==================== block 1
Block 1, placement view:
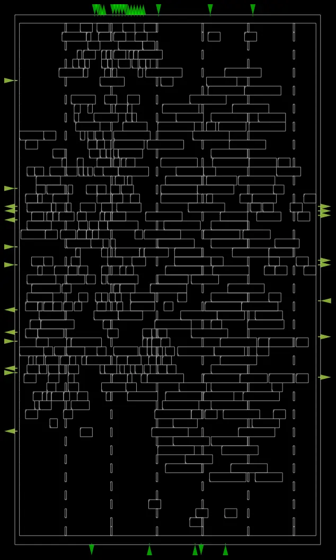
Block 1, placement by cell class:
Fill, decap, tap and diode cells in grey.
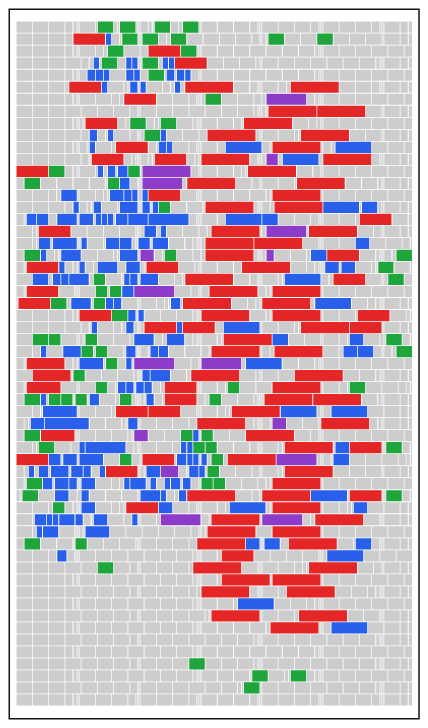
==> src/rtl/sw_host_sequencer.sv <==
// ============================================================================
// Module   : sw_host_sequencer
// Purpose  : Feeds buffered operand words to the CPU inport with the bit-8
//            handshake and captures the CPU outport after each word.
// Revision : 1.0  initial release
// ============================================================================
`default_nettype none

module sw_host_sequencer #(
  parameter int DEPTH = 8,
  parameter int SETUP = 4,
  parameter int HOLD  = 16
) (
  input  logic                     clk,
  input  logic                     reset,
  input  logic                     wr_en,
  input  logic [7:0]               wr_data,
  output logic                     full,
  output logic [$clog2(DEPTH):0]   count,
  input  logic                     start,
  output logic                     busy,
  output logic [8:0]               inport,
  input  logic [7:0]               outport,
  output logic                     res_valid,
  output logic [7:0]               res_data
);

  localparam int PW   = $clog2(DEPTH);
  localparam int CW   = PW + 1;
  localparam int TMAX = (SETUP > HOLD) ? SETUP : HOLD;
  localparam int TW   = (TMAX > 1) ? $clog2(TMAX) : 1;

  localparam logic [CW-1:0] DEPTH_C = CW'(DEPTH);
  localparam logic [TW-1:0] SETUP_T = TW'(SETUP - 1);
  localparam logic [TW-1:0] HOLD_T  = TW'(HOLD - 1);

  typedef enum logic [1:0] {
    ST_IDLE  = 2'd0,
    ST_SETUP = 2'd1,
    ST_HIGH  = 2'd2,
    ST_LOW   = 2'd3
  } state_t;

  state_t        state_q, state_d;
  logic [TW-1:0] tmr_q, tmr_d;
  logic [7:0]    data_q, data_d;
  logic [8:0]    inport_q, inport_d;
  logic          busy_q, busy_d;
  logic          res_valid_q, res_valid_d;
  logic [7:0]    res_data_q, res_data_d;
  logic [PW-1:0] wr_ptr_q, wr_ptr_d;
  logic [PW-1:0] rd_ptr_q, rd_ptr_d;
  logic [CW-1:0] count_q, count_d;
  logic          full_q, full_d;
  logic [7:0]    mem_q [DEPTH];

  logic          push;
  logic          pop;

  always_comb begin
    state_d     = state_q;
    tmr_d       = tmr_q;
    data_d      = data_q;
    res_valid_d = 1'b0;
    res_data_d  = res_data_q;
    pop         = 1'b0;
    push        = wr_en && !full_q;

    case (state_q)
      ST_IDLE: begin
        if (start && (count_q != '0)) begin
          pop     = 1'b1;
          data_d  = mem_q[rd_ptr_q];
          tmr_d   = SETUP_T;
          state_d = ST_SETUP;
        end
      end
      ST_SETUP: begin
        if (tmr_q == '0) begin
          tmr_d   = HOLD_T;
          state_d = ST_HIGH;
        end else begin
          tmr_d = tmr_q - TW'(1);
        end
      end
      ST_HIGH: begin
        if (tmr_q == '0) begin
          tmr_d   = HOLD_T;
          state_d = ST_LOW;
        end else begin
          tmr_d = tmr_q - TW'(1);
        end
      end
      ST_LOW: begin
        if (tmr_q == '0) begin
          res_valid_d = 1'b1;
          res_data_d  = outport;
          // Only words already counted before this edge may chain the session.
          if (count_q != '0) begin
            pop     = 1'b1;
            data_d  = mem_q[rd_ptr_q];
            tmr_d   = SETUP_T;
            state_d = ST_SETUP;
          end else begin
            state_d = ST_IDLE;
          end
        end else begin
          tmr_d = tmr_q - TW'(1);
        end
      end
      default: state_d = ST_IDLE;
    endcase

    inport_d = {(state_d == ST_HIGH), data_d};
    busy_d   = (state_d != ST_IDLE);

    wr_ptr_d = push ? (wr_ptr_q + PW'(1)) : wr_ptr_q;
    rd_ptr_d = pop  ? (rd_ptr_q + PW'(1)) : rd_ptr_q;

    case ({push, pop})
      2'b10:   count_d = count_q + CW'(1);
      2'b01:   count_d = count_q - CW'(1);
      default: count_d = count_q;
    endcase
    full_d = (count_d == DEPTH_C);
  end

  always_ff @(posedge clk) begin
    if (reset) begin
      state_q     <= ST_IDLE;
      tmr_q       <= '0;
      data_q      <= '0;
      inport_q    <= '0;
      busy_q      <= 1'b0;
      res_valid_q <= 1'b0;
      res_data_q  <= '0;
      wr_ptr_q    <= '0;
      rd_ptr_q    <= '0;
      count_q     <= '0;
      full_q      <= 1'b0;
    end else begin
      state_q     <= state_d;
      tmr_q       <= tmr_d;
      data_q      <= data_d;
      inport_q    <= inport_d;
      busy_q      <= busy_d;
      res_valid_q <= res_valid_d;
      res_data_q  <= res_data_d;
      wr_ptr_q    <= wr_ptr_d;
      rd_ptr_q    <= rd_ptr_d;
      count_q     <= count_d;
      full_q      <= full_d;
    end
  end

  // Storage needs no reset; the pointers define which entries are live.
  always_ff @(posedge clk) begin
    if (push) begin
      mem_q[wr_ptr_q] <= wr_data;
    end
  end

  assign full      = full_q;
  assign count     = count_q;
  assign busy      = busy_q;
  assign inport    = inport_q;
  assign res_valid = res_valid_q;
  assign res_data  = res_data_q;

endmodule

`default_nettype wire

==> config.mk <==
export PLATFORM = sky130hd
export DESIGN_NAME = sw_host_sequencer
export DESIGN_NICKNAME = d
export VERILOG_FILES = /design/src/rtl/sw_host_sequencer.sv
export SDC_FILE = /design/constraint.sdc
export NUM_CORES = 1
export LEC_CHECK = 0
export ABC_CLOCK_PERIOD_IN_PS = 2400
export CAP_MARGIN = 15
export CORE_ASPECT_RATIO = 1.75
export CORE_UTILIZATION = 30
export DETAILED_ROUTE_END_ITERATION = 10
export PLACE_DENSITY_LB_ADDON = 0.25
export SYNTH_ARGS = -nofsm -noshare
export SYNTH_HDL_FRONTEND = slang
export SYNTH_SLANG_ARGS = --single-unit
export TNS_END_PERCENT = 30
==> constraint.sdc <==
create_clock -name clk -period 2.4 [get_ports clk]
set_input_delay 0.24 -clock clk [delete_from_list [all_inputs] [get_ports clk]]
set_output_delay 0.24 -clock clk [all_outputs]
set_load 0.05 [all_outputs]
==> impl_metrics.ini <==
; flow metrics
[floorplan]
initCoreUtil_pct = 30.89

[synthesis]
yosys.area_share.adder_pct = 3.204
top_cell_area_share_pct = 44.74
logic_family = multiplexers
yosys_warnings = 0
edf_count = 64

[clocking]
cts_htree_levels = 3
cts_setup_buffers = 1

[outcome]
status = finished, final reports clean

[power]
power-top-group = registers
p_switching_mw = 1.927
powerDensity_nw_per_um2 = 1051

[setup_path]
cp.arrival_ps = 2600
crit_end = count[2]
crit_slowest_cell = or4_4
crit_required_ps = 2640

[global_route]
grt_util_all_layers_pct = 13.32
antenna_found_initial = 0
grt-ovfl-total = 0

[sta]
final.setup.worst_slack_ps = 39.32
whs_ps = 433.5

[route]
detail-route-antenna-nets = 0

[placed_design]
postPlaceCellArea_um2 = 5116

[cells_and_area]
logic_gates = 174
Notes on 'placement view' of block 1 above:
fin cells: 555
# Taps: 177
Core Area: 13,910 µm²
Flops: 103

Notes on 'placement by cell class' of block 1 above:
- remaining logic cells: blue (cells 184)
- registers: red (cells 103)
- remaining buffers and delay cells: green (cells 75)
- clock drivers and dummy loads: purple (cells 16)


==================== block 2
Block 2, I/O nets highlighted:
The bar under the picture is 20 µm long.
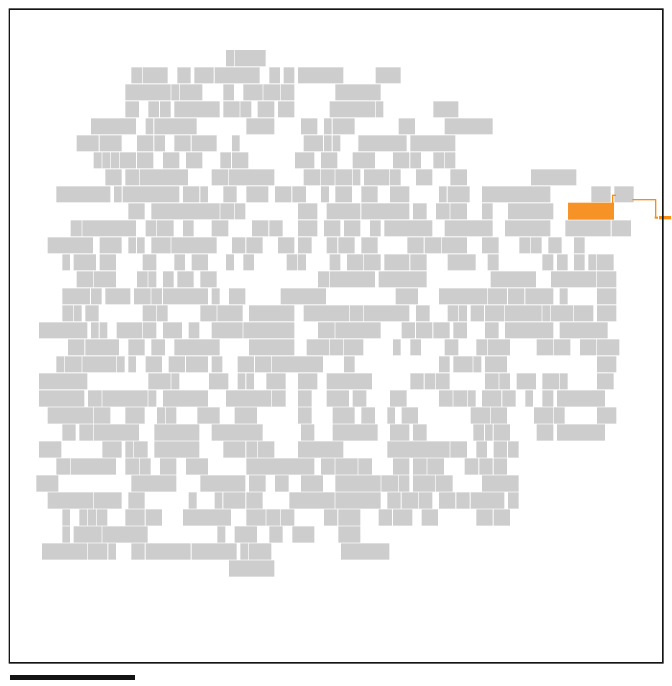
Block 2, placement by cell class:
Fill, decap, tap and diode cells in grey.
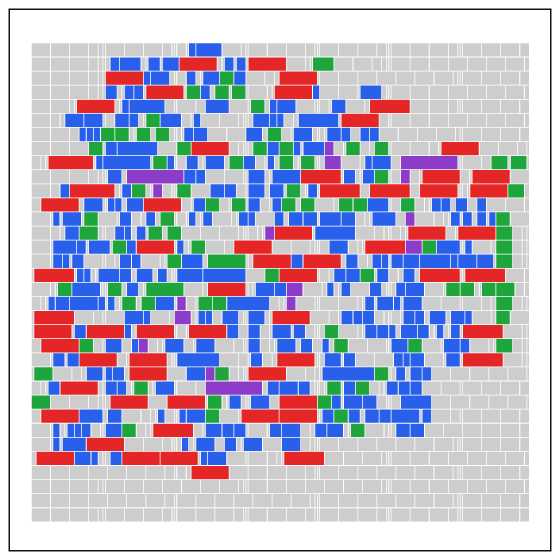
--- src/rtl/proyect_top_pkg.sv ---
// Shared constants for the PS/2 alarm panel: scan codes, FSM encodings, default thresholds.
// Also holds the digit-key lookup used by the decoder.
package proyect_top_pkg;

  localparam logic [7:0] SC_BREAK = 8'hF0;
  localparam logic [7:0] SC_EXT   = 8'hE0;
  localparam logic [7:0] SC_GAS   = 8'h34;
  localparam logic [7:0] SC_NOGAS = 8'h31;
  localparam logic [7:0] SC_RESET = 8'h2D;

  localparam int DEF_ALERT_TEMP  = 7;
  localparam int DEF_DANGER_TEMP = 9;

  localparam logic [1:0] ST_IDLE    = 2'd0;
  localparam logic [1:0] ST_NORMAL  = 2'd1;
  localparam logic [1:0] ST_ALERTA  = 2'd2;
  localparam logic [1:0] ST_PELIGRO = 2'd3;

  typedef struct packed {
    logic       hit;
    logic [3:0] value;
  } digit_t;

  function automatic digit_t scan_to_digit(input logic [7:0] code);
    digit_t d;
    d.hit   = 1'b1;
    d.value = 4'd0;
    case (code)
      8'h45:   d.value = 4'd0;
      8'h16:   d.value = 4'd1;
      8'h1E:   d.value = 4'd2;
      8'h26:   d.value = 4'd3;
      8'h25:   d.value = 4'd4;
      8'h2E:   d.value = 4'd5;
      8'h36:   d.value = 4'd6;
      8'h3D:   d.value = 4'd7;
      8'h3E:   d.value = 4'd8;
      8'h46:   d.value = 4'd9;
      default: d.hit   = 1'b0;
    endcase
    return d;
  endfunction

endpackage

--- src/rtl/proyect_top_ps2_rx.sv ---
// PS/2 receiver: line synchronizers, ps2clk glitch filter, frame capture with
// odd-parity/stop check and a mid-frame inactivity timeout.
module proyect_top_ps2_rx #(
  parameter int SYNC_STAGES = 2,
  parameter int FILTER_LEN  = 8,
  parameter int TIMEOUT     = 100000
) (
  input  logic       clk_i,
  input  logic       rst_i,
  input  logic       ps2clk_i,
  input  logic       ps2data_i,
  input  logic       rx_en_i,
  output logic [7:0] rx_byte_o,
  output logic       rx_done_o
);

  localparam int FW = $clog2(FILTER_LEN + 1);
  localparam int TW = $clog2(TIMEOUT + 1);
  localparam logic [FW-1:0] FLT_RELOAD = FW'(FILTER_LEN - 1);
  localparam logic [TW-1:0] TO_RELOAD  = TW'(TIMEOUT - 1);

  logic [SYNC_STAGES-1:0] clk_sync_q;
  logic [SYNC_STAGES-1:0] dat_sync_q;
  logic                   clk_s;
  logic                   dat_s;

  logic [FW-1:0] flt_cnt_q;
  logic          flt_q;
  logic          strobe_q;

  logic          busy_q;
  logic [3:0]    bit_cnt_q;
  logic [7:0]    shift_q;
  logic          par_q;
  logic [TW-1:0] to_cnt_q;
  logic [7:0]    rx_byte_q;
  logic          rx_done_q;

  assign clk_s = clk_sync_q[SYNC_STAGES-1];
  assign dat_s = dat_sync_q[SYNC_STAGES-1];

  // Idle PS/2 lines sit high, so synchronizers reset to 1 to avoid a false edge.
  always_ff @(posedge clk_i) begin
    if (rst_i) begin
      clk_sync_q <= '1;
      dat_sync_q <= '1;
    end else begin
      clk_sync_q <= {clk_sync_q[SYNC_STAGES-2:0], ps2clk_i};
      dat_sync_q <= {dat_sync_q[SYNC_STAGES-2:0], ps2data_i};
    end
  end

  always_ff @(posedge clk_i) begin
    if (rst_i) begin
      flt_cnt_q <= FLT_RELOAD;
      flt_q     <= 1'b1;
      strobe_q  <= 1'b0;
    end else begin
      strobe_q <= 1'b0;
      if (clk_s == flt_q) begin
        flt_cnt_q <= FLT_RELOAD;
      end else if (flt_cnt_q == '0) begin
        flt_q     <= clk_s;
        flt_cnt_q <= FLT_RELOAD;
        strobe_q  <= ~clk_s;
      end else begin
        flt_cnt_q <= flt_cnt_q - 1'b1;
      end
    end
  end

  // bit_cnt_q: 1..8 data bits, 9 parity, 10 stop.
  always_ff @(posedge clk_i) begin
    if (rst_i) begin
      busy_q    <= 1'b0;
      bit_cnt_q <= 4'd0;
      shift_q   <= 8'd0;
      par_q     <= 1'b0;
      to_cnt_q  <= TO_RELOAD;
      rx_byte_q <= 8'd0;
      rx_done_q <= 1'b0;
    end else begin
      rx_done_q <= 1'b0;
      if (!rx_en_i) begin
        busy_q <= 1'b0;
      end else if (strobe_q) begin
        to_cnt_q <= TO_RELOAD;
        if (!busy_q) begin
          if (!dat_s) begin
            busy_q    <= 1'b1;
            bit_cnt_q <= 4'd1;
          end
        end else begin
          bit_cnt_q <= bit_cnt_q + 4'd1;
          if (bit_cnt_q <= 4'd8) begin
            shift_q <= {dat_s, shift_q[7:1]};
          end else if (bit_cnt_q == 4'd9) begin
            par_q <= dat_s;
          end else begin
            busy_q <= 1'b0;
            if (dat_s && (^{shift_q, par_q})) begin
              rx_byte_q <= shift_q;
              rx_done_q <= 1'b1;
            end
          end
        end
      end else if (busy_q) begin
        if (to_cnt_q == '0) begin
          busy_q <= 1'b0;
        end else begin
          to_cnt_q <= to_cnt_q - 1'b1;
        end
      end
    end
  end

  assign rx_byte_o = rx_byte_q;
  assign rx_done_o = rx_done_q;

endmodule

--- src/rtl/proyect_top.sv ---
// Gas/temperature alarm panel: PS/2 key decoder plus alarm FSM.
// state   | meaning
// IDLE    | no digit since reset/'R'; alarms held off, RESETFSM=1
// NORMAL  | below thresholds, no gas
// ALERTA  | Temps>=ALERT_TEMP or gas present
// PELIGRO | Temps>=DANGER_TEMP with gas present
module proyect_top
  import proyect_top_pkg::*;
#(
  parameter int SYNC_STAGES = 2,
  parameter int FILTER_LEN  = 8,
  parameter int TIMEOUT     = 100000,
  parameter int ALERT_TEMP  = DEF_ALERT_TEMP,
  parameter int DANGER_TEMP = DEF_DANGER_TEMP
) (
  input  logic       CLK_G,
  input  logic       reset_G,
  input  logic       ps2data,
  input  logic       ps2clk,
  input  logic       Rx_en,
  output logic [3:0] Temps,
  output logic       RESETFSM,
  output logic       Gas,
  output logic       Alerta,
  output logic       Peligro
);

  logic [7:0] rx_byte;
  logic       rx_done;
  digit_t     key;

  logic [3:0] temps_q;
  logic       gas_q;
  logic       brk_q;
  logic       digit_q;
  logic       soft_q;

  logic [1:0] state_q;
  logic [1:0] state_d;
  logic       alerta_q;
  logic       peligro_q;
  logic       resetfsm_q;

  proyect_top_ps2_rx #(
    .SYNC_STAGES(SYNC_STAGES),
    .FILTER_LEN (FILTER_LEN),
    .TIMEOUT    (TIMEOUT)
  ) u_rx (
    .clk_i    (CLK_G),
    .rst_i    (reset_G),
    .ps2clk_i (ps2clk),
    .ps2data_i(ps2data),
    .rx_en_i  (Rx_en),
    .rx_byte_o(rx_byte),
    .rx_done_o(rx_done)
  );

  assign key = scan_to_digit(rx_byte);

  // The byte after a break prefix is the key release: swallow it whatever it is.
  always_ff @(posedge CLK_G) begin
    if (reset_G) begin
      temps_q <= 4'd0;
      gas_q   <= 1'b0;
      brk_q   <= 1'b0;
      digit_q <= 1'b0;
      soft_q  <= 1'b0;
    end else begin
      digit_q <= 1'b0;
      soft_q  <= 1'b0;
      if (rx_done) begin
        if (brk_q) begin
          brk_q <= 1'b0;
        end else if (rx_byte == SC_BREAK) begin
          brk_q <= 1'b1;
        end else if (key.hit) begin
          temps_q <= key.value;
          digit_q <= 1'b1;
        end else if (rx_byte == SC_GAS) begin
          gas_q <= 1'b1;
        end else if (rx_byte == SC_NOGAS) begin
          gas_q <= 1'b0;
        end else if (rx_byte == SC_RESET) begin
          temps_q <= 4'd0;
          gas_q   <= 1'b0;
          soft_q  <= 1'b1;
        end
      end
    end
  end

  always_comb begin
    state_d = state_q;
    if (soft_q) begin
      state_d = ST_IDLE;
    end else if (state_q == ST_IDLE) begin
      if (digit_q) state_d = ST_NORMAL;
    end else if ((temps_q >= 4'(DANGER_TEMP)) && gas_q) begin
      state_d = ST_PELIGRO;
    end else if ((temps_q >= 4'(ALERT_TEMP)) || gas_q) begin
      state_d = ST_ALERTA;
    end else begin
      state_d = ST_NORMAL;
    end
  end

  // Alarm flags register the decoded next state so they change with state_q.
  always_ff @(posedge CLK_G) begin
    if (reset_G) begin
      state_q    <= ST_IDLE;
      alerta_q   <= 1'b0;
      peligro_q  <= 1'b0;
      resetfsm_q <= 1'b1;
    end else begin
      state_q    <= state_d;
      alerta_q   <= (state_d == ST_ALERTA) || (state_d == ST_PELIGRO);
      peligro_q  <= (state_d == ST_PELIGRO);
      resetfsm_q <= (state_d == ST_IDLE);
    end
  end

  assign Temps    = temps_q;
  assign Gas      = gas_q;
  assign Alerta   = alerta_q;
  assign Peligro  = peligro_q;
  assign RESETFSM = resetfsm_q;

endmodule

--- config.mk ---
export PLATFORM = sky130hd
export DESIGN_NAME = proyect_top
export DESIGN_NICKNAME = d
export VERILOG_FILES = /design/src/rtl/proyect_top_pkg.sv /design/src/rtl/proyect_top_ps2_rx.sv /design/src/rtl/proyect_top.sv
export SDC_FILE = /design/constraint.sdc
export NUM_CORES = 1
export LEC_CHECK = 0
export CORE_MARGIN = 4
export CORE_UTILIZATION = 35
export CTS_BUF_LIST = sky130_fd_sc_hd__clkbuf_2
export DETAILED_ROUTE_END_ITERATION = 6
export PLACE_DENSITY_LB_ADDON = 0.3
export SYNTH_ARGS = -nofsm -noshare
export SYNTH_HDL_FRONTEND = slang
export SYNTH_HIERARCHICAL = 1
export SYNTH_SLANG_ARGS = --single-unit
--- constraint.sdc ---
create_clock -name CLK_G -period 1.9 [get_ports CLK_G]
set_clock_uncertainty 0.1 [all_clocks]
set_input_delay 0.475 -clock CLK_G [delete_from_list [all_inputs] [get_ports CLK_G]]
set_output_delay 0.475 -clock CLK_G [all_outputs]
set_load 0.005 [all_outputs]
==> impl_metrics.ini <==
; flow metrics
[outcome]
violations = setup timing
status = finished, violations left

[synthesis]
syn_inst = 355
yosys_warnings = 6

[cells_and_area]
largest_reg_flops = 17

[sta]
setup_violations = 10
final.setup.worst_slack_ps = -73.06
whs_ps = 328.3

[floorplan]
core-area_um2 = 8891
well_tap_count = 108

[hold_path]
min_from = u_rx/flt_cnt_q[0]

[power]
power.total_mw = 2.531
powerDensity_nw_per_um2 = 590.6
combPwrFrac_pct = 3.1
power.share.clock_pct = 44.5

[placed_design]
dpl.cell_count = 520

[setup_path]
critical_path_depth = 5
Notes on 'I/O nets highlighted' of block 2 above:
- `Peligro`: orange (bits 1; direction output; edge right; end cells 1; buffers 1; wire 9.00 µm)

Notes on 'placement by cell class' of block 2 above:
- remaining buffers and delay cells: green (cells 83)
- clock drivers and dummy loads: purple (cells 16)
- remaining logic cells: blue (cells 275)
- registers: red (cells 63)


==================== block 3
Block 3, I/O nets highlighted:
The bar under the picture is 20 µm long.
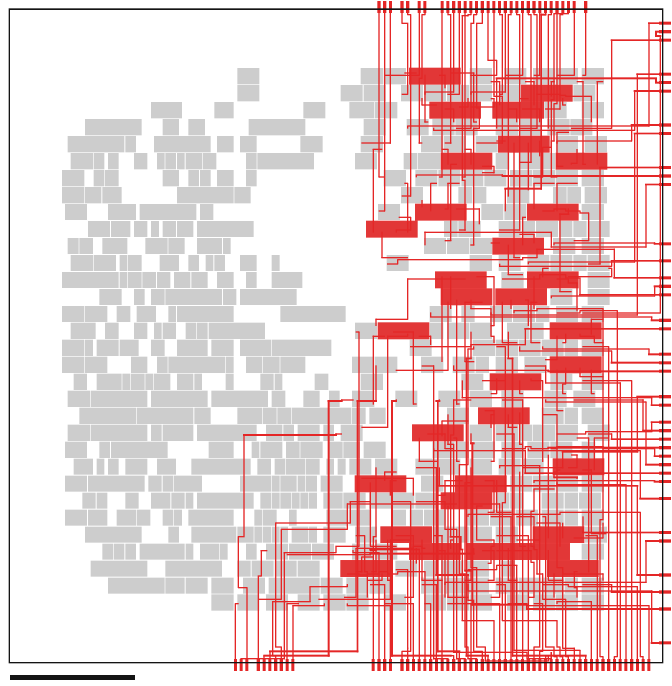
Block 3, placement view:
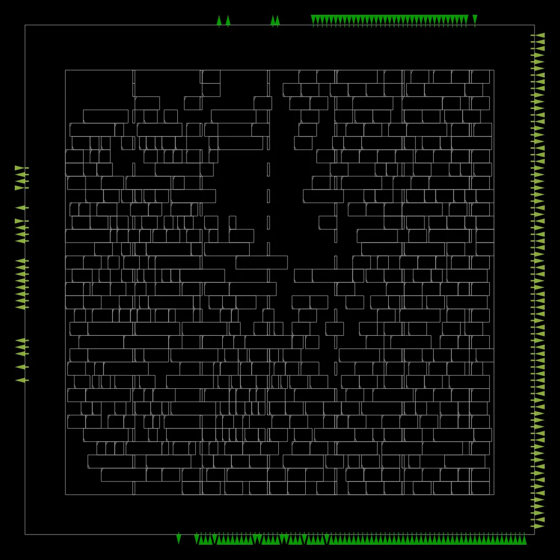
### src/rtl/unpack_arbiter.sv
// unpack_arbiter: packet-level round-robin arbiter that lets N_SRC sources
// share one data_unpack instance. A source is granted on a start-of-packet
// word and keeps the grant until its end-of-packet word is accepted.
//
// Handshake: a word moves on a rising edge when valid and ready are both high
// in that cycle. The source holds its word and flags stable while ready is low.
// src_ready is a combinational function of state, src_valid/src_sop and m_ready.
module unpack_arbiter #(
  parameter  int N_SRC = 4,
  parameter  int DW    = 32,
  localparam int GW    = $clog2(N_SRC)
) (
  input  logic                clk,
  input  logic                rst,
  input  logic [N_SRC-1:0]    src_valid,
  input  logic [N_SRC-1:0]    src_sop,
  input  logic [N_SRC-1:0]    src_eop,
  input  logic [N_SRC*DW-1:0] src_data,
  output logic [N_SRC-1:0]    src_ready,
  output logic                m_valid,
  output logic                m_sop,
  output logic                m_eop,
  output logic [DW-1:0]       m_data,
  input  logic                m_ready,
  output logic [GW-1:0]       grant_id,
  output logic                busy,
  input  logic                stat_clr,
  output logic [15:0]         pkt_count,
  output logic [7:0]          drop_count,
  output logic                err_orphan,
  output logic                err_sop
);

  typedef enum logic {IDLE = 1'b0, LOCK = 1'b1} state_t;

  state_t          state_q;
  logic [GW-1:0]   grant_q;
  logic [GW-1:0]   last_q;
  logic            first_q;
  logic [15:0]     pkt_q;
  logic [7:0]      drop_q;
  logic [7:0]      drop_d;
  logic            err_orphan_q;
  logic            err_sop_q;

  logic [DW-1:0]    src_word [N_SRC];
  logic [N_SRC-1:0] cand;
  logic             cand_any;
  logic [GW-1:0]    win;
  logic [GW-1:0]    idx_g;
  logic [N_SRC-1:0] orphan;
  logic [8:0]       drop_sum;
  logic             xfer;

  // Split the flat source data bus into one word per source.
  always_comb begin
    for (int k = 0; k < N_SRC; k++) begin
      src_word[k] = src_data[k*DW +: DW];
    end
  end

  // Round-robin pick among sources offering a start-of-packet word; scanning
  // offsets from high to low lets the smallest offset after last_q win.
  always_comb begin
    cand     = src_valid & src_sop;
    cand_any = |cand;
    win      = '0;
    idx_g    = '0;
    for (int k = N_SRC - 1; k >= 0; k--) begin
      idx_g = GW'((int'(last_q) + 1 + k) % N_SRC);
      if (cand[idx_g]) begin
        win = idx_g;
      end
    end
  end

  // Output mux and ready steering; orphan words are swallowed while idle.
  always_comb begin
    m_valid   = 1'b0;
    m_sop     = 1'b0;
    m_eop     = 1'b0;
    m_data    = '0;
    src_ready = '0;
    orphan    = '0;
    if (state_q == LOCK) begin
      m_valid            = src_valid[grant_q];
      m_sop              = src_sop[grant_q];
      m_eop              = src_eop[grant_q];
      m_data             = src_word[grant_q];
      src_ready[grant_q] = m_ready;
    end else begin
      orphan    = src_valid & ~src_sop;
      src_ready = orphan;
    end
    if (!rst) begin
      src_ready = '0;
    end
  end

  // Saturating add of every orphan word dropped this cycle.
  always_comb begin
    drop_sum = {1'b0, drop_q};
    for (int k = 0; k < N_SRC; k++) begin
      drop_sum = drop_sum + 9'(orphan[k]);
    end
    drop_d = (drop_sum > 9'd255) ? 8'hFF : drop_sum[7:0];
    xfer   = m_valid & m_ready;
  end

  // Grant FSM plus statistics; a clear wins over any same-cycle update.
  always_ff @(posedge clk or negedge rst) begin
    if (!rst) begin
      state_q      <= IDLE;
      grant_q      <= '0;
      last_q       <= GW'(N_SRC - 1);
      first_q      <= 1'b0;
      pkt_q        <= '0;
      drop_q       <= '0;
      err_orphan_q <= 1'b0;
      err_sop_q    <= 1'b0;
    end else begin
      case (state_q)
        IDLE: begin
          if (cand_any) begin
            state_q <= LOCK;
            grant_q <= win;
            first_q <= 1'b1;
          end
        end
        LOCK: begin
          if (xfer) begin
            first_q <= 1'b0;
            if (m_eop) begin
              state_q <= IDLE;
              last_q  <= grant_q;
            end
          end
        end
        default: state_q <= IDLE;
      endcase
      if (stat_clr) begin
        pkt_q        <= '0;
        drop_q       <= '0;
        err_orphan_q <= 1'b0;
        err_sop_q    <= 1'b0;
      end else begin
        if (xfer && m_eop) begin
          pkt_q <= pkt_q + 16'd1;
        end
        drop_q <= drop_d;
        if (|orphan) begin
          err_orphan_q <= 1'b1;
        end
        if (xfer && m_sop && !first_q) begin
          err_sop_q <= 1'b1;
        end
      end
    end
  end

  assign grant_id   = grant_q;
  assign busy       = (state_q == LOCK);
  assign pkt_count  = pkt_q;
  assign drop_count = drop_q;
  assign err_orphan = err_orphan_q;
  assign err_sop    = err_sop_q;

endmodule

### config.mk
export PLATFORM = sky130hd
export DESIGN_NAME = unpack_arbiter
export DESIGN_NICKNAME = d
export VERILOG_FILES = /design/src/rtl/unpack_arbiter.sv
export SDC_FILE = /design/constraint.sdc
export NUM_CORES = 1
export LEC_CHECK = 0
export ABC_CLOCK_PERIOD_IN_PS = 7900
export CAP_MARGIN = 20
export CORE_MARGIN = 8
export CORE_UTILIZATION = 38
export DETAILED_ROUTE_END_ITERATION = 10
export GPL_ROUTABILITY_DRIVEN = 1
export PLACE_DENSITY = 0.87
export SLEW_MARGIN = 40
export SYNTH_ARGS = -nofsm -noshare
export SYNTH_HDL_FRONTEND = slang
export SYNTH_SLANG_ARGS = --single-unit
### constraint.sdc
create_clock -name clk -period 7.9 [get_ports clk]
set_input_delay 0.79 -clock clk [delete_from_list [all_inputs] [get_ports clk]]
set_output_delay 0.79 -clock clk [all_outputs]
set_load 0.005 [all_outputs]
==> impl_metrics.ini <==
; flow metrics
[synthesis]
synth_chip_area_um2 = 2973
logic_family = multiplexers
yosys.area_share.aoi_pct = 12.08

[clocking]
ctsLongestPathBuffers = 2
cts.sink_count = 32
cts_tree = done

[setup_path]
r2r-end = drop_count[0]
startpoint = grant_id[0]
critical_path_depth = 4

[route]
detail-route-antenna-nets = 0
avgRoutedWirePerCell_um = 21.61

[cells_and_area]
n_all_inverters = 9
buffers = 213
flop_area_um2 = 809.5

[sta]
rsz0062_at_grt = no

[outcome]
status = finished, final reports clean

[hold_path]
min_delay_path_depth = 1
About 'I/O nets highlighted' of block 3:
- `src_data`: red (bits 128; direction input; edge 58 bottom, 38 right, 32 top; end cells 32; buffers 128; wire 5,210 µm)
port bufs: 211
boundary pin count: 212

About 'placement view' of block 3:
Flops: 32
Rows: 32
fin cells: 589
fin util: 68.14%


==================== block 4
Block 4, placement by cell class:
Fill, decap, tap and diode cells in grey.
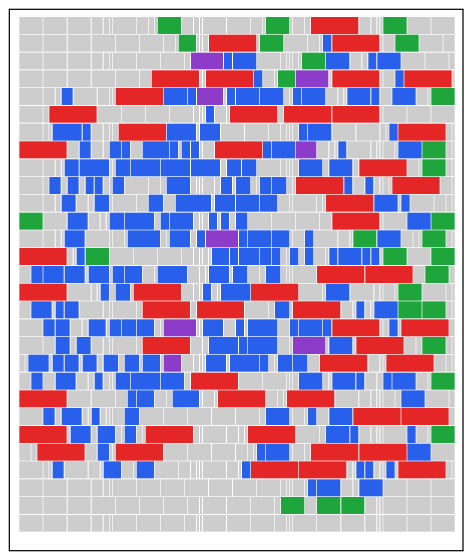
`src/rtl/fechadura_pkg.sv`:
```
// Shared definitions for the electronic lock: key codes, digit width and the
// password-configuration state encoding.
package fechadura_pkg;

   localparam int DIGITO_W = 4;

   localparam logic [DIGITO_W-1:0] TECLA_ASTERISCO = 4'hA;
   localparam logic [DIGITO_W-1:0] TECLA_CERQUILHA = 4'hB;

   typedef enum logic [1:0] {
      IDLE     = 2'd0,
      CAPTURA  = 2'd1,
      CONFIRMA = 2'd2,
      SALVA    = 2'd3
   } estado_cfg_t;

endpackage

```
`src/rtl/config_senha.sv`:
```
// Password configuration: after a debounced reset-button pulse, captures
// NUM_DIGITS keypad digits and commits them to senha on '#' confirmation.
module config_senha
   import fechadura_pkg::*;
#(
   parameter int NUM_DIGITS     = 4,
   parameter int TIMEOUT_CYCLES = 5000,
   parameter logic [NUM_DIGITS*DIGITO_W-1:0] DEFAULT_PIN = '0
) (
   input  logic                           clk,
   input  logic                           rst,
   input  logic                           rst_db,
   input  logic                           digito_valido,
   input  logic [DIGITO_W-1:0]            digito,
   output logic [NUM_DIGITS*DIGITO_W-1:0] senha,
   output logic                           modo_config,
   output logic                           senha_atualizada,
   output logic                           erro
);

   localparam int PIN_W = NUM_DIGITS*DIGITO_W;
   localparam int IDX_W = $clog2(NUM_DIGITS+1);
   localparam int TMR_W = $clog2(TIMEOUT_CYCLES);
   localparam logic [IDX_W-1:0] IDX_LAST = IDX_W'(NUM_DIGITS-1);
   // Abort on the edge that would make the timer reach TIMEOUT_CYCLES-1.
   localparam logic [TMR_W-1:0] TMR_LAST = TMR_W'(TIMEOUT_CYCLES-2);

   estado_cfg_t       estado;
   logic [IDX_W-1:0]  idx;
   logic [TMR_W-1:0]  timer;
   logic [PIN_W-1:0]  buffer;

   logic eh_digito;
   logic eh_cancel;
   logic eh_confirma;
   logic expirou;

   always_comb begin
      eh_digito   = digito_valido && (digito <= 4'd9);
      eh_cancel   = digito_valido && (digito == TECLA_ASTERISCO);
      eh_confirma = digito_valido && (digito == TECLA_CERQUILHA);
      expirou     = (timer == TMR_LAST);
      modo_config = (estado == CAPTURA) || (estado == CONFIRMA);
   end

   always_ff @(posedge clk) begin
      if (rst) begin
         estado           <= IDLE;
         idx              <= '0;
         timer            <= '0;
         buffer           <= '0;
         senha            <= DEFAULT_PIN;
         senha_atualizada <= 1'b0;
         erro             <= 1'b0;
      end else begin
         senha_atualizada <= 1'b0;
         erro             <= 1'b0;
         case (estado)
            IDLE: begin
               if (rst_db) begin
                  estado <= CAPTURA;
                  idx    <= '0;
                  timer  <= '0;
                  buffer <= '0;
               end
            end
            CAPTURA: begin
               if (rst_db) begin
                  idx    <= '0;
                  timer  <= '0;
                  buffer <= '0;
               end else if (eh_digito) begin
                  for (int i = 0; i < NUM_DIGITS; i++) begin
                     if (idx == IDX_W'(i)) buffer[i*DIGITO_W +: DIGITO_W] <= digito;
                  end
                  idx   <= idx + IDX_W'(1);
                  timer <= '0;
                  if (idx == IDX_LAST) estado <= CONFIRMA;
               end else if (eh_cancel || eh_confirma || expirou) begin
                  erro   <= 1'b1;
                  estado <= IDLE;
                  idx    <= '0;
                  timer  <= '0;
               end else begin
                  timer <= timer + TMR_W'(1);
               end
            end
            CONFIRMA: begin
               if (rst_db) begin
                  estado <= CAPTURA;
                  idx    <= '0;
                  timer  <= '0;
                  buffer <= '0;
               end else if (eh_confirma) begin
                  senha            <= buffer;
                  senha_atualizada <= 1'b1;
                  estado           <= SALVA;
                  idx              <= '0;
                  timer            <= '0;
               end else if (eh_cancel || expirou) begin
                  erro   <= 1'b1;
                  estado <= IDLE;
                  idx    <= '0;
                  timer  <= '0;
               end else begin
                  timer <= timer + TMR_W'(1);
               end
            end
            default: begin
               // SALVA: commit already done on entry; rst_db is ignored here.
               estado <= IDLE;
            end
         endcase
      end
   end

endmodule
```
`config.mk`:
```
export PLATFORM = sky130hd
export DESIGN_NAME = config_senha
export DESIGN_NICKNAME = d
export VERILOG_FILES = /design/src/rtl/fechadura_pkg.sv /design/src/rtl/config_senha.sv
export SDC_FILE = /design/constraint.sdc
export NUM_CORES = 1
export LEC_CHECK = 0
export CORE_ASPECT_RATIO = 1.2
export CORE_UTILIZATION = 45
export CTS_BUF_LIST = sky130_fd_sc_hd__clkbuf_8
export DETAILED_ROUTE_END_ITERATION = 6
export PLACE_DENSITY = 0.67
export SETUP_SLACK_MARGIN = 0.4
export SYNTH_ARGS = -nofsm -noshare
export SYNTH_HDL_FRONTEND = slang
export SYNTH_SLANG_ARGS = --single-unit
```
`constraint.sdc`:
```
create_clock -name clk -period 5.5 [get_ports clk]
set_input_delay 1.1 -clock clk [delete_from_list [all_inputs] [get_ports clk]]
set_output_delay 1.1 -clock clk [all_outputs]
set_load 0.005 [all_outputs]
```
==> impl_metrics.ini <==
; flow metrics
[placed_design]
dpl.cell_count = 335
place_ws_ps = 2333
postPlaceCellArea_um2 = 2734

[cells_and_area]
reg_top3 = buffer: 16 flops, senha: 16 flops, timer: 13 flops
buffer_area_share_pct = 9.726
fin_cells = 343

[floorplan]
pin_count = 27
die_w_um = 69.17

[hold_path]
min_from = buffer[10]

[outcome]
status = finished, final reports clean

[global_route]
met1_usage_pct = 20.67

[power]
power.share.clock_pct = 30.0

[synthesis]
synth_chip_area_um2 = 2436
ys_ff = 52
ys_async_sr_fraction_pct = 0

[setup_path]
worstSetupStartpointType = primary input
## Picture notes: 'placement by cell class' of block 4
- remaining logic cells: blue (cells 193)
- registers: red (cells 52)
- clock drivers and dummy loads: purple (cells 8)
- remaining buffers and delay cells: green (cells 28)
post-route cell area: 2830 µm²
fin util: 53.79%
Seq area share: 36.78%


==================== block 5
File: config.mk
export PLATFORM = sky130hd
export DESIGN_NAME = debug_host_link
export DESIGN_NICKNAME = d
export VERILOG_FILES = /design/src/rtl/debug_link_pkg.sv /design/src/rtl/debug_frame_buffer.sv /design/src/rtl/debug_host_link.sv
export SDC_FILE = /design/constraint.sdc
export NUM_CORES = 2
export LEC_CHECK = 0
export CORE_ASPECT_RATIO = 1.4
export CORE_MARGIN = 2
export CORE_UTILIZATION = 32
export CTS_CLUSTER_SIZE = 28
export DETAILED_ROUTE_END_ITERATION = 8
export GPL_ROUTABILITY_DRIVEN = 0
export PLACE_DENSITY = 0.5
export SYNTH_ARGS = -nofsm -noshare
export SYNTH_HDL_FRONTEND = slang
export SYNTH_HIERARCHICAL = 1
export SYNTH_SLANG_ARGS = --single-unit
File: constraint.sdc
create_clock -name clk -period 7.5 [get_ports clk]
set_input_delay 0.75 -clock clk [delete_from_list [all_inputs] [get_ports clk]]
set_output_delay 0.75 -clock clk [all_outputs]
set_load 0.05 [all_outputs]
File: src/rtl/debug_link_pkg.sv
// Shared definitions for both ends of the UART debug link: command codes,
// host FSM state encoding and the response frame length.
package debug_link_pkg;

    localparam logic [7:0] CMD_LOAD = 8'h01;
    localparam logic [7:0] CMD_RUN  = 8'h02;
    localparam logic [7:0] CMD_STEP = 8'h03;

    // 2558 pipeline bits rounded up to whole bytes; the board-side FSM uses the same value.
    localparam int DEFAULT_FRAME_BYTES = 320;

    localparam logic [2:0] ENC_IDLE      = 3'd0;
    localparam logic [2:0] ENC_SEND_CMD  = 3'd1;
    localparam logic [2:0] ENC_WAIT_CMD  = 3'd2;
    localparam logic [2:0] ENC_SEND_WORD = 3'd3;
    localparam logic [2:0] ENC_WAIT_WORD = 3'd4;
    localparam logic [2:0] ENC_RECV      = 3'd5;
    localparam logic [2:0] ENC_ERROR     = 3'd6;

    typedef enum logic [2:0] {
        ST_IDLE      = ENC_IDLE,
        ST_SEND_CMD  = ENC_SEND_CMD,
        ST_WAIT_CMD  = ENC_WAIT_CMD,
        ST_SEND_WORD = ENC_SEND_WORD,
        ST_WAIT_WORD = ENC_WAIT_WORD,
        ST_RECV      = ENC_RECV,
        ST_ERROR     = ENC_ERROR
    } state_t;

    function automatic logic is_valid_cmd(input logic [7:0] cmd);
        return (cmd == CMD_LOAD) || (cmd == CMD_RUN) || (cmd == CMD_STEP);
    endfunction

    // Program words go out MSB first: sel 0 is bits [31:24].
    function automatic logic [7:0] word_byte(input logic [31:0] word, input logic [1:0] sel);
        logic [7:0] b;
        case (sel)
            2'd0:    b = word[31:24];
            2'd1:    b = word[23:16];
            2'd2:    b = word[15:8];
            default: b = word[7:0];
        endcase
        return b;
    endfunction

endpackage

File: src/rtl/debug_frame_buffer.sv
// Response frame store: one write port, one registered read port.
// A read of the address being written returns the new byte.
module debug_frame_buffer #(
    parameter int DEPTH  = 320,
    parameter int ADDR_W = 9
) (
    input  logic              clk,
    input  logic              rst,
    input  logic              i_we,
    input  logic [ADDR_W-1:0] i_waddr,
    input  logic [7:0]        i_wdata,
    input  logic [ADDR_W-1:0] i_raddr,
    output logic [7:0]        o_rdata
);

    logic [7:0] r_mem [DEPTH];
    logic [7:0] r_rdata;

    always_ff @(posedge clk) begin
        if (i_we) begin
            r_mem[i_waddr] <= i_wdata;
        end
    end

    always_ff @(posedge clk or negedge rst) begin
        if (!rst) begin
            r_rdata <= 8'h00;
        end else if (i_we && (i_waddr == i_raddr)) begin
            r_rdata <= i_wdata;
        end else begin
            r_rdata <= r_mem[i_raddr];
        end
    end

    assign o_rdata = r_rdata;

endmodule

File: src/rtl/debug_host_link.sv
// Host side of the UART debug protocol: sends a command, optionally streams
// program words, then captures the fixed-length pipeline dump into a buffer.
module debug_host_link
    import debug_link_pkg::*;
#(
    parameter int FRAME_BYTES    = DEFAULT_FRAME_BYTES,
    parameter int TIMEOUT_CYCLES = 2000000,
    parameter int ADDR_W         = 9
) (
    input  logic              clk,
    input  logic              rst,
    input  logic              i_start,
    input  logic [7:0]        i_cmd,
    input  logic [7:0]        i_word_count,
    input  logic [31:0]       i_instr,
    output logic [7:0]        o_instr_idx,
    output logic [7:0]        o_tx_data,
    output logic              os_tx_start,
    input  logic              is_tx_done,
    input  logic [7:0]        i_rx_data,
    input  logic              is_rx_done,
    input  logic [ADDR_W-1:0] i_rd_addr,
    output logic [7:0]        o_rd_data,
    output logic              o_busy,
    output logic              o_done,
    output logic              o_frame_valid,
    output logic              o_error
);

    localparam int                TMR_W     = (TIMEOUT_CYCLES > 2) ? $clog2(TIMEOUT_CYCLES) : 1;
    localparam logic [TMR_W-1:0]  TMR_LAST  = TMR_W'(TIMEOUT_CYCLES - 1);
    localparam logic [ADDR_W-1:0] WPTR_LAST = ADDR_W'(FRAME_BYTES - 1);

    state_t            r_state, w_state_next;
    logic [7:0]        r_cmd, w_cmd_next;
    logic [7:0]        r_count, w_count_next;
    logic [7:0]        r_idx, w_idx_next;
    logic [1:0]        r_byte, w_byte_next;
    logic [31:0]       r_shadow, w_shadow_next;
    logic [ADDR_W-1:0] r_wptr, w_wptr_next;
    logic [TMR_W-1:0]  r_timer, w_timer_next;
    logic [7:0]        r_tx_data, w_tx_data_next;
    logic              r_tx_start, w_tx_start_next;
    logic              r_done, w_done_next;
    logic              r_frame_valid, w_frame_valid_next;
    logic              r_error, w_error_next;

    logic w_buf_we;
    logic w_timing;
    logic w_expired;

    assign w_buf_we  = (r_state == ST_RECV) && is_rx_done;
    assign w_timing  = (r_state == ST_WAIT_CMD) || (r_state == ST_WAIT_WORD) || (r_state == ST_RECV);
    assign w_expired = (r_timer == TMR_LAST);

    always_ff @(posedge clk or negedge rst) begin
        if (!rst) begin
            r_state       <= ST_IDLE;
            r_cmd         <= 8'h00;
            r_count       <= 8'h00;
            r_idx         <= 8'h00;
            r_byte        <= 2'd0;
            r_shadow      <= 32'h0;
            r_wptr        <= '0;
            r_timer       <= '0;
            r_tx_data     <= 8'h00;
            r_tx_start    <= 1'b0;
            r_done        <= 1'b0;
            r_frame_valid <= 1'b0;
            r_error       <= 1'b0;
        end else begin
            r_state       <= w_state_next;
            r_cmd         <= w_cmd_next;
            r_count       <= w_count_next;
            r_idx         <= w_idx_next;
            r_byte        <= w_byte_next;
            r_shadow      <= w_shadow_next;
            r_wptr        <= w_wptr_next;
            r_timer       <= w_timer_next;
            r_tx_data     <= w_tx_data_next;
            r_tx_start    <= w_tx_start_next;
            r_done        <= w_done_next;
            r_frame_valid <= w_frame_valid_next;
            r_error       <= w_error_next;
        end
    end

    always_comb begin
        w_state_next       = r_state;
        w_cmd_next         = r_cmd;
        w_count_next       = r_count;
        w_idx_next         = r_idx;
        w_byte_next        = r_byte;
        w_shadow_next      = r_shadow;
        w_wptr_next        = r_wptr;
        w_tx_data_next     = r_tx_data;
        w_tx_start_next    = 1'b0;
        w_done_next        = 1'b0;
        w_frame_valid_next = r_frame_valid;
        w_error_next       = r_error;
        w_timer_next       = '0;

        case (r_state)
            ST_IDLE: begin
                if (i_start) begin
                    if (is_valid_cmd(i_cmd)) begin
                        w_cmd_next         = i_cmd;
                        w_count_next       = i_word_count;
                        w_idx_next         = 8'h00;
                        w_byte_next        = 2'd0;
                        w_wptr_next        = '0;
                        w_frame_valid_next = 1'b0;
                        w_error_next       = 1'b0;
                        w_state_next       = ST_SEND_CMD;
                    end else begin
                        w_error_next = 1'b1;
                    end
                end
            end
            ST_SEND_CMD: begin
                w_tx_data_next  = r_cmd;
                w_tx_start_next = 1'b1;
                w_state_next    = ST_WAIT_CMD;
            end
            ST_WAIT_CMD: begin
                if (is_tx_done) begin
                    if (r_cmd != CMD_LOAD) begin
                        w_wptr_next  = '0;
                        w_state_next = ST_RECV;
                    end else if (r_count != 8'h00) begin
                        w_idx_next   = 8'h00;
                        w_byte_next  = 2'd0;
                        w_state_next = ST_SEND_WORD;
                    end else begin
                        w_done_next  = 1'b1;
                        w_state_next = ST_IDLE;
                    end
                end else if (w_expired) begin
                    w_error_next = 1'b1;
                    w_state_next = ST_ERROR;
                end
            end
            ST_SEND_WORD: begin
                // The source word is only guaranteed stable while its index is
                // presented, so capture it once and send the later bytes from the copy.
                if (r_byte == 2'd0) begin
                    w_shadow_next  = i_instr;
                    w_tx_data_next = word_byte(i_instr, 2'd0);
                end else begin
                    w_tx_data_next = word_byte(r_shadow, r_byte);
                end
                w_tx_start_next = 1'b1;
                w_state_next    = ST_WAIT_WORD;
            end
            ST_WAIT_WORD: begin
                if (is_tx_done) begin
                    if (r_byte != 2'd3) begin
                        w_byte_next  = r_byte + 2'd1;
                        w_state_next = ST_SEND_WORD;
                    end else if (r_idx != (r_count - 8'd1)) begin
                        w_idx_next   = r_idx + 8'd1;
                        w_byte_next  = 2'd0;
                        w_state_next = ST_SEND_WORD;
                    end else begin
                        w_done_next  = 1'b1;
                        w_state_next = ST_IDLE;
                    end
                end else if (w_expired) begin
                    w_error_next = 1'b1;
                    w_state_next = ST_ERROR;
                end
            end
            ST_RECV: begin
                // An arriving byte takes priority over an expiring timer.
                if (is_rx_done) begin
                    w_wptr_next = r_wptr + 1'b1;
                    if (r_wptr == WPTR_LAST) begin
                        w_frame_valid_next = 1'b1;
                        w_done_next        = 1'b1;
                        w_state_next       = ST_IDLE;
                    end
                end else if (w_expired) begin
                    w_error_next = 1'b1;
                    w_state_next = ST_ERROR;
                end
            end
            ST_ERROR: begin
                w_state_next = ST_IDLE;
            end
            default: begin
                w_state_next = ST_IDLE;
            end
        endcase

        if ((w_state_next != r_state) || is_tx_done || is_rx_done) begin
            w_timer_next = '0;
        end else if (w_timing) begin
            w_timer_next = r_timer + 1'b1;
        end
    end

    debug_frame_buffer #(
        .DEPTH  (FRAME_BYTES),
        .ADDR_W (ADDR_W)
    ) u_frame_buffer (
        .clk     (clk),
        .rst     (rst),
        .i_we    (w_buf_we),
        .i_waddr (r_wptr),
        .i_wdata (i_rx_data),
        .i_raddr (i_rd_addr),
        .o_rdata (o_rd_data)
    );

    assign o_instr_idx   = r_idx;
    assign o_tx_data     = r_tx_data;
    assign os_tx_start   = r_tx_start;
    assign o_busy        = (r_state != ST_IDLE);
    assign o_done        = r_done;
    assign o_frame_valid = r_frame_valid;
    assign o_error       = r_error;

endmodule

Block 5, placement by cell class:
Fill, decap, tap and diode cells in grey.
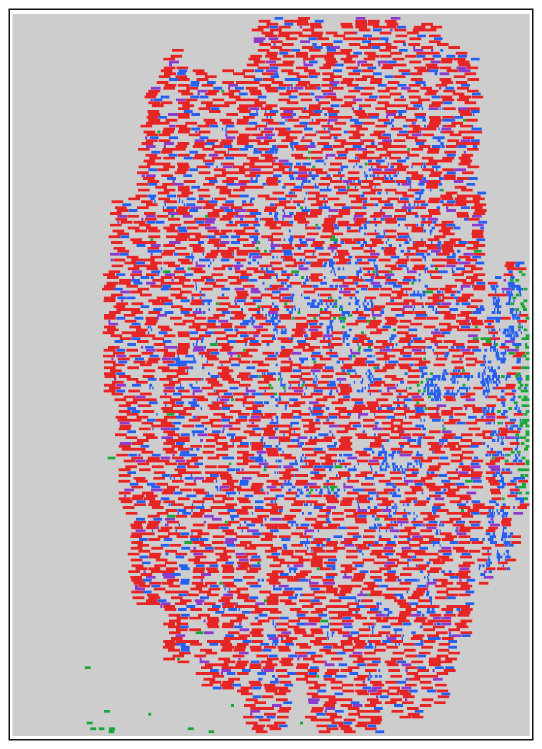
- registers: red (cells 2,663)
- remaining buffers and delay cells: green (cells 213)
- remaining logic cells: blue (cells 2,190)
- clock drivers and dummy loads: purple (cells 453)

Block 5, I/O nets highlighted:
The bar under the picture is 100 µm long.
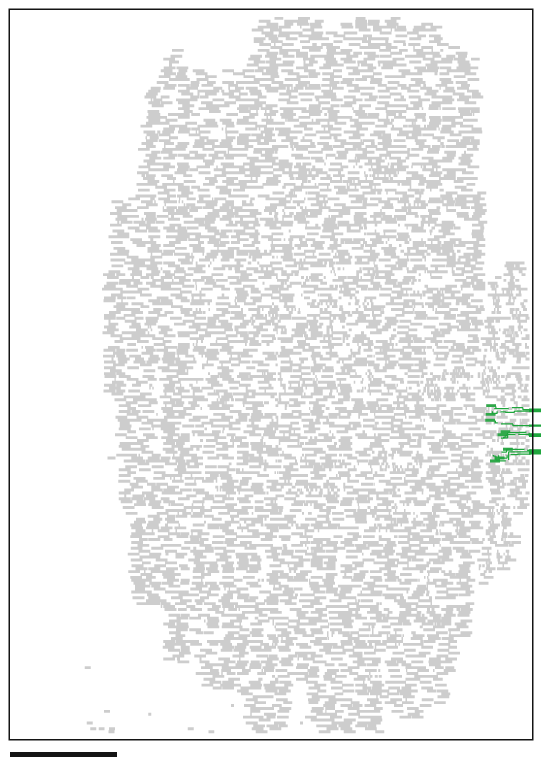
- `o_tx_data`: green (bits 8; direction output; edge right; end cells 8; buffers 8; wire 275 µm)

==> impl_metrics.ini <==
; flow metrics
[outcome]
status = finished, violations left
violations = capacitance limit, slew limit

[sta]
fmax_mhz = 215.7
slew_viol_final = 6

[synthesis]
top_cells_by_count = edfxtp_1, mux4_2, nor2_1
yosysCellCount = 5172
edf_count = 2560
ys_ff = 2663

[cells_and_area]
logic_area_um2 = 23700
reg_top3 = u_frame_buffer/r_mem: 2560 flops, r_shadow: 24 flops, r_timer: 21 flops

[hold_path]
hold_end = u_frame_buffer/r_mem[263][7]

[flow_run]
drv_cap = 1

[route]
drt-met1-wl_mm = 115.1
highest_layer = met5

[power]
p_switching_mw = 7.158

[placed_design]
numPortBuffers = 98

[setup_path]
critical_path_depth = 5

==================== block 6
File: src/rtl/bcd_7seg_scanner_if.sv
// Bus bundle between the BCD source / display consumer and bcd_7seg_scanner.
//   master : drives bcd, load, blank_lz; observes seg, an, valid, frame_done
//   slave  : the scanner itself
// Signals:
//   bcd        packed BCD value, digit 0 in bits [3:0]
//   load       capture request (level, edge-detected by the scanner)
//   blank_lz   1 = blank leading zeros
//   seg        {g,f,e,d,c,b,a}, active-low
//   an         digit enables, active-low
//   valid      a value has been captured since reset
//   frame_done one-cycle pulse at the start of each scan frame
interface bcd_7seg_scanner_if #(
  parameter int DIGITS = 6
);
  logic [DIGITS*4-1:0] bcd;
  logic                load;
  logic                blank_lz;
  logic [6:0]          seg;
  logic [DIGITS-1:0]   an;
  logic                valid;
  logic                frame_done;

  modport master (
    output bcd, load, blank_lz,
    input  seg, an, valid, frame_done
  );

  modport slave (
    input  bcd, load, blank_lz,
    output seg, an, valid, frame_done
  );
endinterface

File: src/rtl/bcd_7seg_scanner.sv
// Multiplexed seven-segment driver. Captures a packed BCD value on the rising
// edge of load into a shadow register and scans its digits onto one shared
// active-low segment bus, one digit per REFRESH_DIV clocks.
// Ports:
//   clk    system clock, rising edge
//   reset  asynchronous, active-low
//   bus    bcd_7seg_scanner_if.slave (bcd, load, blank_lz in;
//          seg, an, valid, frame_done out, all registered)
module bcd_7seg_scanner #(
  parameter int DIGITS      = 6,
  parameter int REFRESH_DIV = 50000
) (
  input  logic                  clk,
  input  logic                  reset,
  bcd_7seg_scanner_if.slave     bus
);

  localparam int IDX_W = (DIGITS > 1) ? $clog2(DIGITS) : 1;
  localparam int PRE_W = $clog2(REFRESH_DIV);

  // Active-low decode; nibbles above 9 show a lone dash (segment g).
  function automatic logic [6:0] seg7_decode(input logic [3:0] d);
    logic [6:0] s;
    case (d)
      4'd0:    s = 7'b1000000;
      4'd1:    s = 7'b1111001;
      4'd2:    s = 7'b0100100;
      4'd3:    s = 7'b0110000;
      4'd4:    s = 7'b0011001;
      4'd5:    s = 7'b0010010;
      4'd6:    s = 7'b0000010;
      4'd7:    s = 7'b1111000;
      4'd8:    s = 7'b0000000;
      4'd9:    s = 7'b0010000;
      default: s = 7'b0111111;
    endcase
    return s;
  endfunction

  logic                load_d_q,     load_d_d;
  logic [DIGITS*4-1:0] shadow_q,     shadow_d;
  logic                valid_q,      valid_d;
  logic [PRE_W-1:0]    presc_q,      presc_d;
  logic [IDX_W-1:0]    idx_q,        idx_d;
  logic                frame_done_q, frame_done_d;
  logic [6:0]          seg_q,        seg_d;
  logic [DIGITS-1:0]   an_q,         an_d;

  logic       rise;
  logic       tc;
  logic       last_digit;
  logic [3:0] cur_digit;
  logic       lead_zero;
  logic       cur_blank;

  always_comb begin
    // capture on the rising edge of load only
    rise     = bus.load & ~load_d_q;
    load_d_d = bus.load;
    shadow_d = rise ? bus.bcd : shadow_q;
    valid_d  = valid_q | rise;

    // prescaler and digit index
    tc           = (presc_q == PRE_W'(REFRESH_DIV - 1));
    presc_d      = tc ? '0 : presc_q + 1'b1;
    last_digit   = (idx_q == IDX_W'(DIGITS - 1));
    idx_d        = tc ? (last_digit ? '0 : idx_q + 1'b1) : idx_q;
    frame_done_d = tc & last_digit;

    // Walk from the most significant digit down; lead_zero stays 1 while
    // every digit from the top down to j is zero.
    cur_digit = '0;
    cur_blank = 1'b0;
    lead_zero = 1'b1;
    for (int j = DIGITS - 1; j >= 0; j--) begin
      lead_zero = lead_zero & (shadow_q[4*j +: 4] == 4'd0);
      if (idx_q == IDX_W'(j)) begin
        cur_digit = shadow_q[4*j +: 4];
        cur_blank = lead_zero & (j != 0);
      end
    end

    // output stage, registered from the current index and shadow
    if (!valid_q || (bus.blank_lz && cur_blank)) begin
      seg_d = 7'h7F;
      an_d  = '1;
    end else begin
      seg_d = seg7_decode(cur_digit);
      an_d  = ~(DIGITS'(1) << idx_q);
    end
  end

  always_ff @(posedge clk or negedge reset) begin
    if (!reset) begin
      load_d_q     <= 1'b0;
      shadow_q     <= '0;
      valid_q      <= 1'b0;
      presc_q      <= '0;
      idx_q        <= '0;
      frame_done_q <= 1'b0;
      seg_q        <= 7'h7F;
      an_q         <= '1;
    end else begin
      load_d_q     <= load_d_d;
      shadow_q     <= shadow_d;
      valid_q      <= valid_d;
      presc_q      <= presc_d;
      idx_q        <= idx_d;
      frame_done_q <= frame_done_d;
      seg_q        <= seg_d;
      an_q         <= an_d;
    end
  end

  assign bus.seg        = seg_q;
  assign bus.an         = an_q;
  assign bus.valid      = valid_q;
  assign bus.frame_done = frame_done_q;

endmodule

File: src/flat_wrapper.sv
// flat-port wrapper written by rule: the top's interface ports become plain ports
module bcd_7seg_scanner_flat 
#(
  parameter int DIGITS      = 6,
  parameter int REFRESH_DIV = 50000
)
  (clk, reset, bus_bcd, bus_load, bus_blank_lz, bus_seg, bus_an, bus_valid, bus_frame_done);
  bcd_7seg_scanner_if #(.DIGITS(DIGITS)) bus_i ();
  input  logic clk;
  input  logic reset;
  input wire logic [$bits(bus_i.bcd)-1:0] bus_bcd;
  input wire logic [$bits(bus_i.load)-1:0] bus_load;
  input wire logic [$bits(bus_i.blank_lz)-1:0] bus_blank_lz;
  output wire logic [$bits(bus_i.seg)-1:0] bus_seg;
  output wire logic [$bits(bus_i.an)-1:0] bus_an;
  output wire logic [$bits(bus_i.valid)-1:0] bus_valid;
  output wire logic [$bits(bus_i.frame_done)-1:0] bus_frame_done;
  assign bus_i.bcd = bus_bcd;
  assign bus_i.load = bus_load;
  assign bus_i.blank_lz = bus_blank_lz;
  assign bus_seg = bus_i.seg;
  assign bus_an = bus_i.an;
  assign bus_valid = bus_i.valid;
  assign bus_frame_done = bus_i.frame_done;
  bcd_7seg_scanner #(.DIGITS(DIGITS), .REFRESH_DIV(REFRESH_DIV)) u_core (.clk(clk), .reset(reset), .bus(bus_i));
endmodule
File: config.mk
export PLATFORM = sky130hd
export DESIGN_NAME = bcd_7seg_scanner_flat
export DESIGN_NICKNAME = d
export VERILOG_FILES = /design/src/rtl/bcd_7seg_scanner_if.sv /design/src/rtl/bcd_7seg_scanner.sv /design/src/flat_wrapper.sv
export SDC_FILE = /design/constraint.sdc
export NUM_CORES = 1
export LEC_CHECK = 0
export CORE_ASPECT_RATIO = 1.5
export CORE_MARGIN = 4
export CORE_UTILIZATION = 53
export CTS_CLUSTER_DIAMETER = 60
export DETAILED_ROUTE_END_ITERATION = 10
export PLACE_DENSITY = 0.86
export SLEW_MARGIN = 20
export SYNTH_ARGS = -nofsm -noshare
export SYNTH_HDL_FRONTEND = slang
export SYNTH_SLANG_ARGS = --single-unit
File: constraint.sdc
create_clock -name clk -period 2.85 [get_ports clk]
set_input_delay 0.855 -clock clk [delete_from_list [all_inputs] [get_ports clk]]
set_output_delay 0.855 -clock clk [all_outputs]
set_load 0.01 [all_outputs]
Block 6, power grid:
The bar under the picture is 20 µm long. Pins as bars on the die edge. Tap cells in grey.
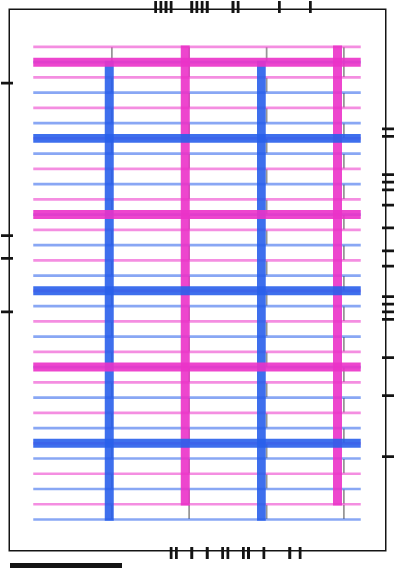
- VDD: magenta
- VSS: blue
- rows: 31
- met5 straps: 6

Block 6, I/O nets highlighted:
The bar under the picture is 20 µm long.
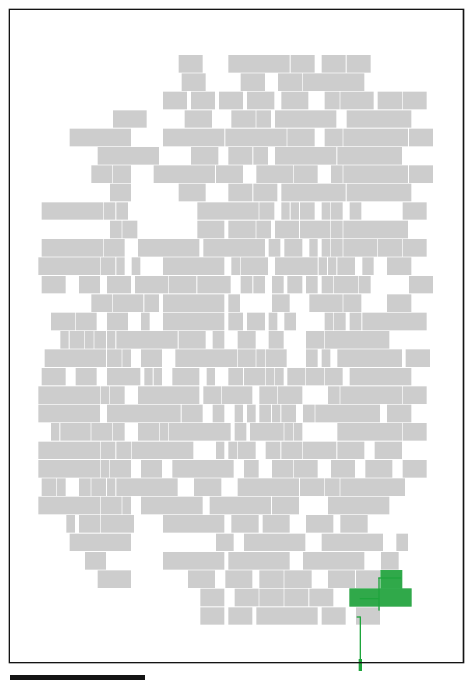
- `bus_load`: green (bits 1; direction input; edge bottom; end cells 2; buffers 1; wire 17.5 µm)

Block 6, placement by cell class:
Fill, decap, tap and diode cells in grey.
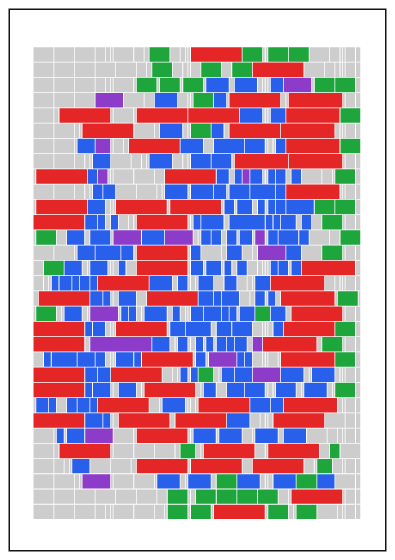
- clock drivers and dummy loads: purple (cells 16)
- remaining logic cells: blue (cells 167)
- registers: red (cells 59)
- remaining buffers and delay cells: green (cells 46)

==> impl_metrics.ini <==
; flow metrics
[outcome]
status = finished, final reports clean

[clocking]
clk_pin_slew_worst_paths_ps = 70
cts_tree = done
holdBufCountCts = 0
cts_made_buffers = 9

[synthesis]
top_cells_by_count = dfrtp_1, mux2_2, nand2_1
synthXorXnorAreaFrac_pct = 4.764
yosys.area_share.adder_pct = 1.361
yosys.area_share.aoi_pct = 7.577
yosysTopAreaCell = dfrtp_1

[setup_path]
cp_num_buf_inv = 0
r2r_start = u_core.idx_q[1]
critPathCaptureType = flip-flop
startpoint = u_core.idx_q[1]
crit_end = u_core.bus.seg[1]

[sta]
relSlewSlack_pct = 65.86
hold_viol = 0
slew_viol_final = 0
setup_violations = 0
whs_ps = 451.5

[floorplan]
fp.dieH_um = 96.35
initCoreUtil_pct = 55.98
die_w_um = 66.90
die_area_um2 = 6445

[cells_and_area]
logic_gates = 161
layout_top_cells = dfrtp_1, clkdlybuf4s50_1, mux2_2
stdcell_area_um2 = 3422
largest_reg_flops = 24
sh_comb_area_pct = 34.63

[route]
dr_wl_met2_mm = 3.270

[power]
powerDensity_nw_per_um2 = 584.8
pg_comb_mw = 0.275

[placed_design]
numPortBuffers = 42
postPlaceCellArea_um2 = 3228
place_congestion = 0.8697
dpl.cell_count = 338

[global_route]
use_met3_pct = 6.776
met1_usage_pct = 20.66

==================== block 7
Block 7, placement view:
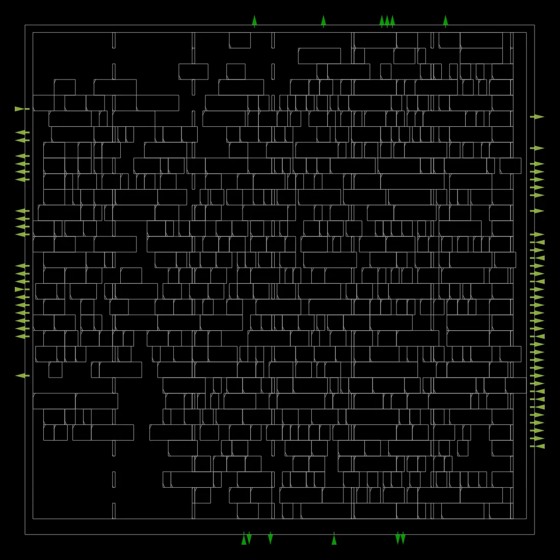
Block 7, placement by cell class:
Fill, decap, tap and diode cells in grey.
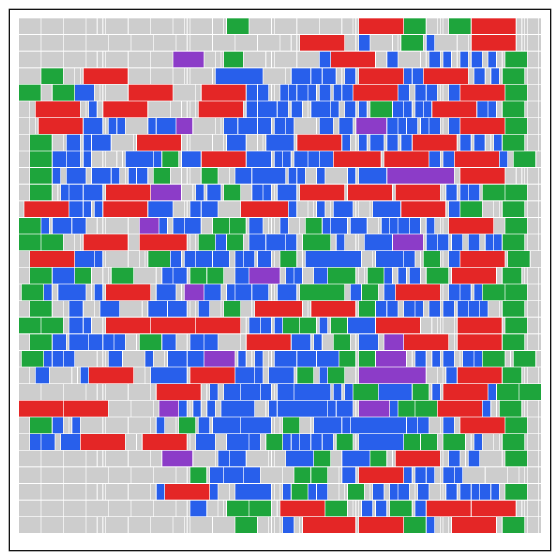
Block 7, power grid:
The bar under the picture is 20 µm long. Pins as bars on the die edge. Tap cells in grey.
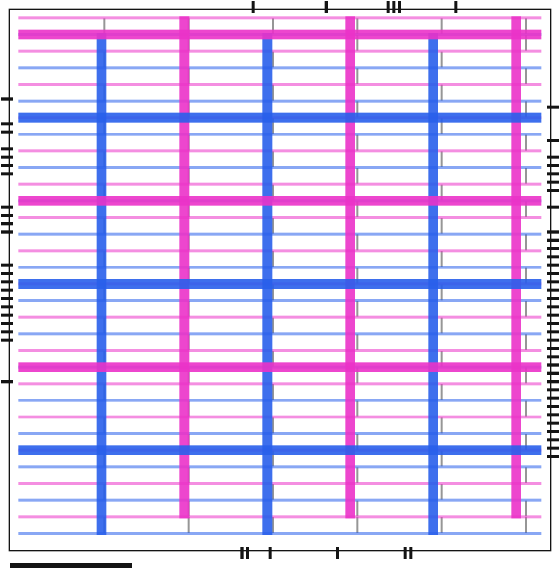
### config.mk
export PLATFORM = sky130hd
export DESIGN_NAME = prog_mem_loader
export DESIGN_NICKNAME = d
export VERILOG_FILES = /design/src/rtl/prog_mem_loader.sv
export SDC_FILE = /design/constraint.sdc
export NUM_CORES = 1
export LEC_CHECK = 0
export CORE_UTILIZATION = 47
export DETAILED_ROUTE_END_ITERATION = 10
export GPL_ROUTABILITY_DRIVEN = 0
export PLACE_DENSITY = 0.77
export SLEW_MARGIN = 20
export SYNTH_ARGS = -nofsm -noshare
export SYNTH_HDL_FRONTEND = slang
export SYNTH_SLANG_ARGS = --single-unit
### constraint.sdc
create_clock -name clk -period 2.1 [get_ports clk]
set_clock_uncertainty 0.1 [all_clocks]
set_input_delay 0.21 -clock clk [delete_from_list [all_inputs] [get_ports clk]]
set_output_delay 0.21 -clock clk [all_outputs]
set_load 0.01 [all_outputs]
### src/rtl/prog_mem_loader.sv
// prog_mem_loader
// ---------------------------------------------------------------------------
// Fills program memory from a framed byte stream while the CPU is held.
// It is the write-side partner of the fetch path, which only reads.
//
// Frame format on the byte stream:
//   COUNT (N words, 0 means DEPTH), then N*BYTES data bytes, then CHK.
//   Data bytes are little-endian within each word.
//   The frame is good when COUNT + all data bytes + CHK == 0 (mod 256).
//
// Handshake (in_valid / in_ready):
//   A byte transfers on a rising edge where in_valid && in_ready are both 1.
//   in_ready depends only on the FSM state, never on in_valid.
//   in_data is ignored on every other edge.
//
// Ports:
//   clk, rst       clock and synchronous active-high reset
//   load_start     one-cycle pulse that starts a frame (IDLE/DONE/ERR only)
//   in_valid       stream byte valid
//   in_data        stream byte
//   in_ready       loader accepts a byte this cycle
//   mem_wen        one-cycle program memory write strobe
//   mem_addr       write address (holds its last value outside a write)
//   mem_wdata      write data    (holds its last value outside a write)
//   cpu_hold       keeps the CPU in reset while a load runs or has failed
//   busy           frame in progress
//   done           last frame finished with a good checksum (sticky)
//   err            last frame failed its checksum (sticky)
//   words_loaded   words written in the current or last frame
//   state_dbg      current FSM state encoding, for debug and checkers
// ---------------------------------------------------------------------------
module prog_mem_loader #(
  parameter int WIDTH     = 32,
  parameter int ADD_WIDTH = 8,
  parameter int DEPTH     = 256
) (
  input  logic                 clk,
  input  logic                 rst,
  input  logic                 load_start,
  input  logic                 in_valid,
  input  logic [7:0]           in_data,
  output logic                 in_ready,
  output logic                 mem_wen,
  output logic [ADD_WIDTH-1:0] mem_addr,
  output logic [WIDTH-1:0]     mem_wdata,
  output logic                 cpu_hold,
  output logic                 busy,
  output logic                 done,
  output logic                 err,
  output logic [ADD_WIDTH:0]   words_loaded,
  output logic [2:0]           state_dbg
);

  localparam int BYTES = WIDTH / 8;
  localparam int IDX_W = (BYTES > 1) ? $clog2(BYTES) : 1;

  typedef enum logic [2:0] {
    S_IDLE  = 3'd0,
    S_COUNT = 3'd1,
    S_DATA  = 3'd2,
    S_WRITE = 3'd3,
    S_CHECK = 3'd4,
    S_DONE  = 3'd5,
    S_ERR   = 3'd6
  } state_e;

  state_e               state_q, state_d;

  logic [ADD_WIDTH-1:0] addr_q;
  logic [ADD_WIDTH:0]   words_q;
  logic [ADD_WIDTH:0]   rem_q;
  logic [IDX_W-1:0]     idx_q;
  logic [7:0]           sum_q;
  logic [WIDTH-1:0]     word_q;
  logic                 done_q;

  logic                 accept;
  logic                 start;
  logic                 last_byte;
  logic                 last_word;
  logic [7:0]           sum_next;

  // A transfer needs both sides; in_ready is a pure function of state.
  assign accept    = in_valid && in_ready;
  // load_start only counts when no frame is running.
  assign start     = load_start &&
                     ((state_q == S_IDLE) || (state_q == S_DONE) || (state_q == S_ERR));
  assign last_byte = (idx_q == IDX_W'(BYTES - 1));
  assign last_word = (rem_q == (ADD_WIDTH+1)'(1));
  assign sum_next  = sum_q + in_data;

  // -------------------------------------------------------------------------
  // State register
  // -------------------------------------------------------------------------
  always_ff @(posedge clk) begin
    if (rst) begin
      state_q <= S_IDLE;
    end else begin
      state_q <= state_d;
    end
  end

  // -------------------------------------------------------------------------
  // Next-state logic
  // -------------------------------------------------------------------------
  always_comb begin
    state_d = state_q;
    case (state_q)
      S_IDLE, S_DONE: begin
        state_d = start ? S_COUNT : S_IDLE;
      end
      S_COUNT: begin
        if (accept) state_d = S_DATA;
      end
      S_DATA: begin
        if (accept && last_byte) state_d = S_WRITE;
      end
      S_WRITE: begin
        state_d = last_word ? S_CHECK : S_DATA;
      end
      S_CHECK: begin
        if (accept) state_d = (sum_next == 8'd0) ? S_DONE : S_ERR;
      end
      S_ERR: begin
        if (start) state_d = S_COUNT;
      end
      default: state_d = S_IDLE;
    endcase
  end

  // -------------------------------------------------------------------------
  // Output logic
  // -------------------------------------------------------------------------
  // err and cpu_hold follow the ERR state directly: ERR is only left on a
  // new load_start or rst, which is exactly when err must clear.
  always_comb begin
    in_ready = 1'b0;
    mem_wen  = 1'b0;
    busy     = 1'b0;
    err      = 1'b0;
    cpu_hold = 1'b0;
    case (state_q)
      S_COUNT, S_DATA, S_CHECK: begin
        in_ready = 1'b1;
        busy     = 1'b1;
        cpu_hold = 1'b1;
      end
      S_WRITE: begin
        mem_wen  = 1'b1;
        busy     = 1'b1;
        cpu_hold = 1'b1;
      end
      S_ERR: begin
        err      = 1'b1;
        cpu_hold = 1'b1;
      end
      default: begin
        in_ready = 1'b0;
      end
    endcase
  end

  assign done         = done_q;
  assign mem_addr     = addr_q;
  assign mem_wdata    = word_q;
  assign words_loaded = words_q;
  assign state_dbg    = state_q;

  // -------------------------------------------------------------------------
  // Datapath: address, counters, checksum and word assembly
  // -------------------------------------------------------------------------
  always_ff @(posedge clk) begin
    if (rst) begin
      addr_q  <= '0;
      words_q <= '0;
      rem_q   <= '0;
      idx_q   <= '0;
      sum_q   <= '0;
      word_q  <= '0;
      done_q  <= 1'b0;
    end else if (start) begin
      addr_q  <= '0;
      words_q <= '0;
      rem_q   <= '0;
      idx_q   <= '0;
      sum_q   <= '0;
      done_q  <= 1'b0;
    end else begin
      case (state_q)
        S_COUNT: begin
          if (accept) begin
            // COUNT of zero stands for a full memory image.
            rem_q <= (in_data == 8'd0) ? (ADD_WIDTH+1)'(DEPTH)
                                       : (ADD_WIDTH+1)'(in_data);
            sum_q <= sum_next;
            idx_q <= '0;
          end
        end
        S_DATA: begin
          if (accept) begin
            for (int k = 0; k < BYTES; k++) begin
              if (idx_q == IDX_W'(k)) word_q[8*k +: 8] <= in_data;
            end
            sum_q <= sum_next;
            idx_q <= last_byte ? '0 : idx_q + IDX_W'(1);
          end
        end
        S_WRITE: begin
          words_q <= words_q + (ADD_WIDTH+1)'(1);
          rem_q   <= rem_q - (ADD_WIDTH+1)'(1);
          // The last write of a full-depth frame sits at DEPTH-1; do not
          // step past it so the address never wraps to 0.
          if (!last_word) addr_q <= addr_q + ADD_WIDTH'(1);
        end
        S_CHECK: begin
          if (accept) begin
            sum_q <= sum_next;
            if (sum_next == 8'd0) done_q <= 1'b1;
          end
        end
        default: begin
          sum_q <= sum_q;
        end
      endcase
    end
  end

endmodule
==> impl_metrics.ini <==
; flow metrics
[cells_and_area]
buffers = 112
area_delta_synth_final_pct = 38.54
diodes = 0
layout_top_cells = dfxtp_1, clkdlybuf4s50_1, a21oi_1, nand2_1, nor2_1

[sta]
final.setup.worst_slack_ps = -124.9
setup_violations = 3
period_minus_slack_ps = 2225

[outcome]
status = finished, violations left
violations = setup timing

[hold_path]
hold_end = mem_wdata[1]

[placed_design]
place_ws_ps = -624.4

[synthesis]
ys_ff = 72
edf_count = 0
syn-cell-area_um2 = 3503
ys_async_sr_fraction_pct = 0

[setup_path]
crit_end = state_dbg[1]
startpoint = sum_q[1]
cp_num_buf_inv = 0
slowest_delay_ps = 550
rr_worst_depth = 7
critical_path_depth = 7

[power]
power.share.clock_pct = 39.6
power.total_mw = 3.147
Notes on 'placement view' of block 7 above:
Seq area share: 29.88%
fin util: 67.27%
Core Area: 7214 µm²
# Taps: 99
# fillers: 607

Notes on 'placement by cell class' of block 7 above:
- remaining logic cells: blue (cells 332)
- clock drivers and dummy loads: purple (cells 16)
- remaining buffers and delay cells: green (cells 112)
- registers: red (cells 72)
post-route cell area: 4853 µm²
Rows: 31

Notes on 'power grid' of block 7 above:
- VDD: magenta
- VSS: blue
- tap cells: 99
- rows: 31
- signal pins: 70
- met1 rails: 32
- met4 straps: 6


==================== block 8
File: src/rtl/uart_receiver.sv
// ---------------------------------------------------------------------------
// uart_receiver
//
// Oversampling UART receive engine. It synchronises the serial line,
// qualifies the start bit and samples 5..8 data bits LSB-first. It then
// checks optional parity and one or two stop bits. Each finished frame is
// presented with its error flags on a valid/ready interface.
//
// Parameters
//   DATA_WIDTH    maximum data bits per frame (rxData width)
//   OVERSAMPLING  oversample ticks per bit, 16 or 13
//
// Ports
//   clk, reset      system clock, synchronous active-high reset
//   rx              asynchronous serial input, idle high
//   baudDivisor     clk cycles per oversample tick (0 behaves as 1)
//   dataType        data bits per frame 5..8 (other values behave as 8)
//   parityEnable    parity bit present
//   parityType      0 = even, 1 = odd
//   stopBits        2 = two stop bits, anything else = one
//   rxData          received data, LSB-aligned, unused MSBs zero
//   rxValid/rxReady frame handshake toward the consumer
//   parityError     parity mismatch for rxData
//   framingError    a stop bit sampled low
//   breakError      data, parity and final stop all low
//   overrunError    an unaccepted frame was overwritten by this one
//   busy            receiver is inside a frame
//
// Build option
//   UART_RX_MAJORITY_VOTE_EN  when defined, each bit value is the 2-of-3
//   majority of the samples at SP-1, SP and SP+1. The decision moves to
//   SP+1. When undefined, each bit is a single sample at SP.
// ---------------------------------------------------------------------------
module uart_receiver #(
  parameter int unsigned DATA_WIDTH   = 8,
  parameter int unsigned OVERSAMPLING = 16
) (
  input  logic                  clk,
  input  logic                  reset,
  input  logic                  rx,
  input  logic [15:0]           baudDivisor,
  input  logic [3:0]            dataType,
  input  logic                  parityEnable,
  input  logic                  parityType,
  input  logic [1:0]            stopBits,
  output logic [DATA_WIDTH-1:0] rxData,
  output logic                  rxValid,
  input  logic                  rxReady,
  output logic                  parityError,
  output logic                  framingError,
  output logic                  breakError,
  output logic                  overrunError,
  output logic                  busy
);

  typedef enum logic [2:0] {
    IDLE,
    START,
    DATA,
    PARITY,
    STOP
  } state_t;

  localparam logic [3:0] SC_LAST = 4'(OVERSAMPLING - 1);
  localparam logic [3:0] SP      = 4'(OVERSAMPLING / 2);

  // -------------------------------------------------------------------------
  // Input synchroniser (idle-high reset value keeps the line looking idle)
  // -------------------------------------------------------------------------
  logic rx_meta;
  logic rx_s;

  always_ff @(posedge clk) begin
    if (reset) begin
      rx_meta <= 1'b1;
      rx_s    <= 1'b1;
    end else begin
      rx_meta <= rx;
      rx_s    <= rx_meta;
    end
  end

  // -------------------------------------------------------------------------
  // Oversample tick generator
  // -------------------------------------------------------------------------
  logic [15:0] div_cnt;
  logic [15:0] div_last;
  logic        tick;

  assign div_last = (baudDivisor == 16'd0) ? 16'd0 : baudDivisor - 16'd1;
  // >= rather than == so a count left above a freshly lowered divisor still wraps
  assign tick     = (div_cnt >= div_last);

  always_ff @(posedge clk) begin
    if (reset) begin
      div_cnt <= '0;
    end else if (tick) begin
      div_cnt <= '0;
    end else begin
      div_cnt <= div_cnt + 16'd1;
    end
  end

  // -------------------------------------------------------------------------
  // Frame state
  // -------------------------------------------------------------------------
  state_t                state, state_nxt;
  logic [3:0]            sc, sc_nxt;
  logic [3:0]            bit_cnt, bit_cnt_nxt;
  logic                  stop_cnt, stop_cnt_nxt;
  logic                  armed, armed_nxt;
  logic [DATA_WIDTH-1:0] data_sh, data_nxt;
  logic                  par_bit, par_nxt;
  logic                  stop_err, stop_err_nxt;
  logic                  complete;

  // sc holds the in-bit index of the previous tick. idx is the index of the
  // tick being processed now. Bit boundaries and sample points are therefore
  // keyed on the actual tick count since the start edge was detected.
  logic [3:0] idx;
  logic       bit_end;
  logic       decide;
  logic       bit_val;
  logic [3:0] n_bits;
  logic [3:0] last_bit;
  logic       final_stop;

  assign idx     = (sc == SC_LAST) ? 4'd0 : sc + 4'd1;
  assign bit_end = (sc == SC_LAST);

  assign n_bits     = (dataType >= 4'd5 && dataType <= 4'd8) ? dataType : 4'd8;
  assign last_bit   = n_bits - 4'd1;
  assign final_stop = (stopBits == 2'd2) ? stop_cnt : 1'b1;

`ifdef UART_RX_MAJORITY_VOTE_EN
  localparam logic [3:0] SP_EARLY = SP - 4'd1;
  localparam logic [3:0] DECIDE   = SP + 4'd1;

  logic [1:0] vote_q;

  always_ff @(posedge clk) begin
    if (reset) begin
      vote_q <= '1;
    end else if (tick && state != IDLE) begin
      if (idx == SP_EARLY) vote_q[0] <= rx_s;
      if (idx == SP)       vote_q[1] <= rx_s;
    end
  end

  assign bit_val = (vote_q[0] & vote_q[1]) | (vote_q[0] & rx_s) | (vote_q[1] & rx_s);
  assign decide  = (idx == DECIDE);
`else
  assign bit_val = rx_s;
  assign decide  = (idx == SP);
`endif

  always_ff @(posedge clk) begin
    if (reset) begin
      state    <= IDLE;
      sc       <= '0;
      bit_cnt  <= '0;
      stop_cnt <= 1'b0;
      armed    <= 1'b0;
      data_sh  <= '0;
      par_bit  <= 1'b0;
      stop_err <= 1'b0;
    end else begin
      state    <= state_nxt;
      sc       <= sc_nxt;
      bit_cnt  <= bit_cnt_nxt;
      stop_cnt <= stop_cnt_nxt;
      armed    <= armed_nxt;
      data_sh  <= data_nxt;
      par_bit  <= par_nxt;
      stop_err <= stop_err_nxt;
    end
  end

  always_comb begin
    state_nxt    = state;
    sc_nxt       = sc;
    bit_cnt_nxt  = bit_cnt;
    stop_cnt_nxt = stop_cnt;
    armed_nxt    = armed;
    data_nxt     = data_sh;
    par_nxt      = par_bit;
    stop_err_nxt = stop_err;
    complete     = 1'b0;

    if (tick) begin
      case (state)
        IDLE: begin
          if (rx_s) begin
            armed_nxt = 1'b1;
          end else if (armed) begin
            state_nxt = START;
            sc_nxt    = '0;
            data_nxt  = '0;
          end
        end

        START: begin
          sc_nxt = idx;
          if (decide && bit_val) begin
            // false start: the line is already back high, so stay armed
            state_nxt = IDLE;
            sc_nxt    = '0;
          end else if (bit_end) begin
            state_nxt   = DATA;
            bit_cnt_nxt = '0;
          end
        end

        DATA: begin
          sc_nxt = idx;
          if (decide) begin
            for (int unsigned i = 0; i < DATA_WIDTH; i++) begin
              if (bit_cnt == 4'(i)) data_nxt[i] = bit_val;
            end
          end
          if (bit_end) begin
            if (bit_cnt == last_bit) begin
              if (parityEnable) begin
                state_nxt = PARITY;
              end else begin
                state_nxt    = STOP;
                stop_cnt_nxt = 1'b0;
                stop_err_nxt = 1'b0;
              end
            end else begin
              bit_cnt_nxt = bit_cnt + 4'd1;
            end
          end
        end

        PARITY: begin
          sc_nxt = idx;
          if (decide) par_nxt = bit_val;
          if (bit_end) begin
            state_nxt    = STOP;
            stop_cnt_nxt = 1'b0;
            stop_err_nxt = 1'b0;
          end
        end

        STOP: begin
          sc_nxt = idx;
          if (decide) begin
            if (final_stop) begin
              // completion does not wait for the end of the stop bit
              complete  = 1'b1;
              state_nxt = IDLE;
              armed_nxt = 1'b0;
              sc_nxt    = '0;
            end else begin
              stop_err_nxt = ~bit_val;
            end
          end
          if (bit_end && !final_stop) stop_cnt_nxt = 1'b1;
        end

        default: begin
          state_nxt = IDLE;
          sc_nxt    = '0;
        end
      endcase
    end
  end

  assign busy = (state != IDLE);

  // -------------------------------------------------------------------------
  // Output holding register and handshake
  // -------------------------------------------------------------------------
  always_ff @(posedge clk) begin
    if (reset) begin
      rxData       <= '0;
      rxValid      <= 1'b0;
      parityError  <= 1'b0;
      framingError <= 1'b0;
      breakError   <= 1'b0;
      overrunError <= 1'b0;
    end else if (complete) begin
      rxData       <= data_sh;
      parityError  <= parityEnable && ((^{data_sh, par_bit}) != parityType);
      framingError <= stop_err | ~bit_val;
      breakError   <= (data_sh == '0) && (!parityEnable || !par_bit) && !bit_val;
      // an accept in the same cycle retires the old frame cleanly
      overrunError <= rxValid && !rxReady;
      rxValid      <= 1'b1;
    end else if (rxValid && rxReady) begin
      rxValid <= 1'b0;
    end
  end

endmodule

File: config.mk
export PLATFORM = sky130hd
export DESIGN_NAME = uart_receiver
export DESIGN_NICKNAME = d
export VERILOG_FILES = /design/src/rtl/uart_receiver.sv
export SDC_FILE = /design/constraint.sdc
export NUM_CORES = 1
export LEC_CHECK = 0
export CAP_MARGIN = 0
export CORE_ASPECT_RATIO = 0.75
export CORE_MARGIN = 2
export CORE_UTILIZATION = 56
export CTS_CLUSTER_DIAMETER = 120
export DETAILED_ROUTE_END_ITERATION = 16
export PLACE_DENSITY = 0.83
export REMOVE_ABC_BUFFERS = 1
export SYNTH_ARGS = -nofsm -noshare
export SYNTH_HDL_FRONTEND = slang
export SYNTH_SLANG_ARGS = --single-unit
File: constraint.sdc
create_clock -name clk -period 5.6 [get_ports clk]
set_clock_uncertainty 0.1 [all_clocks]
set_input_delay 1.68 -clock clk [delete_from_list [all_inputs] [get_ports clk]]
set_output_delay 1.68 -clock clk [all_outputs]
set_load 0.01 [all_outputs]
==> impl_metrics.ini <==
; flow metrics
[hold_path]
min_from = rx_meta
hold_end = bit_val
hold_class = reg -> reg

[floorplan]
fp.dieH_um = 72.43

[flow_run]
drv_cap = 0

[synthesis]
area_leaders = dfxtp_1, ha_1, xnor2_1
yosys_warnings = 0
yosysCellCount = 433
logic_family = simple AND/OR/NAND/NOR gates
synth_area_per_cell_um2 = 8.074
yosys.area_share.aoi_pct = 16.14

[power]
leakagePower_nw = 1.596
power.total_mw = 0.7458
power-top-group = registers
combPwrFrac_pct = 9.8
p_switching_mw = 0.1751

[global_route]
first_global_vias = 3049
grt_util_all_layers_pct = 24.93

[sta]
fin_crit_sh_pct = 94.42
period_minus_slack_ps = 5288

[route]
avgRoutedWirePerCell_um = 14.74
detail-route-antenna-nets = 0
wl_met3_um = 494
dr_wl_met2_mm = 3.594

[cells_and_area]
mostFrequentLayoutCell = dfxtp_1
stdcell_area_um2 = 4198
buffers = 55
n_all_inverters = 20

[outcome]
status = finished, final reports clean

[clocking]
clk_pin_slew_worst_paths_ps = 100
cts_tree = done

[setup_path]
slowest_delay_ps = 540
r2r-end = state[2]
Block 8, I/O nets highlighted:
The bar under the picture is 20 µm long.
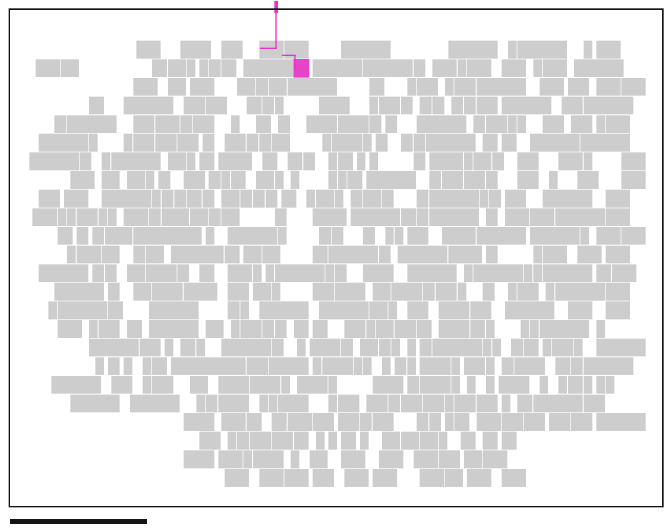
- `rx`: magenta (bits 1; direction input; edge top; end cells 1; buffers 1; wire 11.6 µm)
port bufs: 41
boundary pin count: 42


==================== block 9
===== src/rtl/pc_register_unit_if.sv =====
// Fetch-side bundle between the PC register and its neighbours (PC adder, branch/jump
// resolution, hazard unit and decode).
interface pc_register_unit_if #(
  parameter int COUNT_W = 16
);
  logic [31:0]        PCAddResult;
  logic               BranchTaken;
  logic [31:0]        BranchTarget;
  logic               Jump;
  logic [31:0]        JumpTarget;
  logic               Stall;
  logic               FetchReady;
  logic [31:0]        PCResult;
  logic               FetchValid;
  logic               Misaligned;
  logic [COUNT_W-1:0] FetchCount;

  modport master (
    output PCAddResult, BranchTaken, BranchTarget, Jump, JumpTarget, Stall, FetchReady,
    input  PCResult, FetchValid, Misaligned, FetchCount
  );

  modport slave (
    input  PCAddResult, BranchTaken, BranchTarget, Jump, JumpTarget, Stall, FetchReady,
    output PCResult, FetchValid, Misaligned, FetchCount
  );
endinterface


===== src/rtl/pc_register_unit.sv =====
// Program counter register with BOOT/RUN/HALT sequencing, redirect priority,
// sticky misalignment trap and a wrapping accepted-fetch counter.
module pc_register_unit #(
  parameter logic [31:0] RESET_VECTOR = 32'h0000_0000,
  parameter int          COUNT_W      = 16
) (
  input  logic              clk,
  input  logic              rst_n,
  pc_register_unit_if.slave bus
);
  typedef enum logic [1:0] {BOOT, RUN, HALT} state_t;

  state_t             state_q, state_d;
  logic [31:0]        pc_q, pc_d;
  logic               mis_q, mis_d;
  logic [COUNT_W-1:0] count_q, count_d;

  logic        redirect;
  logic        accept;
  logic [31:0] target;

  always_comb begin
    state_d  = state_q;
    pc_d     = pc_q;
    mis_d    = mis_q;
    count_d  = count_q;
    redirect = bus.Jump | bus.BranchTaken;
    accept   = bus.FetchReady & ~bus.Stall;
    target   = bus.PCAddResult;
    if (bus.Jump)             target = bus.JumpTarget;
    else if (bus.BranchTaken) target = bus.BranchTarget;

    unique case (state_q)
      BOOT: state_d = RUN;
      RUN: begin
        if (accept) count_d = count_q + 1'b1;
        // A redirect flushes even while stalled; a bad target traps instead of loading.
        if (redirect || accept) begin
          if (target[1:0] != 2'b00) begin
            mis_d   = 1'b1;
            state_d = HALT;
          end else begin
            pc_d = target;
          end
        end
      end
      HALT: state_d = HALT;
      default: state_d = BOOT;
    endcase
  end

  always_ff @(posedge clk or negedge rst_n) begin
    if (!rst_n) begin
      state_q <= BOOT;
      pc_q    <= RESET_VECTOR;
      mis_q   <= 1'b0;
      count_q <= '0;
    end else begin
      state_q <= state_d;
      pc_q    <= pc_d;
      mis_q   <= mis_d;
      count_q <= count_d;
    end
  end

  assign bus.PCResult   = pc_q;
  assign bus.FetchValid = (state_q == RUN);
  assign bus.Misaligned = mis_q;
  assign bus.FetchCount = count_q;
endmodule

===== src/flat_wrapper.sv =====
// flat-port wrapper written by rule: the top's interface ports become plain ports
module pc_register_unit_flat 
#(
  parameter logic [31:0] RESET_VECTOR = 32'h0000_0000,
  parameter int          COUNT_W      = 16
)
  (clk, rst_n, bus_PCAddResult, bus_BranchTaken, bus_BranchTarget, bus_Jump, bus_JumpTarget, bus_Stall, bus_FetchReady, bus_PCResult, bus_FetchValid, bus_Misaligned, bus_FetchCount);
  pc_register_unit_if #(.COUNT_W(COUNT_W)) bus_i ();
  input  logic clk;
  input  logic rst_n;
  input wire logic [$bits(bus_i.PCAddResult)-1:0] bus_PCAddResult;
  input wire logic [$bits(bus_i.BranchTaken)-1:0] bus_BranchTaken;
  input wire logic [$bits(bus_i.BranchTarget)-1:0] bus_BranchTarget;
  input wire logic [$bits(bus_i.Jump)-1:0] bus_Jump;
  input wire logic [$bits(bus_i.JumpTarget)-1:0] bus_JumpTarget;
  input wire logic [$bits(bus_i.Stall)-1:0] bus_Stall;
  input wire logic [$bits(bus_i.FetchReady)-1:0] bus_FetchReady;
  output wire logic [$bits(bus_i.PCResult)-1:0] bus_PCResult;
  output wire logic [$bits(bus_i.FetchValid)-1:0] bus_FetchValid;
  output wire logic [$bits(bus_i.Misaligned)-1:0] bus_Misaligned;
  output wire logic [$bits(bus_i.FetchCount)-1:0] bus_FetchCount;
  assign bus_i.PCAddResult = bus_PCAddResult;
  assign bus_i.BranchTaken = bus_BranchTaken;
  assign bus_i.BranchTarget = bus_BranchTarget;
  assign bus_i.Jump = bus_Jump;
  assign bus_i.JumpTarget = bus_JumpTarget;
  assign bus_i.Stall = bus_Stall;
  assign bus_i.FetchReady = bus_FetchReady;
  assign bus_PCResult = bus_i.PCResult;
  assign bus_FetchValid = bus_i.FetchValid;
  assign bus_Misaligned = bus_i.Misaligned;
  assign bus_FetchCount = bus_i.FetchCount;
  pc_register_unit #(.RESET_VECTOR(RESET_VECTOR), .COUNT_W(COUNT_W)) u_core (.clk(clk), .rst_n(rst_n), .bus(bus_i));
endmodule

===== config.mk =====
export PLATFORM = sky130hd
export DESIGN_NAME = pc_register_unit_flat
export DESIGN_NICKNAME = d
export VERILOG_FILES = /design/src/rtl/pc_register_unit_if.sv /design/src/rtl/pc_register_unit.sv /design/src/flat_wrapper.sv
export SDC_FILE = /design/constraint.sdc
export NUM_CORES = 1
export LEC_CHECK = 0
export ABC_CLOCK_PERIOD_IN_PS = 1700
export CAP_MARGIN = 20
export CORE_ASPECT_RATIO = 1.5
export CORE_MARGIN = 8
export CORE_UTILIZATION = 35
export DETAILED_ROUTE_END_ITERATION = 7
export GPL_ROUTABILITY_DRIVEN = 0
export PLACE_DENSITY = 0.73
export RECOVER_POWER = 25
export SYNTH_ARGS = -nofsm -noshare
export SYNTH_HDL_FRONTEND = slang
export SYNTH_SLANG_ARGS = --single-unit

===== constraint.sdc =====
create_clock -name clk -period 1.7 [get_ports clk]
set_input_delay 0.255 -clock clk [delete_from_list [all_inputs] [get_ports clk]]
set_output_delay 0.255 -clock clk [all_outputs]
set_load 0.005 [all_outputs]

Block 9, signal metal coverage by tile:
18 x 25 tiles, from dark blue (low) to red (high), scaled to the fullest tile. Values are wire area over tile area, all layers added.
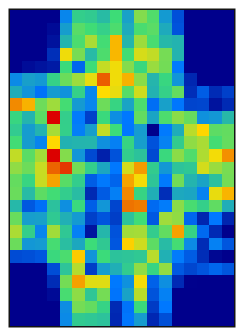
- tiles over half the peak: 31%
- nearly empty tiles: 17%
- mean over tiles: 0.12
Vias: 2,360
WL/cell: 15.66 µm
Global Route Usage Sum: 14.25%
final wirelength: 8.067 mm

==> impl_metrics.ini <==
; flow metrics
[synthesis]
synth_area_per_cell_um2 = 11.34
yosysTopAreaCell = dfrtp_1

[power]
pg_comb_mw = 2.15
power-top-group = combinational cells
swShare_pct = 25.30
p_switching_mw = 1.284
peakVddDrop_mv = 0.5655

[cells_and_area]
buffers = 169
seq_share_pct = 27.16
fin_cells = 515
utilization_pct = 59.43
area_delta_synth_final_pct = 67.83

[global_route]
grt_pass1_wl_mm = 12.61

[clocking]
holdBufCountCts = 1

[route]
drt-met1-wl_mm = 3.071
dr_wl_met2_mm = 4.254
viasPerCell = 4.583

[setup_path]
worstSetupStartpointType = primary input
crit_slowest_cell = clkdlybuf4s50_1

[sta]
whs_ps = 434.3
worst_slew_pin_slew_ps = 490.9
setup_violations = 0

[outcome]
status = finished, final reports clean

==================== block 10
Block 10, I/O nets highlighted:
The bar under the picture is 50 µm long.
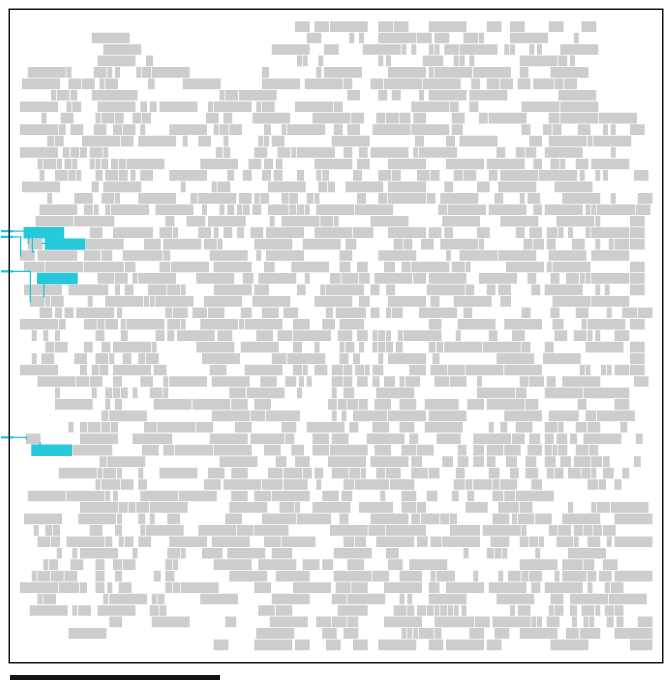
Block 10, placement by cell class:
Fill, decap, tap and diode cells in grey.
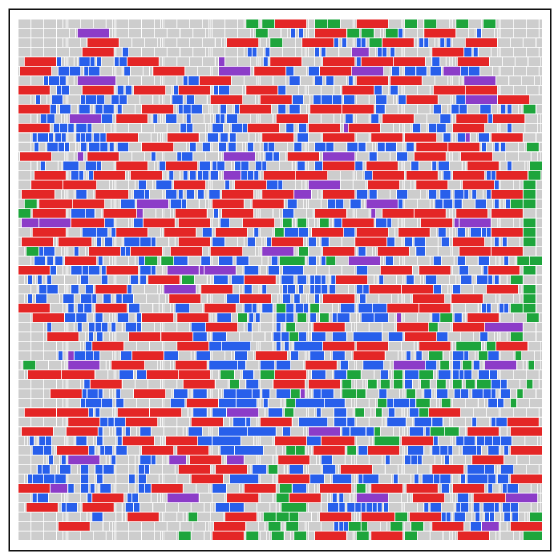
Block 10, placement view:
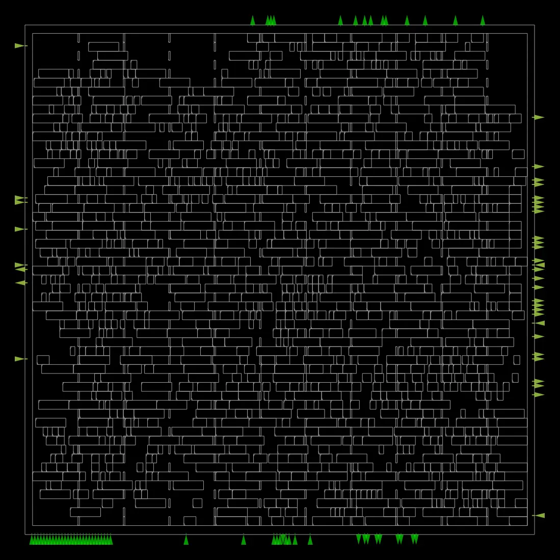
`src/rtl/key_display_pkg.sv`:
```
// key_display_pkg: register offsets, SSDC bit indices and seven-segment decode
// shared by the key/display controller and its debouncer.
package key_display_pkg;
  localparam logic [3:0] LEDC     = 4'h0;
  localparam logic [3:0] SSDC     = 4'h1;
  localparam logic [3:0] KEYS     = 4'h2;
  localparam logic [3:0] KDIE     = 4'h3;
  localparam logic [3:0] DIG_BASE = 4'h8;
  localparam int SSDC_EN  = 0;
  localparam int SSDC_HEX = 1;
  // Active-low {g,f,e,d,c,b,a}
  typedef enum logic [6:0] {
    SEG_0 = 7'h40, SEG_1 = 7'h79, SEG_2 = 7'h24, SEG_3 = 7'h30,
    SEG_4 = 7'h19, SEG_5 = 7'h12, SEG_6 = 7'h02, SEG_7 = 7'h78,
    SEG_8 = 7'h00, SEG_9 = 7'h10, SEG_A = 7'h08, SEG_B = 7'h03,
    SEG_C = 7'h46, SEG_D = 7'h21, SEG_E = 7'h06, SEG_F = 7'h0E,
    SEG_BLANK = 7'h7F
  } seg_code_e;
  function automatic seg_code_e seg_decode(input logic [3:0] v, input logic hex);
    case (v)
      4'h0: return SEG_0;
      4'h1: return SEG_1;
      4'h2: return SEG_2;
      4'h3: return SEG_3;
      4'h4: return SEG_4;
      4'h5: return SEG_5;
      4'h6: return SEG_6;
      4'h7: return SEG_7;
      4'h8: return SEG_8;
      4'h9: return SEG_9;
      4'hA: return hex ? SEG_A : SEG_BLANK;
      4'hB: return hex ? SEG_B : SEG_BLANK;
      4'hC: return hex ? SEG_C : SEG_BLANK;
      4'hD: return hex ? SEG_D : SEG_BLANK;
      4'hE: return hex ? SEG_E : SEG_BLANK;
      default: return hex ? SEG_F : SEG_BLANK;
    endcase
  endfunction
endpackage

```
`src/rtl/key_display_ctrl_if.sv`:
```
// key_display_ctrl_if: register-bus handshake between the I/O decoder and the key/display block.
interface key_display_ctrl_if;
  logic        BlockSelect;
  logic [3:0]  RegAddress;
  logic        WrEn;
  logic [31:0] WrData;
  logic        RdEn;
  logic [31:0] RdData;
  logic        KeyPressInt;
  modport master (output BlockSelect, RegAddress, WrEn, WrData, RdEn, input RdData, KeyPressInt);
  modport slave  (input BlockSelect, RegAddress, WrEn, WrData, RdEn, output RdData, KeyPressInt);
endinterface

```
`src/rtl/key_debouncer.sv`:
```
// key_debouncer: 2-flop synchroniser plus stability counter for one active-low key,
// emitting 1-cycle press (1->0) and release (0->1) pulses on accepted transitions.
module key_debouncer #(
  parameter int DEBOUNCE_CYCLES = 150000
) (
  input  logic clk,
  input  logic rst_n,
  input  logic key_i,
  output logic press_o,
  output logic rel_o
);
  localparam int DW = $clog2(DEBOUNCE_CYCLES);
  logic [1:0]    sync_q;
  logic          stable_q, press_q, rel_q, accept;
  logic [DW-1:0] cnt_q;
  assign accept  = (sync_q[1] != stable_q) && (cnt_q == DW'(DEBOUNCE_CYCLES - 1));
  assign press_o = press_q;
  assign rel_o   = rel_q;
  always_ff @(posedge clk or negedge rst_n)
    if (!rst_n) begin
      sync_q   <= 2'b11;
      stable_q <= 1'b1;
      cnt_q    <= '0;
      press_q  <= 1'b0;
      rel_q    <= 1'b0;
    end else begin
      sync_q   <= {sync_q[0], key_i};
      cnt_q    <= (sync_q[1] == stable_q || accept) ? '0 : cnt_q + DW'(1);
      stable_q <= accept ? sync_q[1] : stable_q;
      press_q  <= accept & ~sync_q[1];
      rel_q    <= accept & sync_q[1];
    end
endmodule

```
`src/rtl/key_display_ctrl.sv`:
```
// key_display_ctrl: LED register, multiplexed seven-segment scan and debounced key events.
// Optional: define KEY_RELEASE_EVT_EN to latch release events in KEYS/KDIE[31:16].
module key_display_ctrl
  import key_display_pkg::*;
#(
  parameter int NUM_DIGITS      = 6,
  parameter int NUM_KEYS        = 4,
  parameter int NUM_LEDS        = 4,
  parameter int SCAN_DIV        = 100000,
  parameter int DEBOUNCE_CYCLES = 150000
) (
  input  logic                  Clock,
  input  logic                  Reset,
  key_display_ctrl_if.slave     bus,
  output logic [NUM_LEDS-1:0]   LED,
  output logic [7:0]            Segment,
  output logic [NUM_DIGITS-1:0] Digital,
  input  logic [NUM_KEYS-1:0]   Keys
);
  localparam int CW = $clog2(SCAN_DIV);
  localparam logic [31:0] KEY_MASK = 32'((64'd1 << NUM_KEYS) - 64'd1);
`ifdef KEY_RELEASE_EVT_EN
  localparam logic [31:0] EV_MASK = KEY_MASK | (KEY_MASK << 16);
`else
  localparam logic [31:0] EV_MASK = KEY_MASK;
`endif
  logic [NUM_LEDS-1:0]   led_q;
  logic [1:0]            ssdc_q;
  logic [31:0]           keys_q, keys_d, kdie_q, kdie_d, ev_set, rd_mux, rd_q;
  logic [4:0]            dig_q [8];
  logic [CW-1:0]         cnt_q;
  logic [2:0]            idx_q, idx_d;
  logic [NUM_DIGITS-1:0] digital_q;
  logic                  int_q, wr, rd, tc, dig_hit;
  logic [NUM_KEYS-1:0]   press, rel;
  for (genvar k = 0; k < NUM_KEYS; k++) begin : g_key
    key_debouncer #(.DEBOUNCE_CYCLES(DEBOUNCE_CYCLES)) u_db (
      .clk(Clock), .rst_n(Reset), .key_i(Keys[k]), .press_o(press[k]), .rel_o(rel[k])
    );
  end
  assign wr      = bus.BlockSelect & bus.WrEn;
  assign rd      = bus.BlockSelect & bus.RdEn;
  assign dig_hit = bus.RegAddress[3] && ({1'b0, bus.RegAddress[2:0]} < 4'(NUM_DIGITS));
  assign tc      = ssdc_q[SSDC_EN] && (cnt_q == CW'(SCAN_DIV - 1));
  assign idx_d   = !tc ? idx_q : (idx_q == 3'(NUM_DIGITS - 1)) ? 3'd0 : idx_q + 3'd1;
  assign ev_set  = (32'(press) | (32'(rel) << 16)) & EV_MASK;
  // A press arriving in the clearing cycle survives the clear.
  assign keys_d  = ((rd && bus.RegAddress == KEYS) ? 32'd0 : keys_q) | ev_set;
  assign kdie_d  = (wr && bus.RegAddress == KDIE) ? bus.WrData & EV_MASK : kdie_q;
  always_comb
    rd_mux = bus.RegAddress == LEDC ? 32'(led_q) :
             bus.RegAddress == SSDC ? 32'(ssdc_q) :
             bus.RegAddress == KEYS ? keys_q :
             bus.RegAddress == KDIE ? kdie_q :
             dig_hit                ? 32'(dig_q[bus.RegAddress[2:0]]) : 32'd0;
  assign Segment         = ssdc_q[SSDC_EN]
                           ? {~dig_q[idx_q][4], seg_decode(dig_q[idx_q][3:0], ssdc_q[SSDC_HEX])}
                           : 8'hFF;
  assign LED             = led_q;
  assign Digital         = digital_q;
  assign bus.RdData      = rd_q;
  assign bus.KeyPressInt = int_q;
  always_ff @(posedge Clock or negedge Reset)
    if (!Reset) begin
      led_q     <= '0;
      ssdc_q    <= '0;
      keys_q    <= '0;
      kdie_q    <= '0;
      rd_q      <= '0;
      int_q     <= 1'b0;
      cnt_q     <= '0;
      idx_q     <= '0;
      digital_q <= NUM_DIGITS'(1);
      for (int i = 0; i < 8; i++) dig_q[i] <= '0;
    end else begin
      if (wr && bus.RegAddress == LEDC) led_q <= bus.WrData[NUM_LEDS-1:0];
      if (wr && bus.RegAddress == SSDC) ssdc_q <= bus.WrData[1:0];
      if (wr && dig_hit) dig_q[bus.RegAddress[2:0]] <= bus.WrData[4:0];
      keys_q <= keys_d;
      kdie_q <= kdie_d;
      int_q  <= |(keys_d & kdie_d);
      if (rd) rd_q <= rd_mux;
      if (ssdc_q[SSDC_EN]) cnt_q <= tc ? '0 : cnt_q + CW'(1);
      idx_q <= idx_d;
      if (tc) digital_q <= NUM_DIGITS'(1) << idx_d;
    end
endmodule

```
`src/flat_wrapper.sv`:
```
// flat-port wrapper written by rule: the top's interface ports become plain ports
module key_display_ctrl_flat import key_display_pkg::*;
#(
  parameter int NUM_DIGITS      = 6,
  parameter int NUM_KEYS        = 4,
  parameter int NUM_LEDS        = 4,
  parameter int SCAN_DIV        = 100000,
  parameter int DEBOUNCE_CYCLES = 150000
)
  (Clock, Reset, LED, Segment, Digital, Keys, bus_BlockSelect, bus_RegAddress, bus_WrEn, bus_WrData, bus_RdEn, bus_RdData, bus_KeyPressInt);
  key_display_ctrl_if bus_i ();
  input  logic Clock;
  input  logic Reset;
  output logic [NUM_LEDS-1:0] LED;
  output logic [7:0] Segment;
  output logic [NUM_DIGITS-1:0] Digital;
  input  logic [NUM_KEYS-1:0] Keys;
  input wire logic [$bits(bus_i.BlockSelect)-1:0] bus_BlockSelect;
  input wire logic [$bits(bus_i.RegAddress)-1:0] bus_RegAddress;
  input wire logic [$bits(bus_i.WrEn)-1:0] bus_WrEn;
  input wire logic [$bits(bus_i.WrData)-1:0] bus_WrData;
  input wire logic [$bits(bus_i.RdEn)-1:0] bus_RdEn;
  output wire logic [$bits(bus_i.RdData)-1:0] bus_RdData;
  output wire logic [$bits(bus_i.KeyPressInt)-1:0] bus_KeyPressInt;
  assign bus_i.BlockSelect = bus_BlockSelect;
  assign bus_i.RegAddress = bus_RegAddress;
  assign bus_i.WrEn = bus_WrEn;
  assign bus_i.WrData = bus_WrData;
  assign bus_i.RdEn = bus_RdEn;
  assign bus_RdData = bus_i.RdData;
  assign bus_KeyPressInt = bus_i.KeyPressInt;
  key_display_ctrl #(.NUM_DIGITS(NUM_DIGITS), .NUM_KEYS(NUM_KEYS), .NUM_LEDS(NUM_LEDS), .SCAN_DIV(SCAN_DIV), .DEBOUNCE_CYCLES(DEBOUNCE_CYCLES)) u_core (.Clock(Clock), .Reset(Reset), .bus(bus_i), .LED(LED), .Segment(Segment), .Digital(Digital), .Keys(Keys));
endmodule
```
`config.mk`:
```
export PLATFORM = sky130hd
export DESIGN_NAME = key_display_ctrl_flat
export DESIGN_NICKNAME = d
export VERILOG_FILES = /design/src/rtl/key_display_pkg.sv /design/src/rtl/key_display_ctrl_if.sv /design/src/rtl/key_debouncer.sv /design/src/rtl/key_display_ctrl.sv /design/src/flat_wrapper.sv
export SDC_FILE = /design/constraint.sdc
export NUM_CORES = 1
export LEC_CHECK = 0
export CORE_MARGIN = 2
export CORE_UTILIZATION = 50
export DETAILED_ROUTE_END_ITERATION = 8
export PLACE_DENSITY_LB_ADDON = 0.12
export SYNTH_ARGS = -nofsm -noshare
export SYNTH_HDL_FRONTEND = slang
export SYNTH_SLANG_ARGS = --single-unit
```
`constraint.sdc`:
```
create_clock -name Clock -period 3 [get_ports Clock]
set_input_delay 0.6 -clock Clock [delete_from_list [all_inputs] [get_ports Clock]]
set_output_delay 0.6 -clock Clock [all_outputs]
set_load 0.01 [all_outputs]
```
==> impl_metrics.ini <==
; flow metrics
[power]
peakVddDrop_mv = 0.5593
power.share.clock_pct = 40.2
pg_comb_mw = 1.11
p_clk_mw = 3.36
powerDensity_nw_per_um2 = 614.5
p_seq_mw = 3.90

[cells_and_area]
layout_top_cells = dfrtp_1, nor2_1, clkdlybuf4s50_1
final-clk-cell-share_pct = 6.645
nClkBuffers = 43
logic_gates = 688
largest-register = u_core.g_key.u_db.cnt_q

[synthesis]
yosysCellCount = 1014
top_cell_area_share_pct = 53.63
top_cells_by_count = dfrtp_1, nor2_1, and2_1
area_leaders = dfrtp_1, nor2_1, mux2_2
yosys_warnings = 0
synthMuxAreaShare_pct = 8.265
ff_type = dfrtp_1

[setup_path]
worstSetupStartpointType = flip-flop
rrSetupSlack_ps = 850
critical_path_depth = 10
cp_max_fo = 6
rr_worst_depth = 4

[floorplan]
die_w_um = 154.9
fp.dieH_um = 154.9

[sta]
whs_ps = 355.5
setup_violations = 7
slew_viol_final = 0
final.setup.worst_slack_ps = -247.5
worst_slew_pin_slew_ps = 597.9

[hold_path]
hold_class = reg -> reg
min_from = u_core.g_key[2].u_db.sync_q[0]

[outcome]
status = finished, violations left
violations = setup timing

[clocking]
cts.sink_count = 257
clk_latency_ps = 520
ctsLongestPathBuffers = 3
ctsRootBufferMaster = clkbuf_16
cts_setup_buffers = 11

[placed_design]
dp_hpwl_mm = 15.43

[route]
drt-met1-wl_mm = 11.64
drc = 0
drtIter0Drc = 363

[global_route]
antenna_found_initial = 0
Notes on 'I/O nets highlighted' of block 10 above:
- `Keys`: cyan (bits 4; direction input; edge left; end cells 4; buffers 4; wire 43.7 µm)
port bufs: 68
boundary pin count: 96

Notes on 'placement by cell class' of block 10 above:
- registers: red (cells 257)
- clock drivers and dummy loads: purple (cells 49)
- remaining buffers and delay cells: green (cells 127)
- remaining logic cells: blue (cells 700)
Rows: 55
Seq area share: 47.31%
fin util: 60.58%

Notes on 'placement view' of block 10 above:
fin cells: 1,418
Core Area: 22,500 µm²


==================== block 11
<file path="src/rtl/inst_prefetch_queue_pkg.sv">
// Shared constants and the window byte-ordering helper for inst_prefetch_queue.
// The optional PREFETCH_PERF_EN build adds no package content.
package inst_prefetch_queue_pkg;

    localparam int IPQ_WIN_BYTES = 6;
    localparam int IPQ_CONSUME_W = 3;
    localparam int IPQ_WIN_W     = IPQ_WIN_BYTES * 8;

    // Window byte idx occupies bits [lsb +: 8]; byte 0 is the queue head.
    function automatic int ipq_win_lsb(input int idx);
        return idx * 8;
    endfunction

endpackage

</file>
<file path="src/rtl/ipq_perf_counters.sv">
// Saturating 32-bit event counters for the prefetch queue.
// Instantiated only when PREFETCH_PERF_EN is defined.
module ipq_perf_counters (
    input  logic        clock,
    input  logic        resetn,
    input  logic        starve_i,
    input  logic        full_i,
    input  logic        flush_i,
    output logic [31:0] perf_starve,
    output logic [31:0] perf_full,
    output logic [31:0] perf_flush
);

    logic [31:0] starve_q, full_q, flush_q;

    function automatic logic [31:0] sat_inc(input logic [31:0] v, input logic inc);
        return (inc && (v != '1)) ? v + 32'd1 : v;
    endfunction

    always_ff @(posedge clock or negedge resetn) begin
        if (!resetn) begin
            starve_q <= '0;
            full_q   <= '0;
            flush_q  <= '0;
        end else begin
            starve_q <= sat_inc(starve_q, starve_i);
            full_q   <= sat_inc(full_q, full_i);
            flush_q  <= sat_inc(flush_q, flush_i);
        end
    end

    assign perf_starve = starve_q;
    assign perf_full   = full_q;
    assign perf_flush  = flush_q;

endmodule

</file>
<file path="src/rtl/inst_prefetch_queue.sv">
// Byte-wide instruction prefetch queue presenting the oldest 6 bytes as a window.
// Define PREFETCH_PERF_EN to add the starve/full/flush performance counters.
module inst_prefetch_queue
    import inst_prefetch_queue_pkg::*;
#(
    parameter int unsigned DEPTH    = 8,
    parameter logic [31:0] RESET_PC = 32'h0
) (
    input  logic                     clock,
    input  logic                     resetn,
    output logic [31:0]              instmem_addr,
    input  logic [7:0]               instmem_dataout,
    input  logic                     redirect,
    input  logic [31:0]              redirect_pc,
    input  logic [IPQ_CONSUME_W-1:0] consume,
    output logic [IPQ_WIN_W-1:0]     q_window,
    output logic [3:0]               q_count,
    output logic [31:0]              q_head_pc
`ifdef PREFETCH_PERF_EN
    ,
    output logic [31:0]              perf_starve,
    output logic [31:0]              perf_full,
    output logic [31:0]              perf_flush
`endif
);

    localparam int PW = $clog2(DEPTH);
    localparam int CW = $clog2(DEPTH + 1);

    logic [7:0]    mem_q [DEPTH];
    logic [PW-1:0] rd_ptr_q, rd_ptr_d, wr_ptr_q, wr_ptr_d;
    logic [CW-1:0] count_q, count_d;
    logic [31:0]   fetch_pc_q, fetch_pc_d, head_pc_q, head_pc_d;
    logic [CW-1:0] n_take;
    logic          fill;

    // Fill looks only at the registered count, so consume never reaches the memory port.
    assign fill = (count_q < CW'(DEPTH)) && !redirect;

    always_comb begin
        n_take = CW'(consume);
        if (n_take > count_q)               n_take = count_q;
        if (n_take > CW'(IPQ_WIN_BYTES))    n_take = CW'(IPQ_WIN_BYTES);
    end

    // NOTE: every next-state signal gets its value on every path, so no latch is inferred.
    always_comb begin
        rd_ptr_d   = rd_ptr_q + PW'(n_take);
        head_pc_d  = head_pc_q + 32'(n_take);
        wr_ptr_d   = wr_ptr_q + PW'(fill);
        fetch_pc_d = fetch_pc_q + 32'(fill);
        count_d    = count_q + CW'(fill) - n_take;
        if (redirect) begin
            rd_ptr_d   = '0;
            wr_ptr_d   = '0;
            count_d    = '0;
            fetch_pc_d = redirect_pc;
            head_pc_d  = redirect_pc;
        end
    end

    // NOTE: state registers use non-blocking assignments so all update together on the edge.
    always_ff @(posedge clock or negedge resetn) begin
        if (!resetn) begin
            rd_ptr_q   <= '0;
            wr_ptr_q   <= '0;
            count_q    <= '0;
            fetch_pc_q <= RESET_PC;
            head_pc_q  <= RESET_PC;
        end else begin
            rd_ptr_q   <= rd_ptr_d;
            wr_ptr_q   <= wr_ptr_d;
            count_q    <= count_d;
            fetch_pc_q <= fetch_pc_d;
            head_pc_q  <= head_pc_d;
        end
    end

    // NOTE: the byte storage has no reset; slots beyond count are masked in the window.
    always_ff @(posedge clock) begin
        if (fill) mem_q[wr_ptr_q] <= instmem_dataout;
    end

    always_comb begin
        q_window = '0;
        for (int i = 0; i < IPQ_WIN_BYTES; i++) begin
            if (CW'(i) < count_q)
                q_window[ipq_win_lsb(i) +: 8] = mem_q[rd_ptr_q + PW'(i)];
        end
    end

    assign instmem_addr = fetch_pc_q;
    assign q_head_pc    = head_pc_q;
    assign q_count      = 4'(count_q);

`ifdef PREFETCH_PERF_EN
    ipq_perf_counters u_perf (
        .clock       (clock),
        .resetn      (resetn),
        .starve_i    ((count_q == '0) && !redirect),
        .full_i      (count_q == CW'(DEPTH)),
        .flush_i     (redirect),
        .perf_starve (perf_starve),
        .perf_full   (perf_full),
        .perf_flush  (perf_flush)
    );
`endif

endmodule
</file>
<file path="config.mk">
export PLATFORM = sky130hd
export DESIGN_NAME = inst_prefetch_queue
export DESIGN_NICKNAME = d
export VERILOG_FILES = /design/src/rtl/inst_prefetch_queue_pkg.sv /design/src/rtl/ipq_perf_counters.sv /design/src/rtl/inst_prefetch_queue.sv
export SDC_FILE = /design/constraint.sdc
export NUM_CORES = 1
export LEC_CHECK = 0
export CORE_ASPECT_RATIO = 1.4
export CORE_UTILIZATION = 41
export CTS_BUF_LIST = sky130_fd_sc_hd__clkbuf_2 sky130_fd_sc_hd__clkbuf_4 sky130_fd_sc_hd__clkbuf_8
export CTS_CLUSTER_SIZE = 14
export DETAILED_ROUTE_END_ITERATION = 8
export HOLD_SLACK_MARGIN = 0.05
export PLACE_DENSITY = 0.65
export SETUP_SLACK_MARGIN = 0.3
export SLEW_MARGIN = 10
export SYNTH_ARGS = -nofsm -noshare
export SYNTH_HDL_FRONTEND = slang
export SYNTH_SLANG_ARGS = --single-unit
</file>
<file path="constraint.sdc">
create_clock -name clock -period 4.27 [get_ports clock]
set_input_delay 0.854 -clock clock [delete_from_list [all_inputs] [get_ports clock]]
set_output_delay 0.854 -clock clock [all_outputs]
set_load 0.03 [all_outputs]
</file>
Block 11, signal metal coverage by tile:
25 x 35 tiles, from dark blue (low) to red (high), scaled to the fullest tile. Values are wire area over tile area, all layers added.
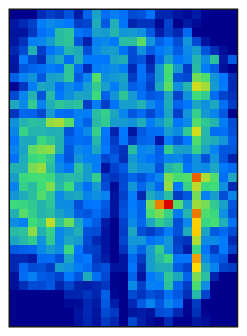
- fullest tile: 0.67
- tiles over half the peak: 6.7%
- emptiest ninth of the die: bottom middle
- mean over tiles: 0.17

Block 11, power grid:
The bar under the picture is 20 µm long. Pins as bars on the die edge. Tap cells in grey.
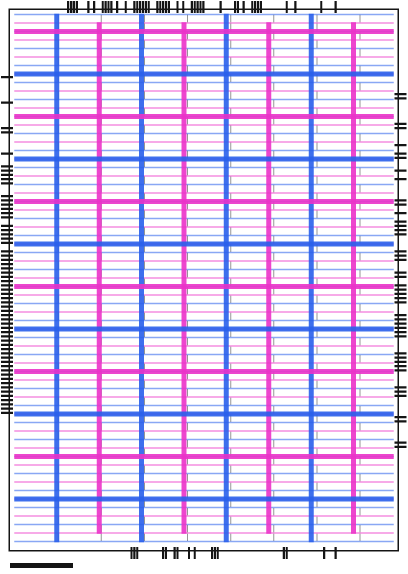
- VDD: magenta
- VSS: blue
- tap cells: 256
- met1 rails: 63
- met4 straps: 8
- rows: 62

Block 11, placement by cell class:
Fill, decap, tap and diode cells in grey.
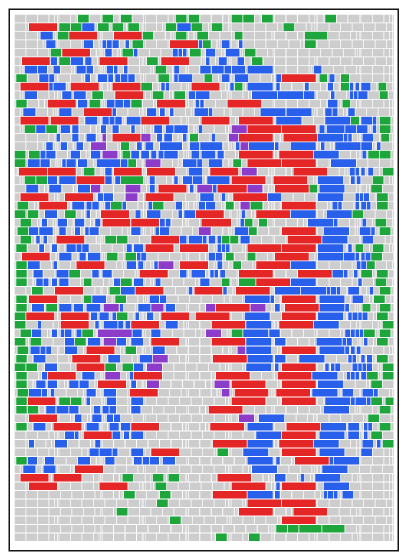
- clock drivers and dummy loads: purple (cells 32)
- registers: red (cells 138)
- remaining logic cells: blue (cells 521)
- remaining buffers and delay cells: green (cells 190)
post-route cell area: 10,980 µm²
Seq area share: 34.39%
fin util: 53.62%
Core Area: 20,480 µm²

==> impl_metrics.ini <==
; flow metrics
[clocking]
cts_tree = done
clk_pin_slew_worst_paths_ps = 100
ctsLongestPathBuffers = 2

[setup_path]
rrSetupSlack_ps = 960

[route]
drt-met1-wl_mm = 8.569
dr_wl_met2_mm = 12.05
viasPerCell = 5.625

[cells_and_area]
largest-register = mem_q
area_delta_synth_final_pct = 28.56
final-clk-cell-share_pct = 3.555
logic_gates = 502
buffers = 190

[power]
leakagePower_nw = 4.039

[outcome]
status = finished, final reports clean

[synthesis]
yosysCellCount = 695
floorplan.nets = 764
synth_area_per_cell_um2 = 12.29

[flow_run]
drv_cap = 0

[sta]
whs_ps = 568.6

[placed_design]
place_congestion = 0.7814

[floorplan]
die_w_um = 124.0


## Gallery

Power grid.
panel A
The bar under the picture is 20 µm long. Pins as bars on the die edge. Tap cells in grey.
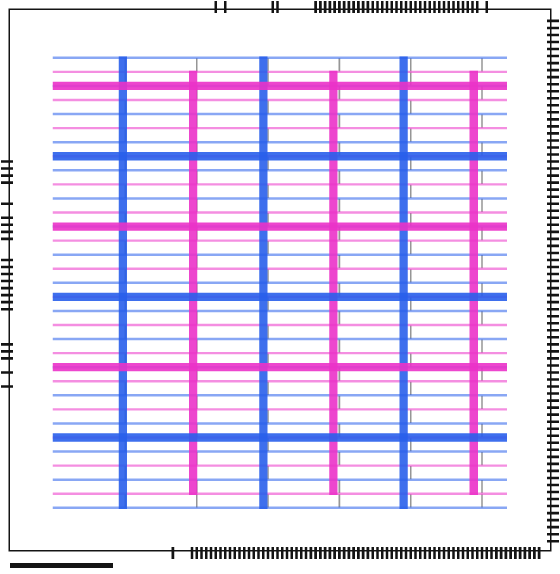
panel B
The bar under the picture is 20 µm long. Pins as bars on the die edge. Tap cells in grey.
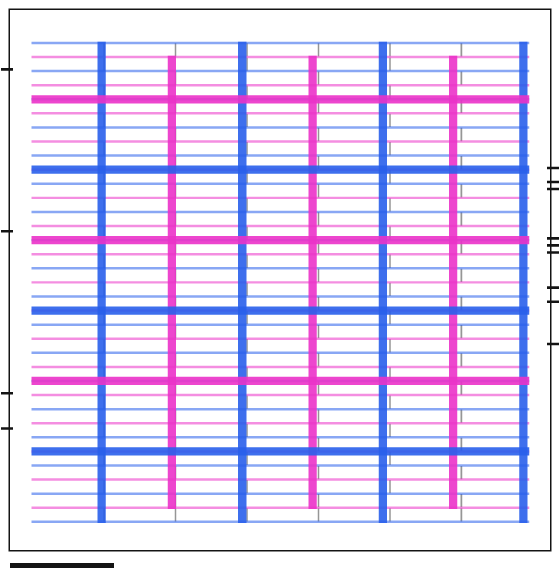
panel C
The bar under the picture is 100 µm long. Pins as bars on the die edge. Tap cells in grey.
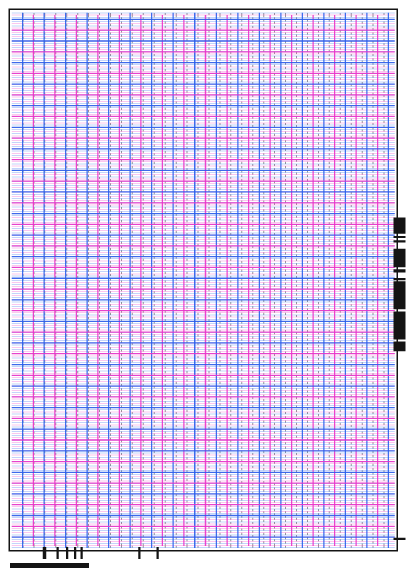
panel D
The bar under the picture is 20 µm long. Pins as bars on the die edge. Tap cells in grey.
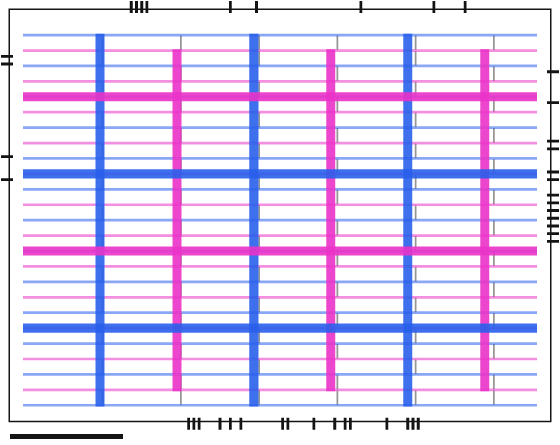
panel E
The bar under the picture is 20 µm long. Pins as bars on the die edge. Tap cells in grey.
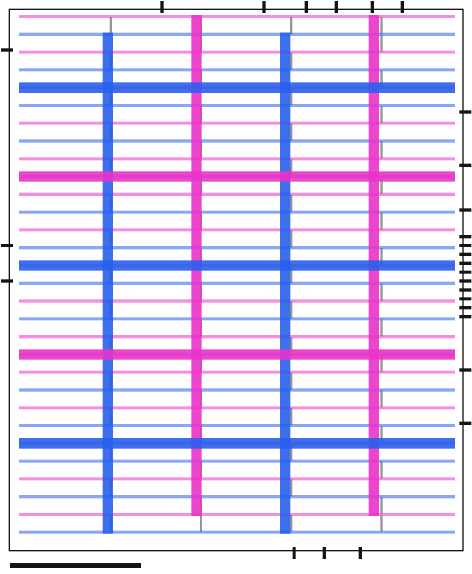
panel F
The bar under the picture is 50 µm long. Pins as bars on the die edge. Tap cells in grey.
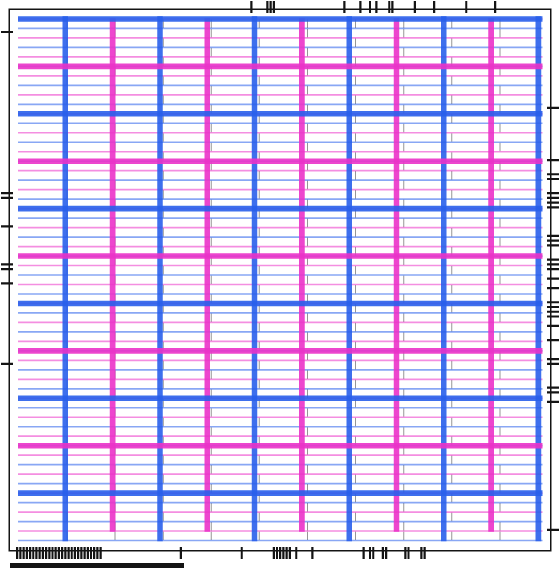
Panel D comes from block 8.
Panel A comes from block 3.
Panel C comes from block 5.
Panel E comes from block 4.
Panel F comes from block 10.
Panel B comes from block 2.
Of these, fewest pins: panel B
Of these, smallest die: panel E


## Gallery

Placement view.
(a)
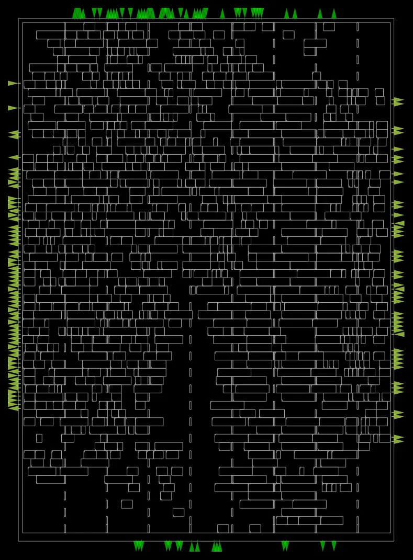
(b)
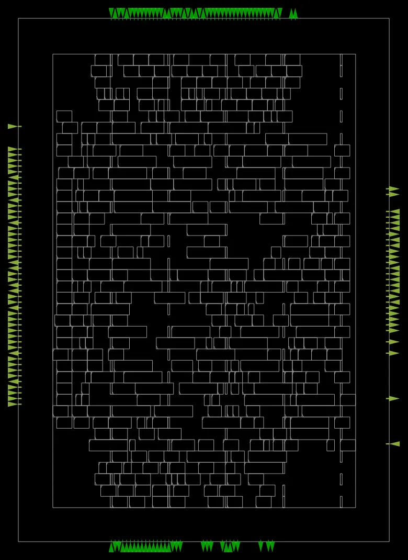
(c)
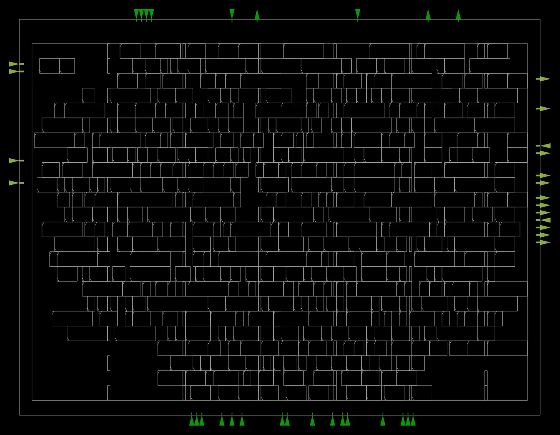
(d)
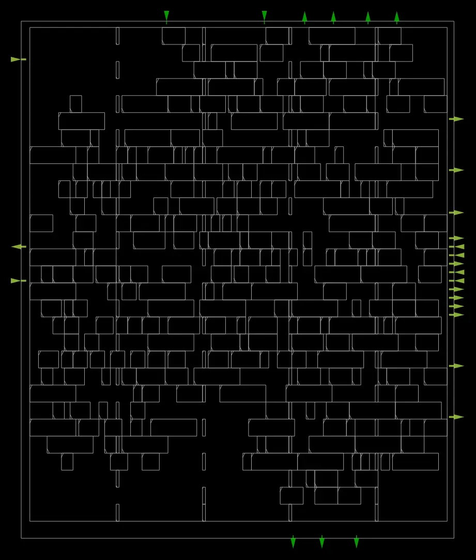
(e)
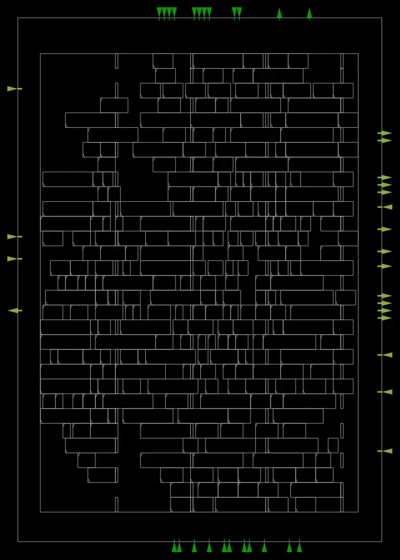
(f)
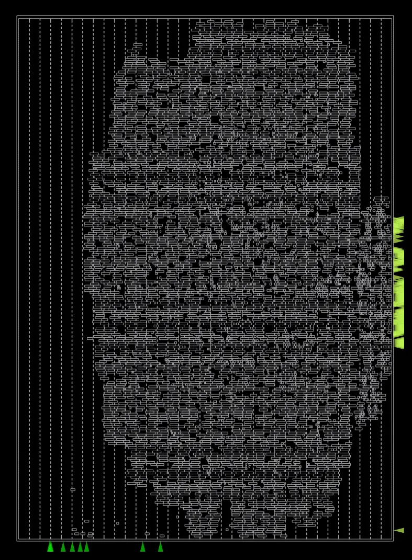
| from | picture |
|---|---|
| block 9 | (b) |
| block 8 | (c) |
| block 4 | (d) |
| block 6 | (e) |
| block 11 | (a) |
| block 5 | (f) |
Of these, most cells: (f)
Of these, lowest utilization: (f)

Power figures rest on the tool's default switching activity, not on a simulated workload.
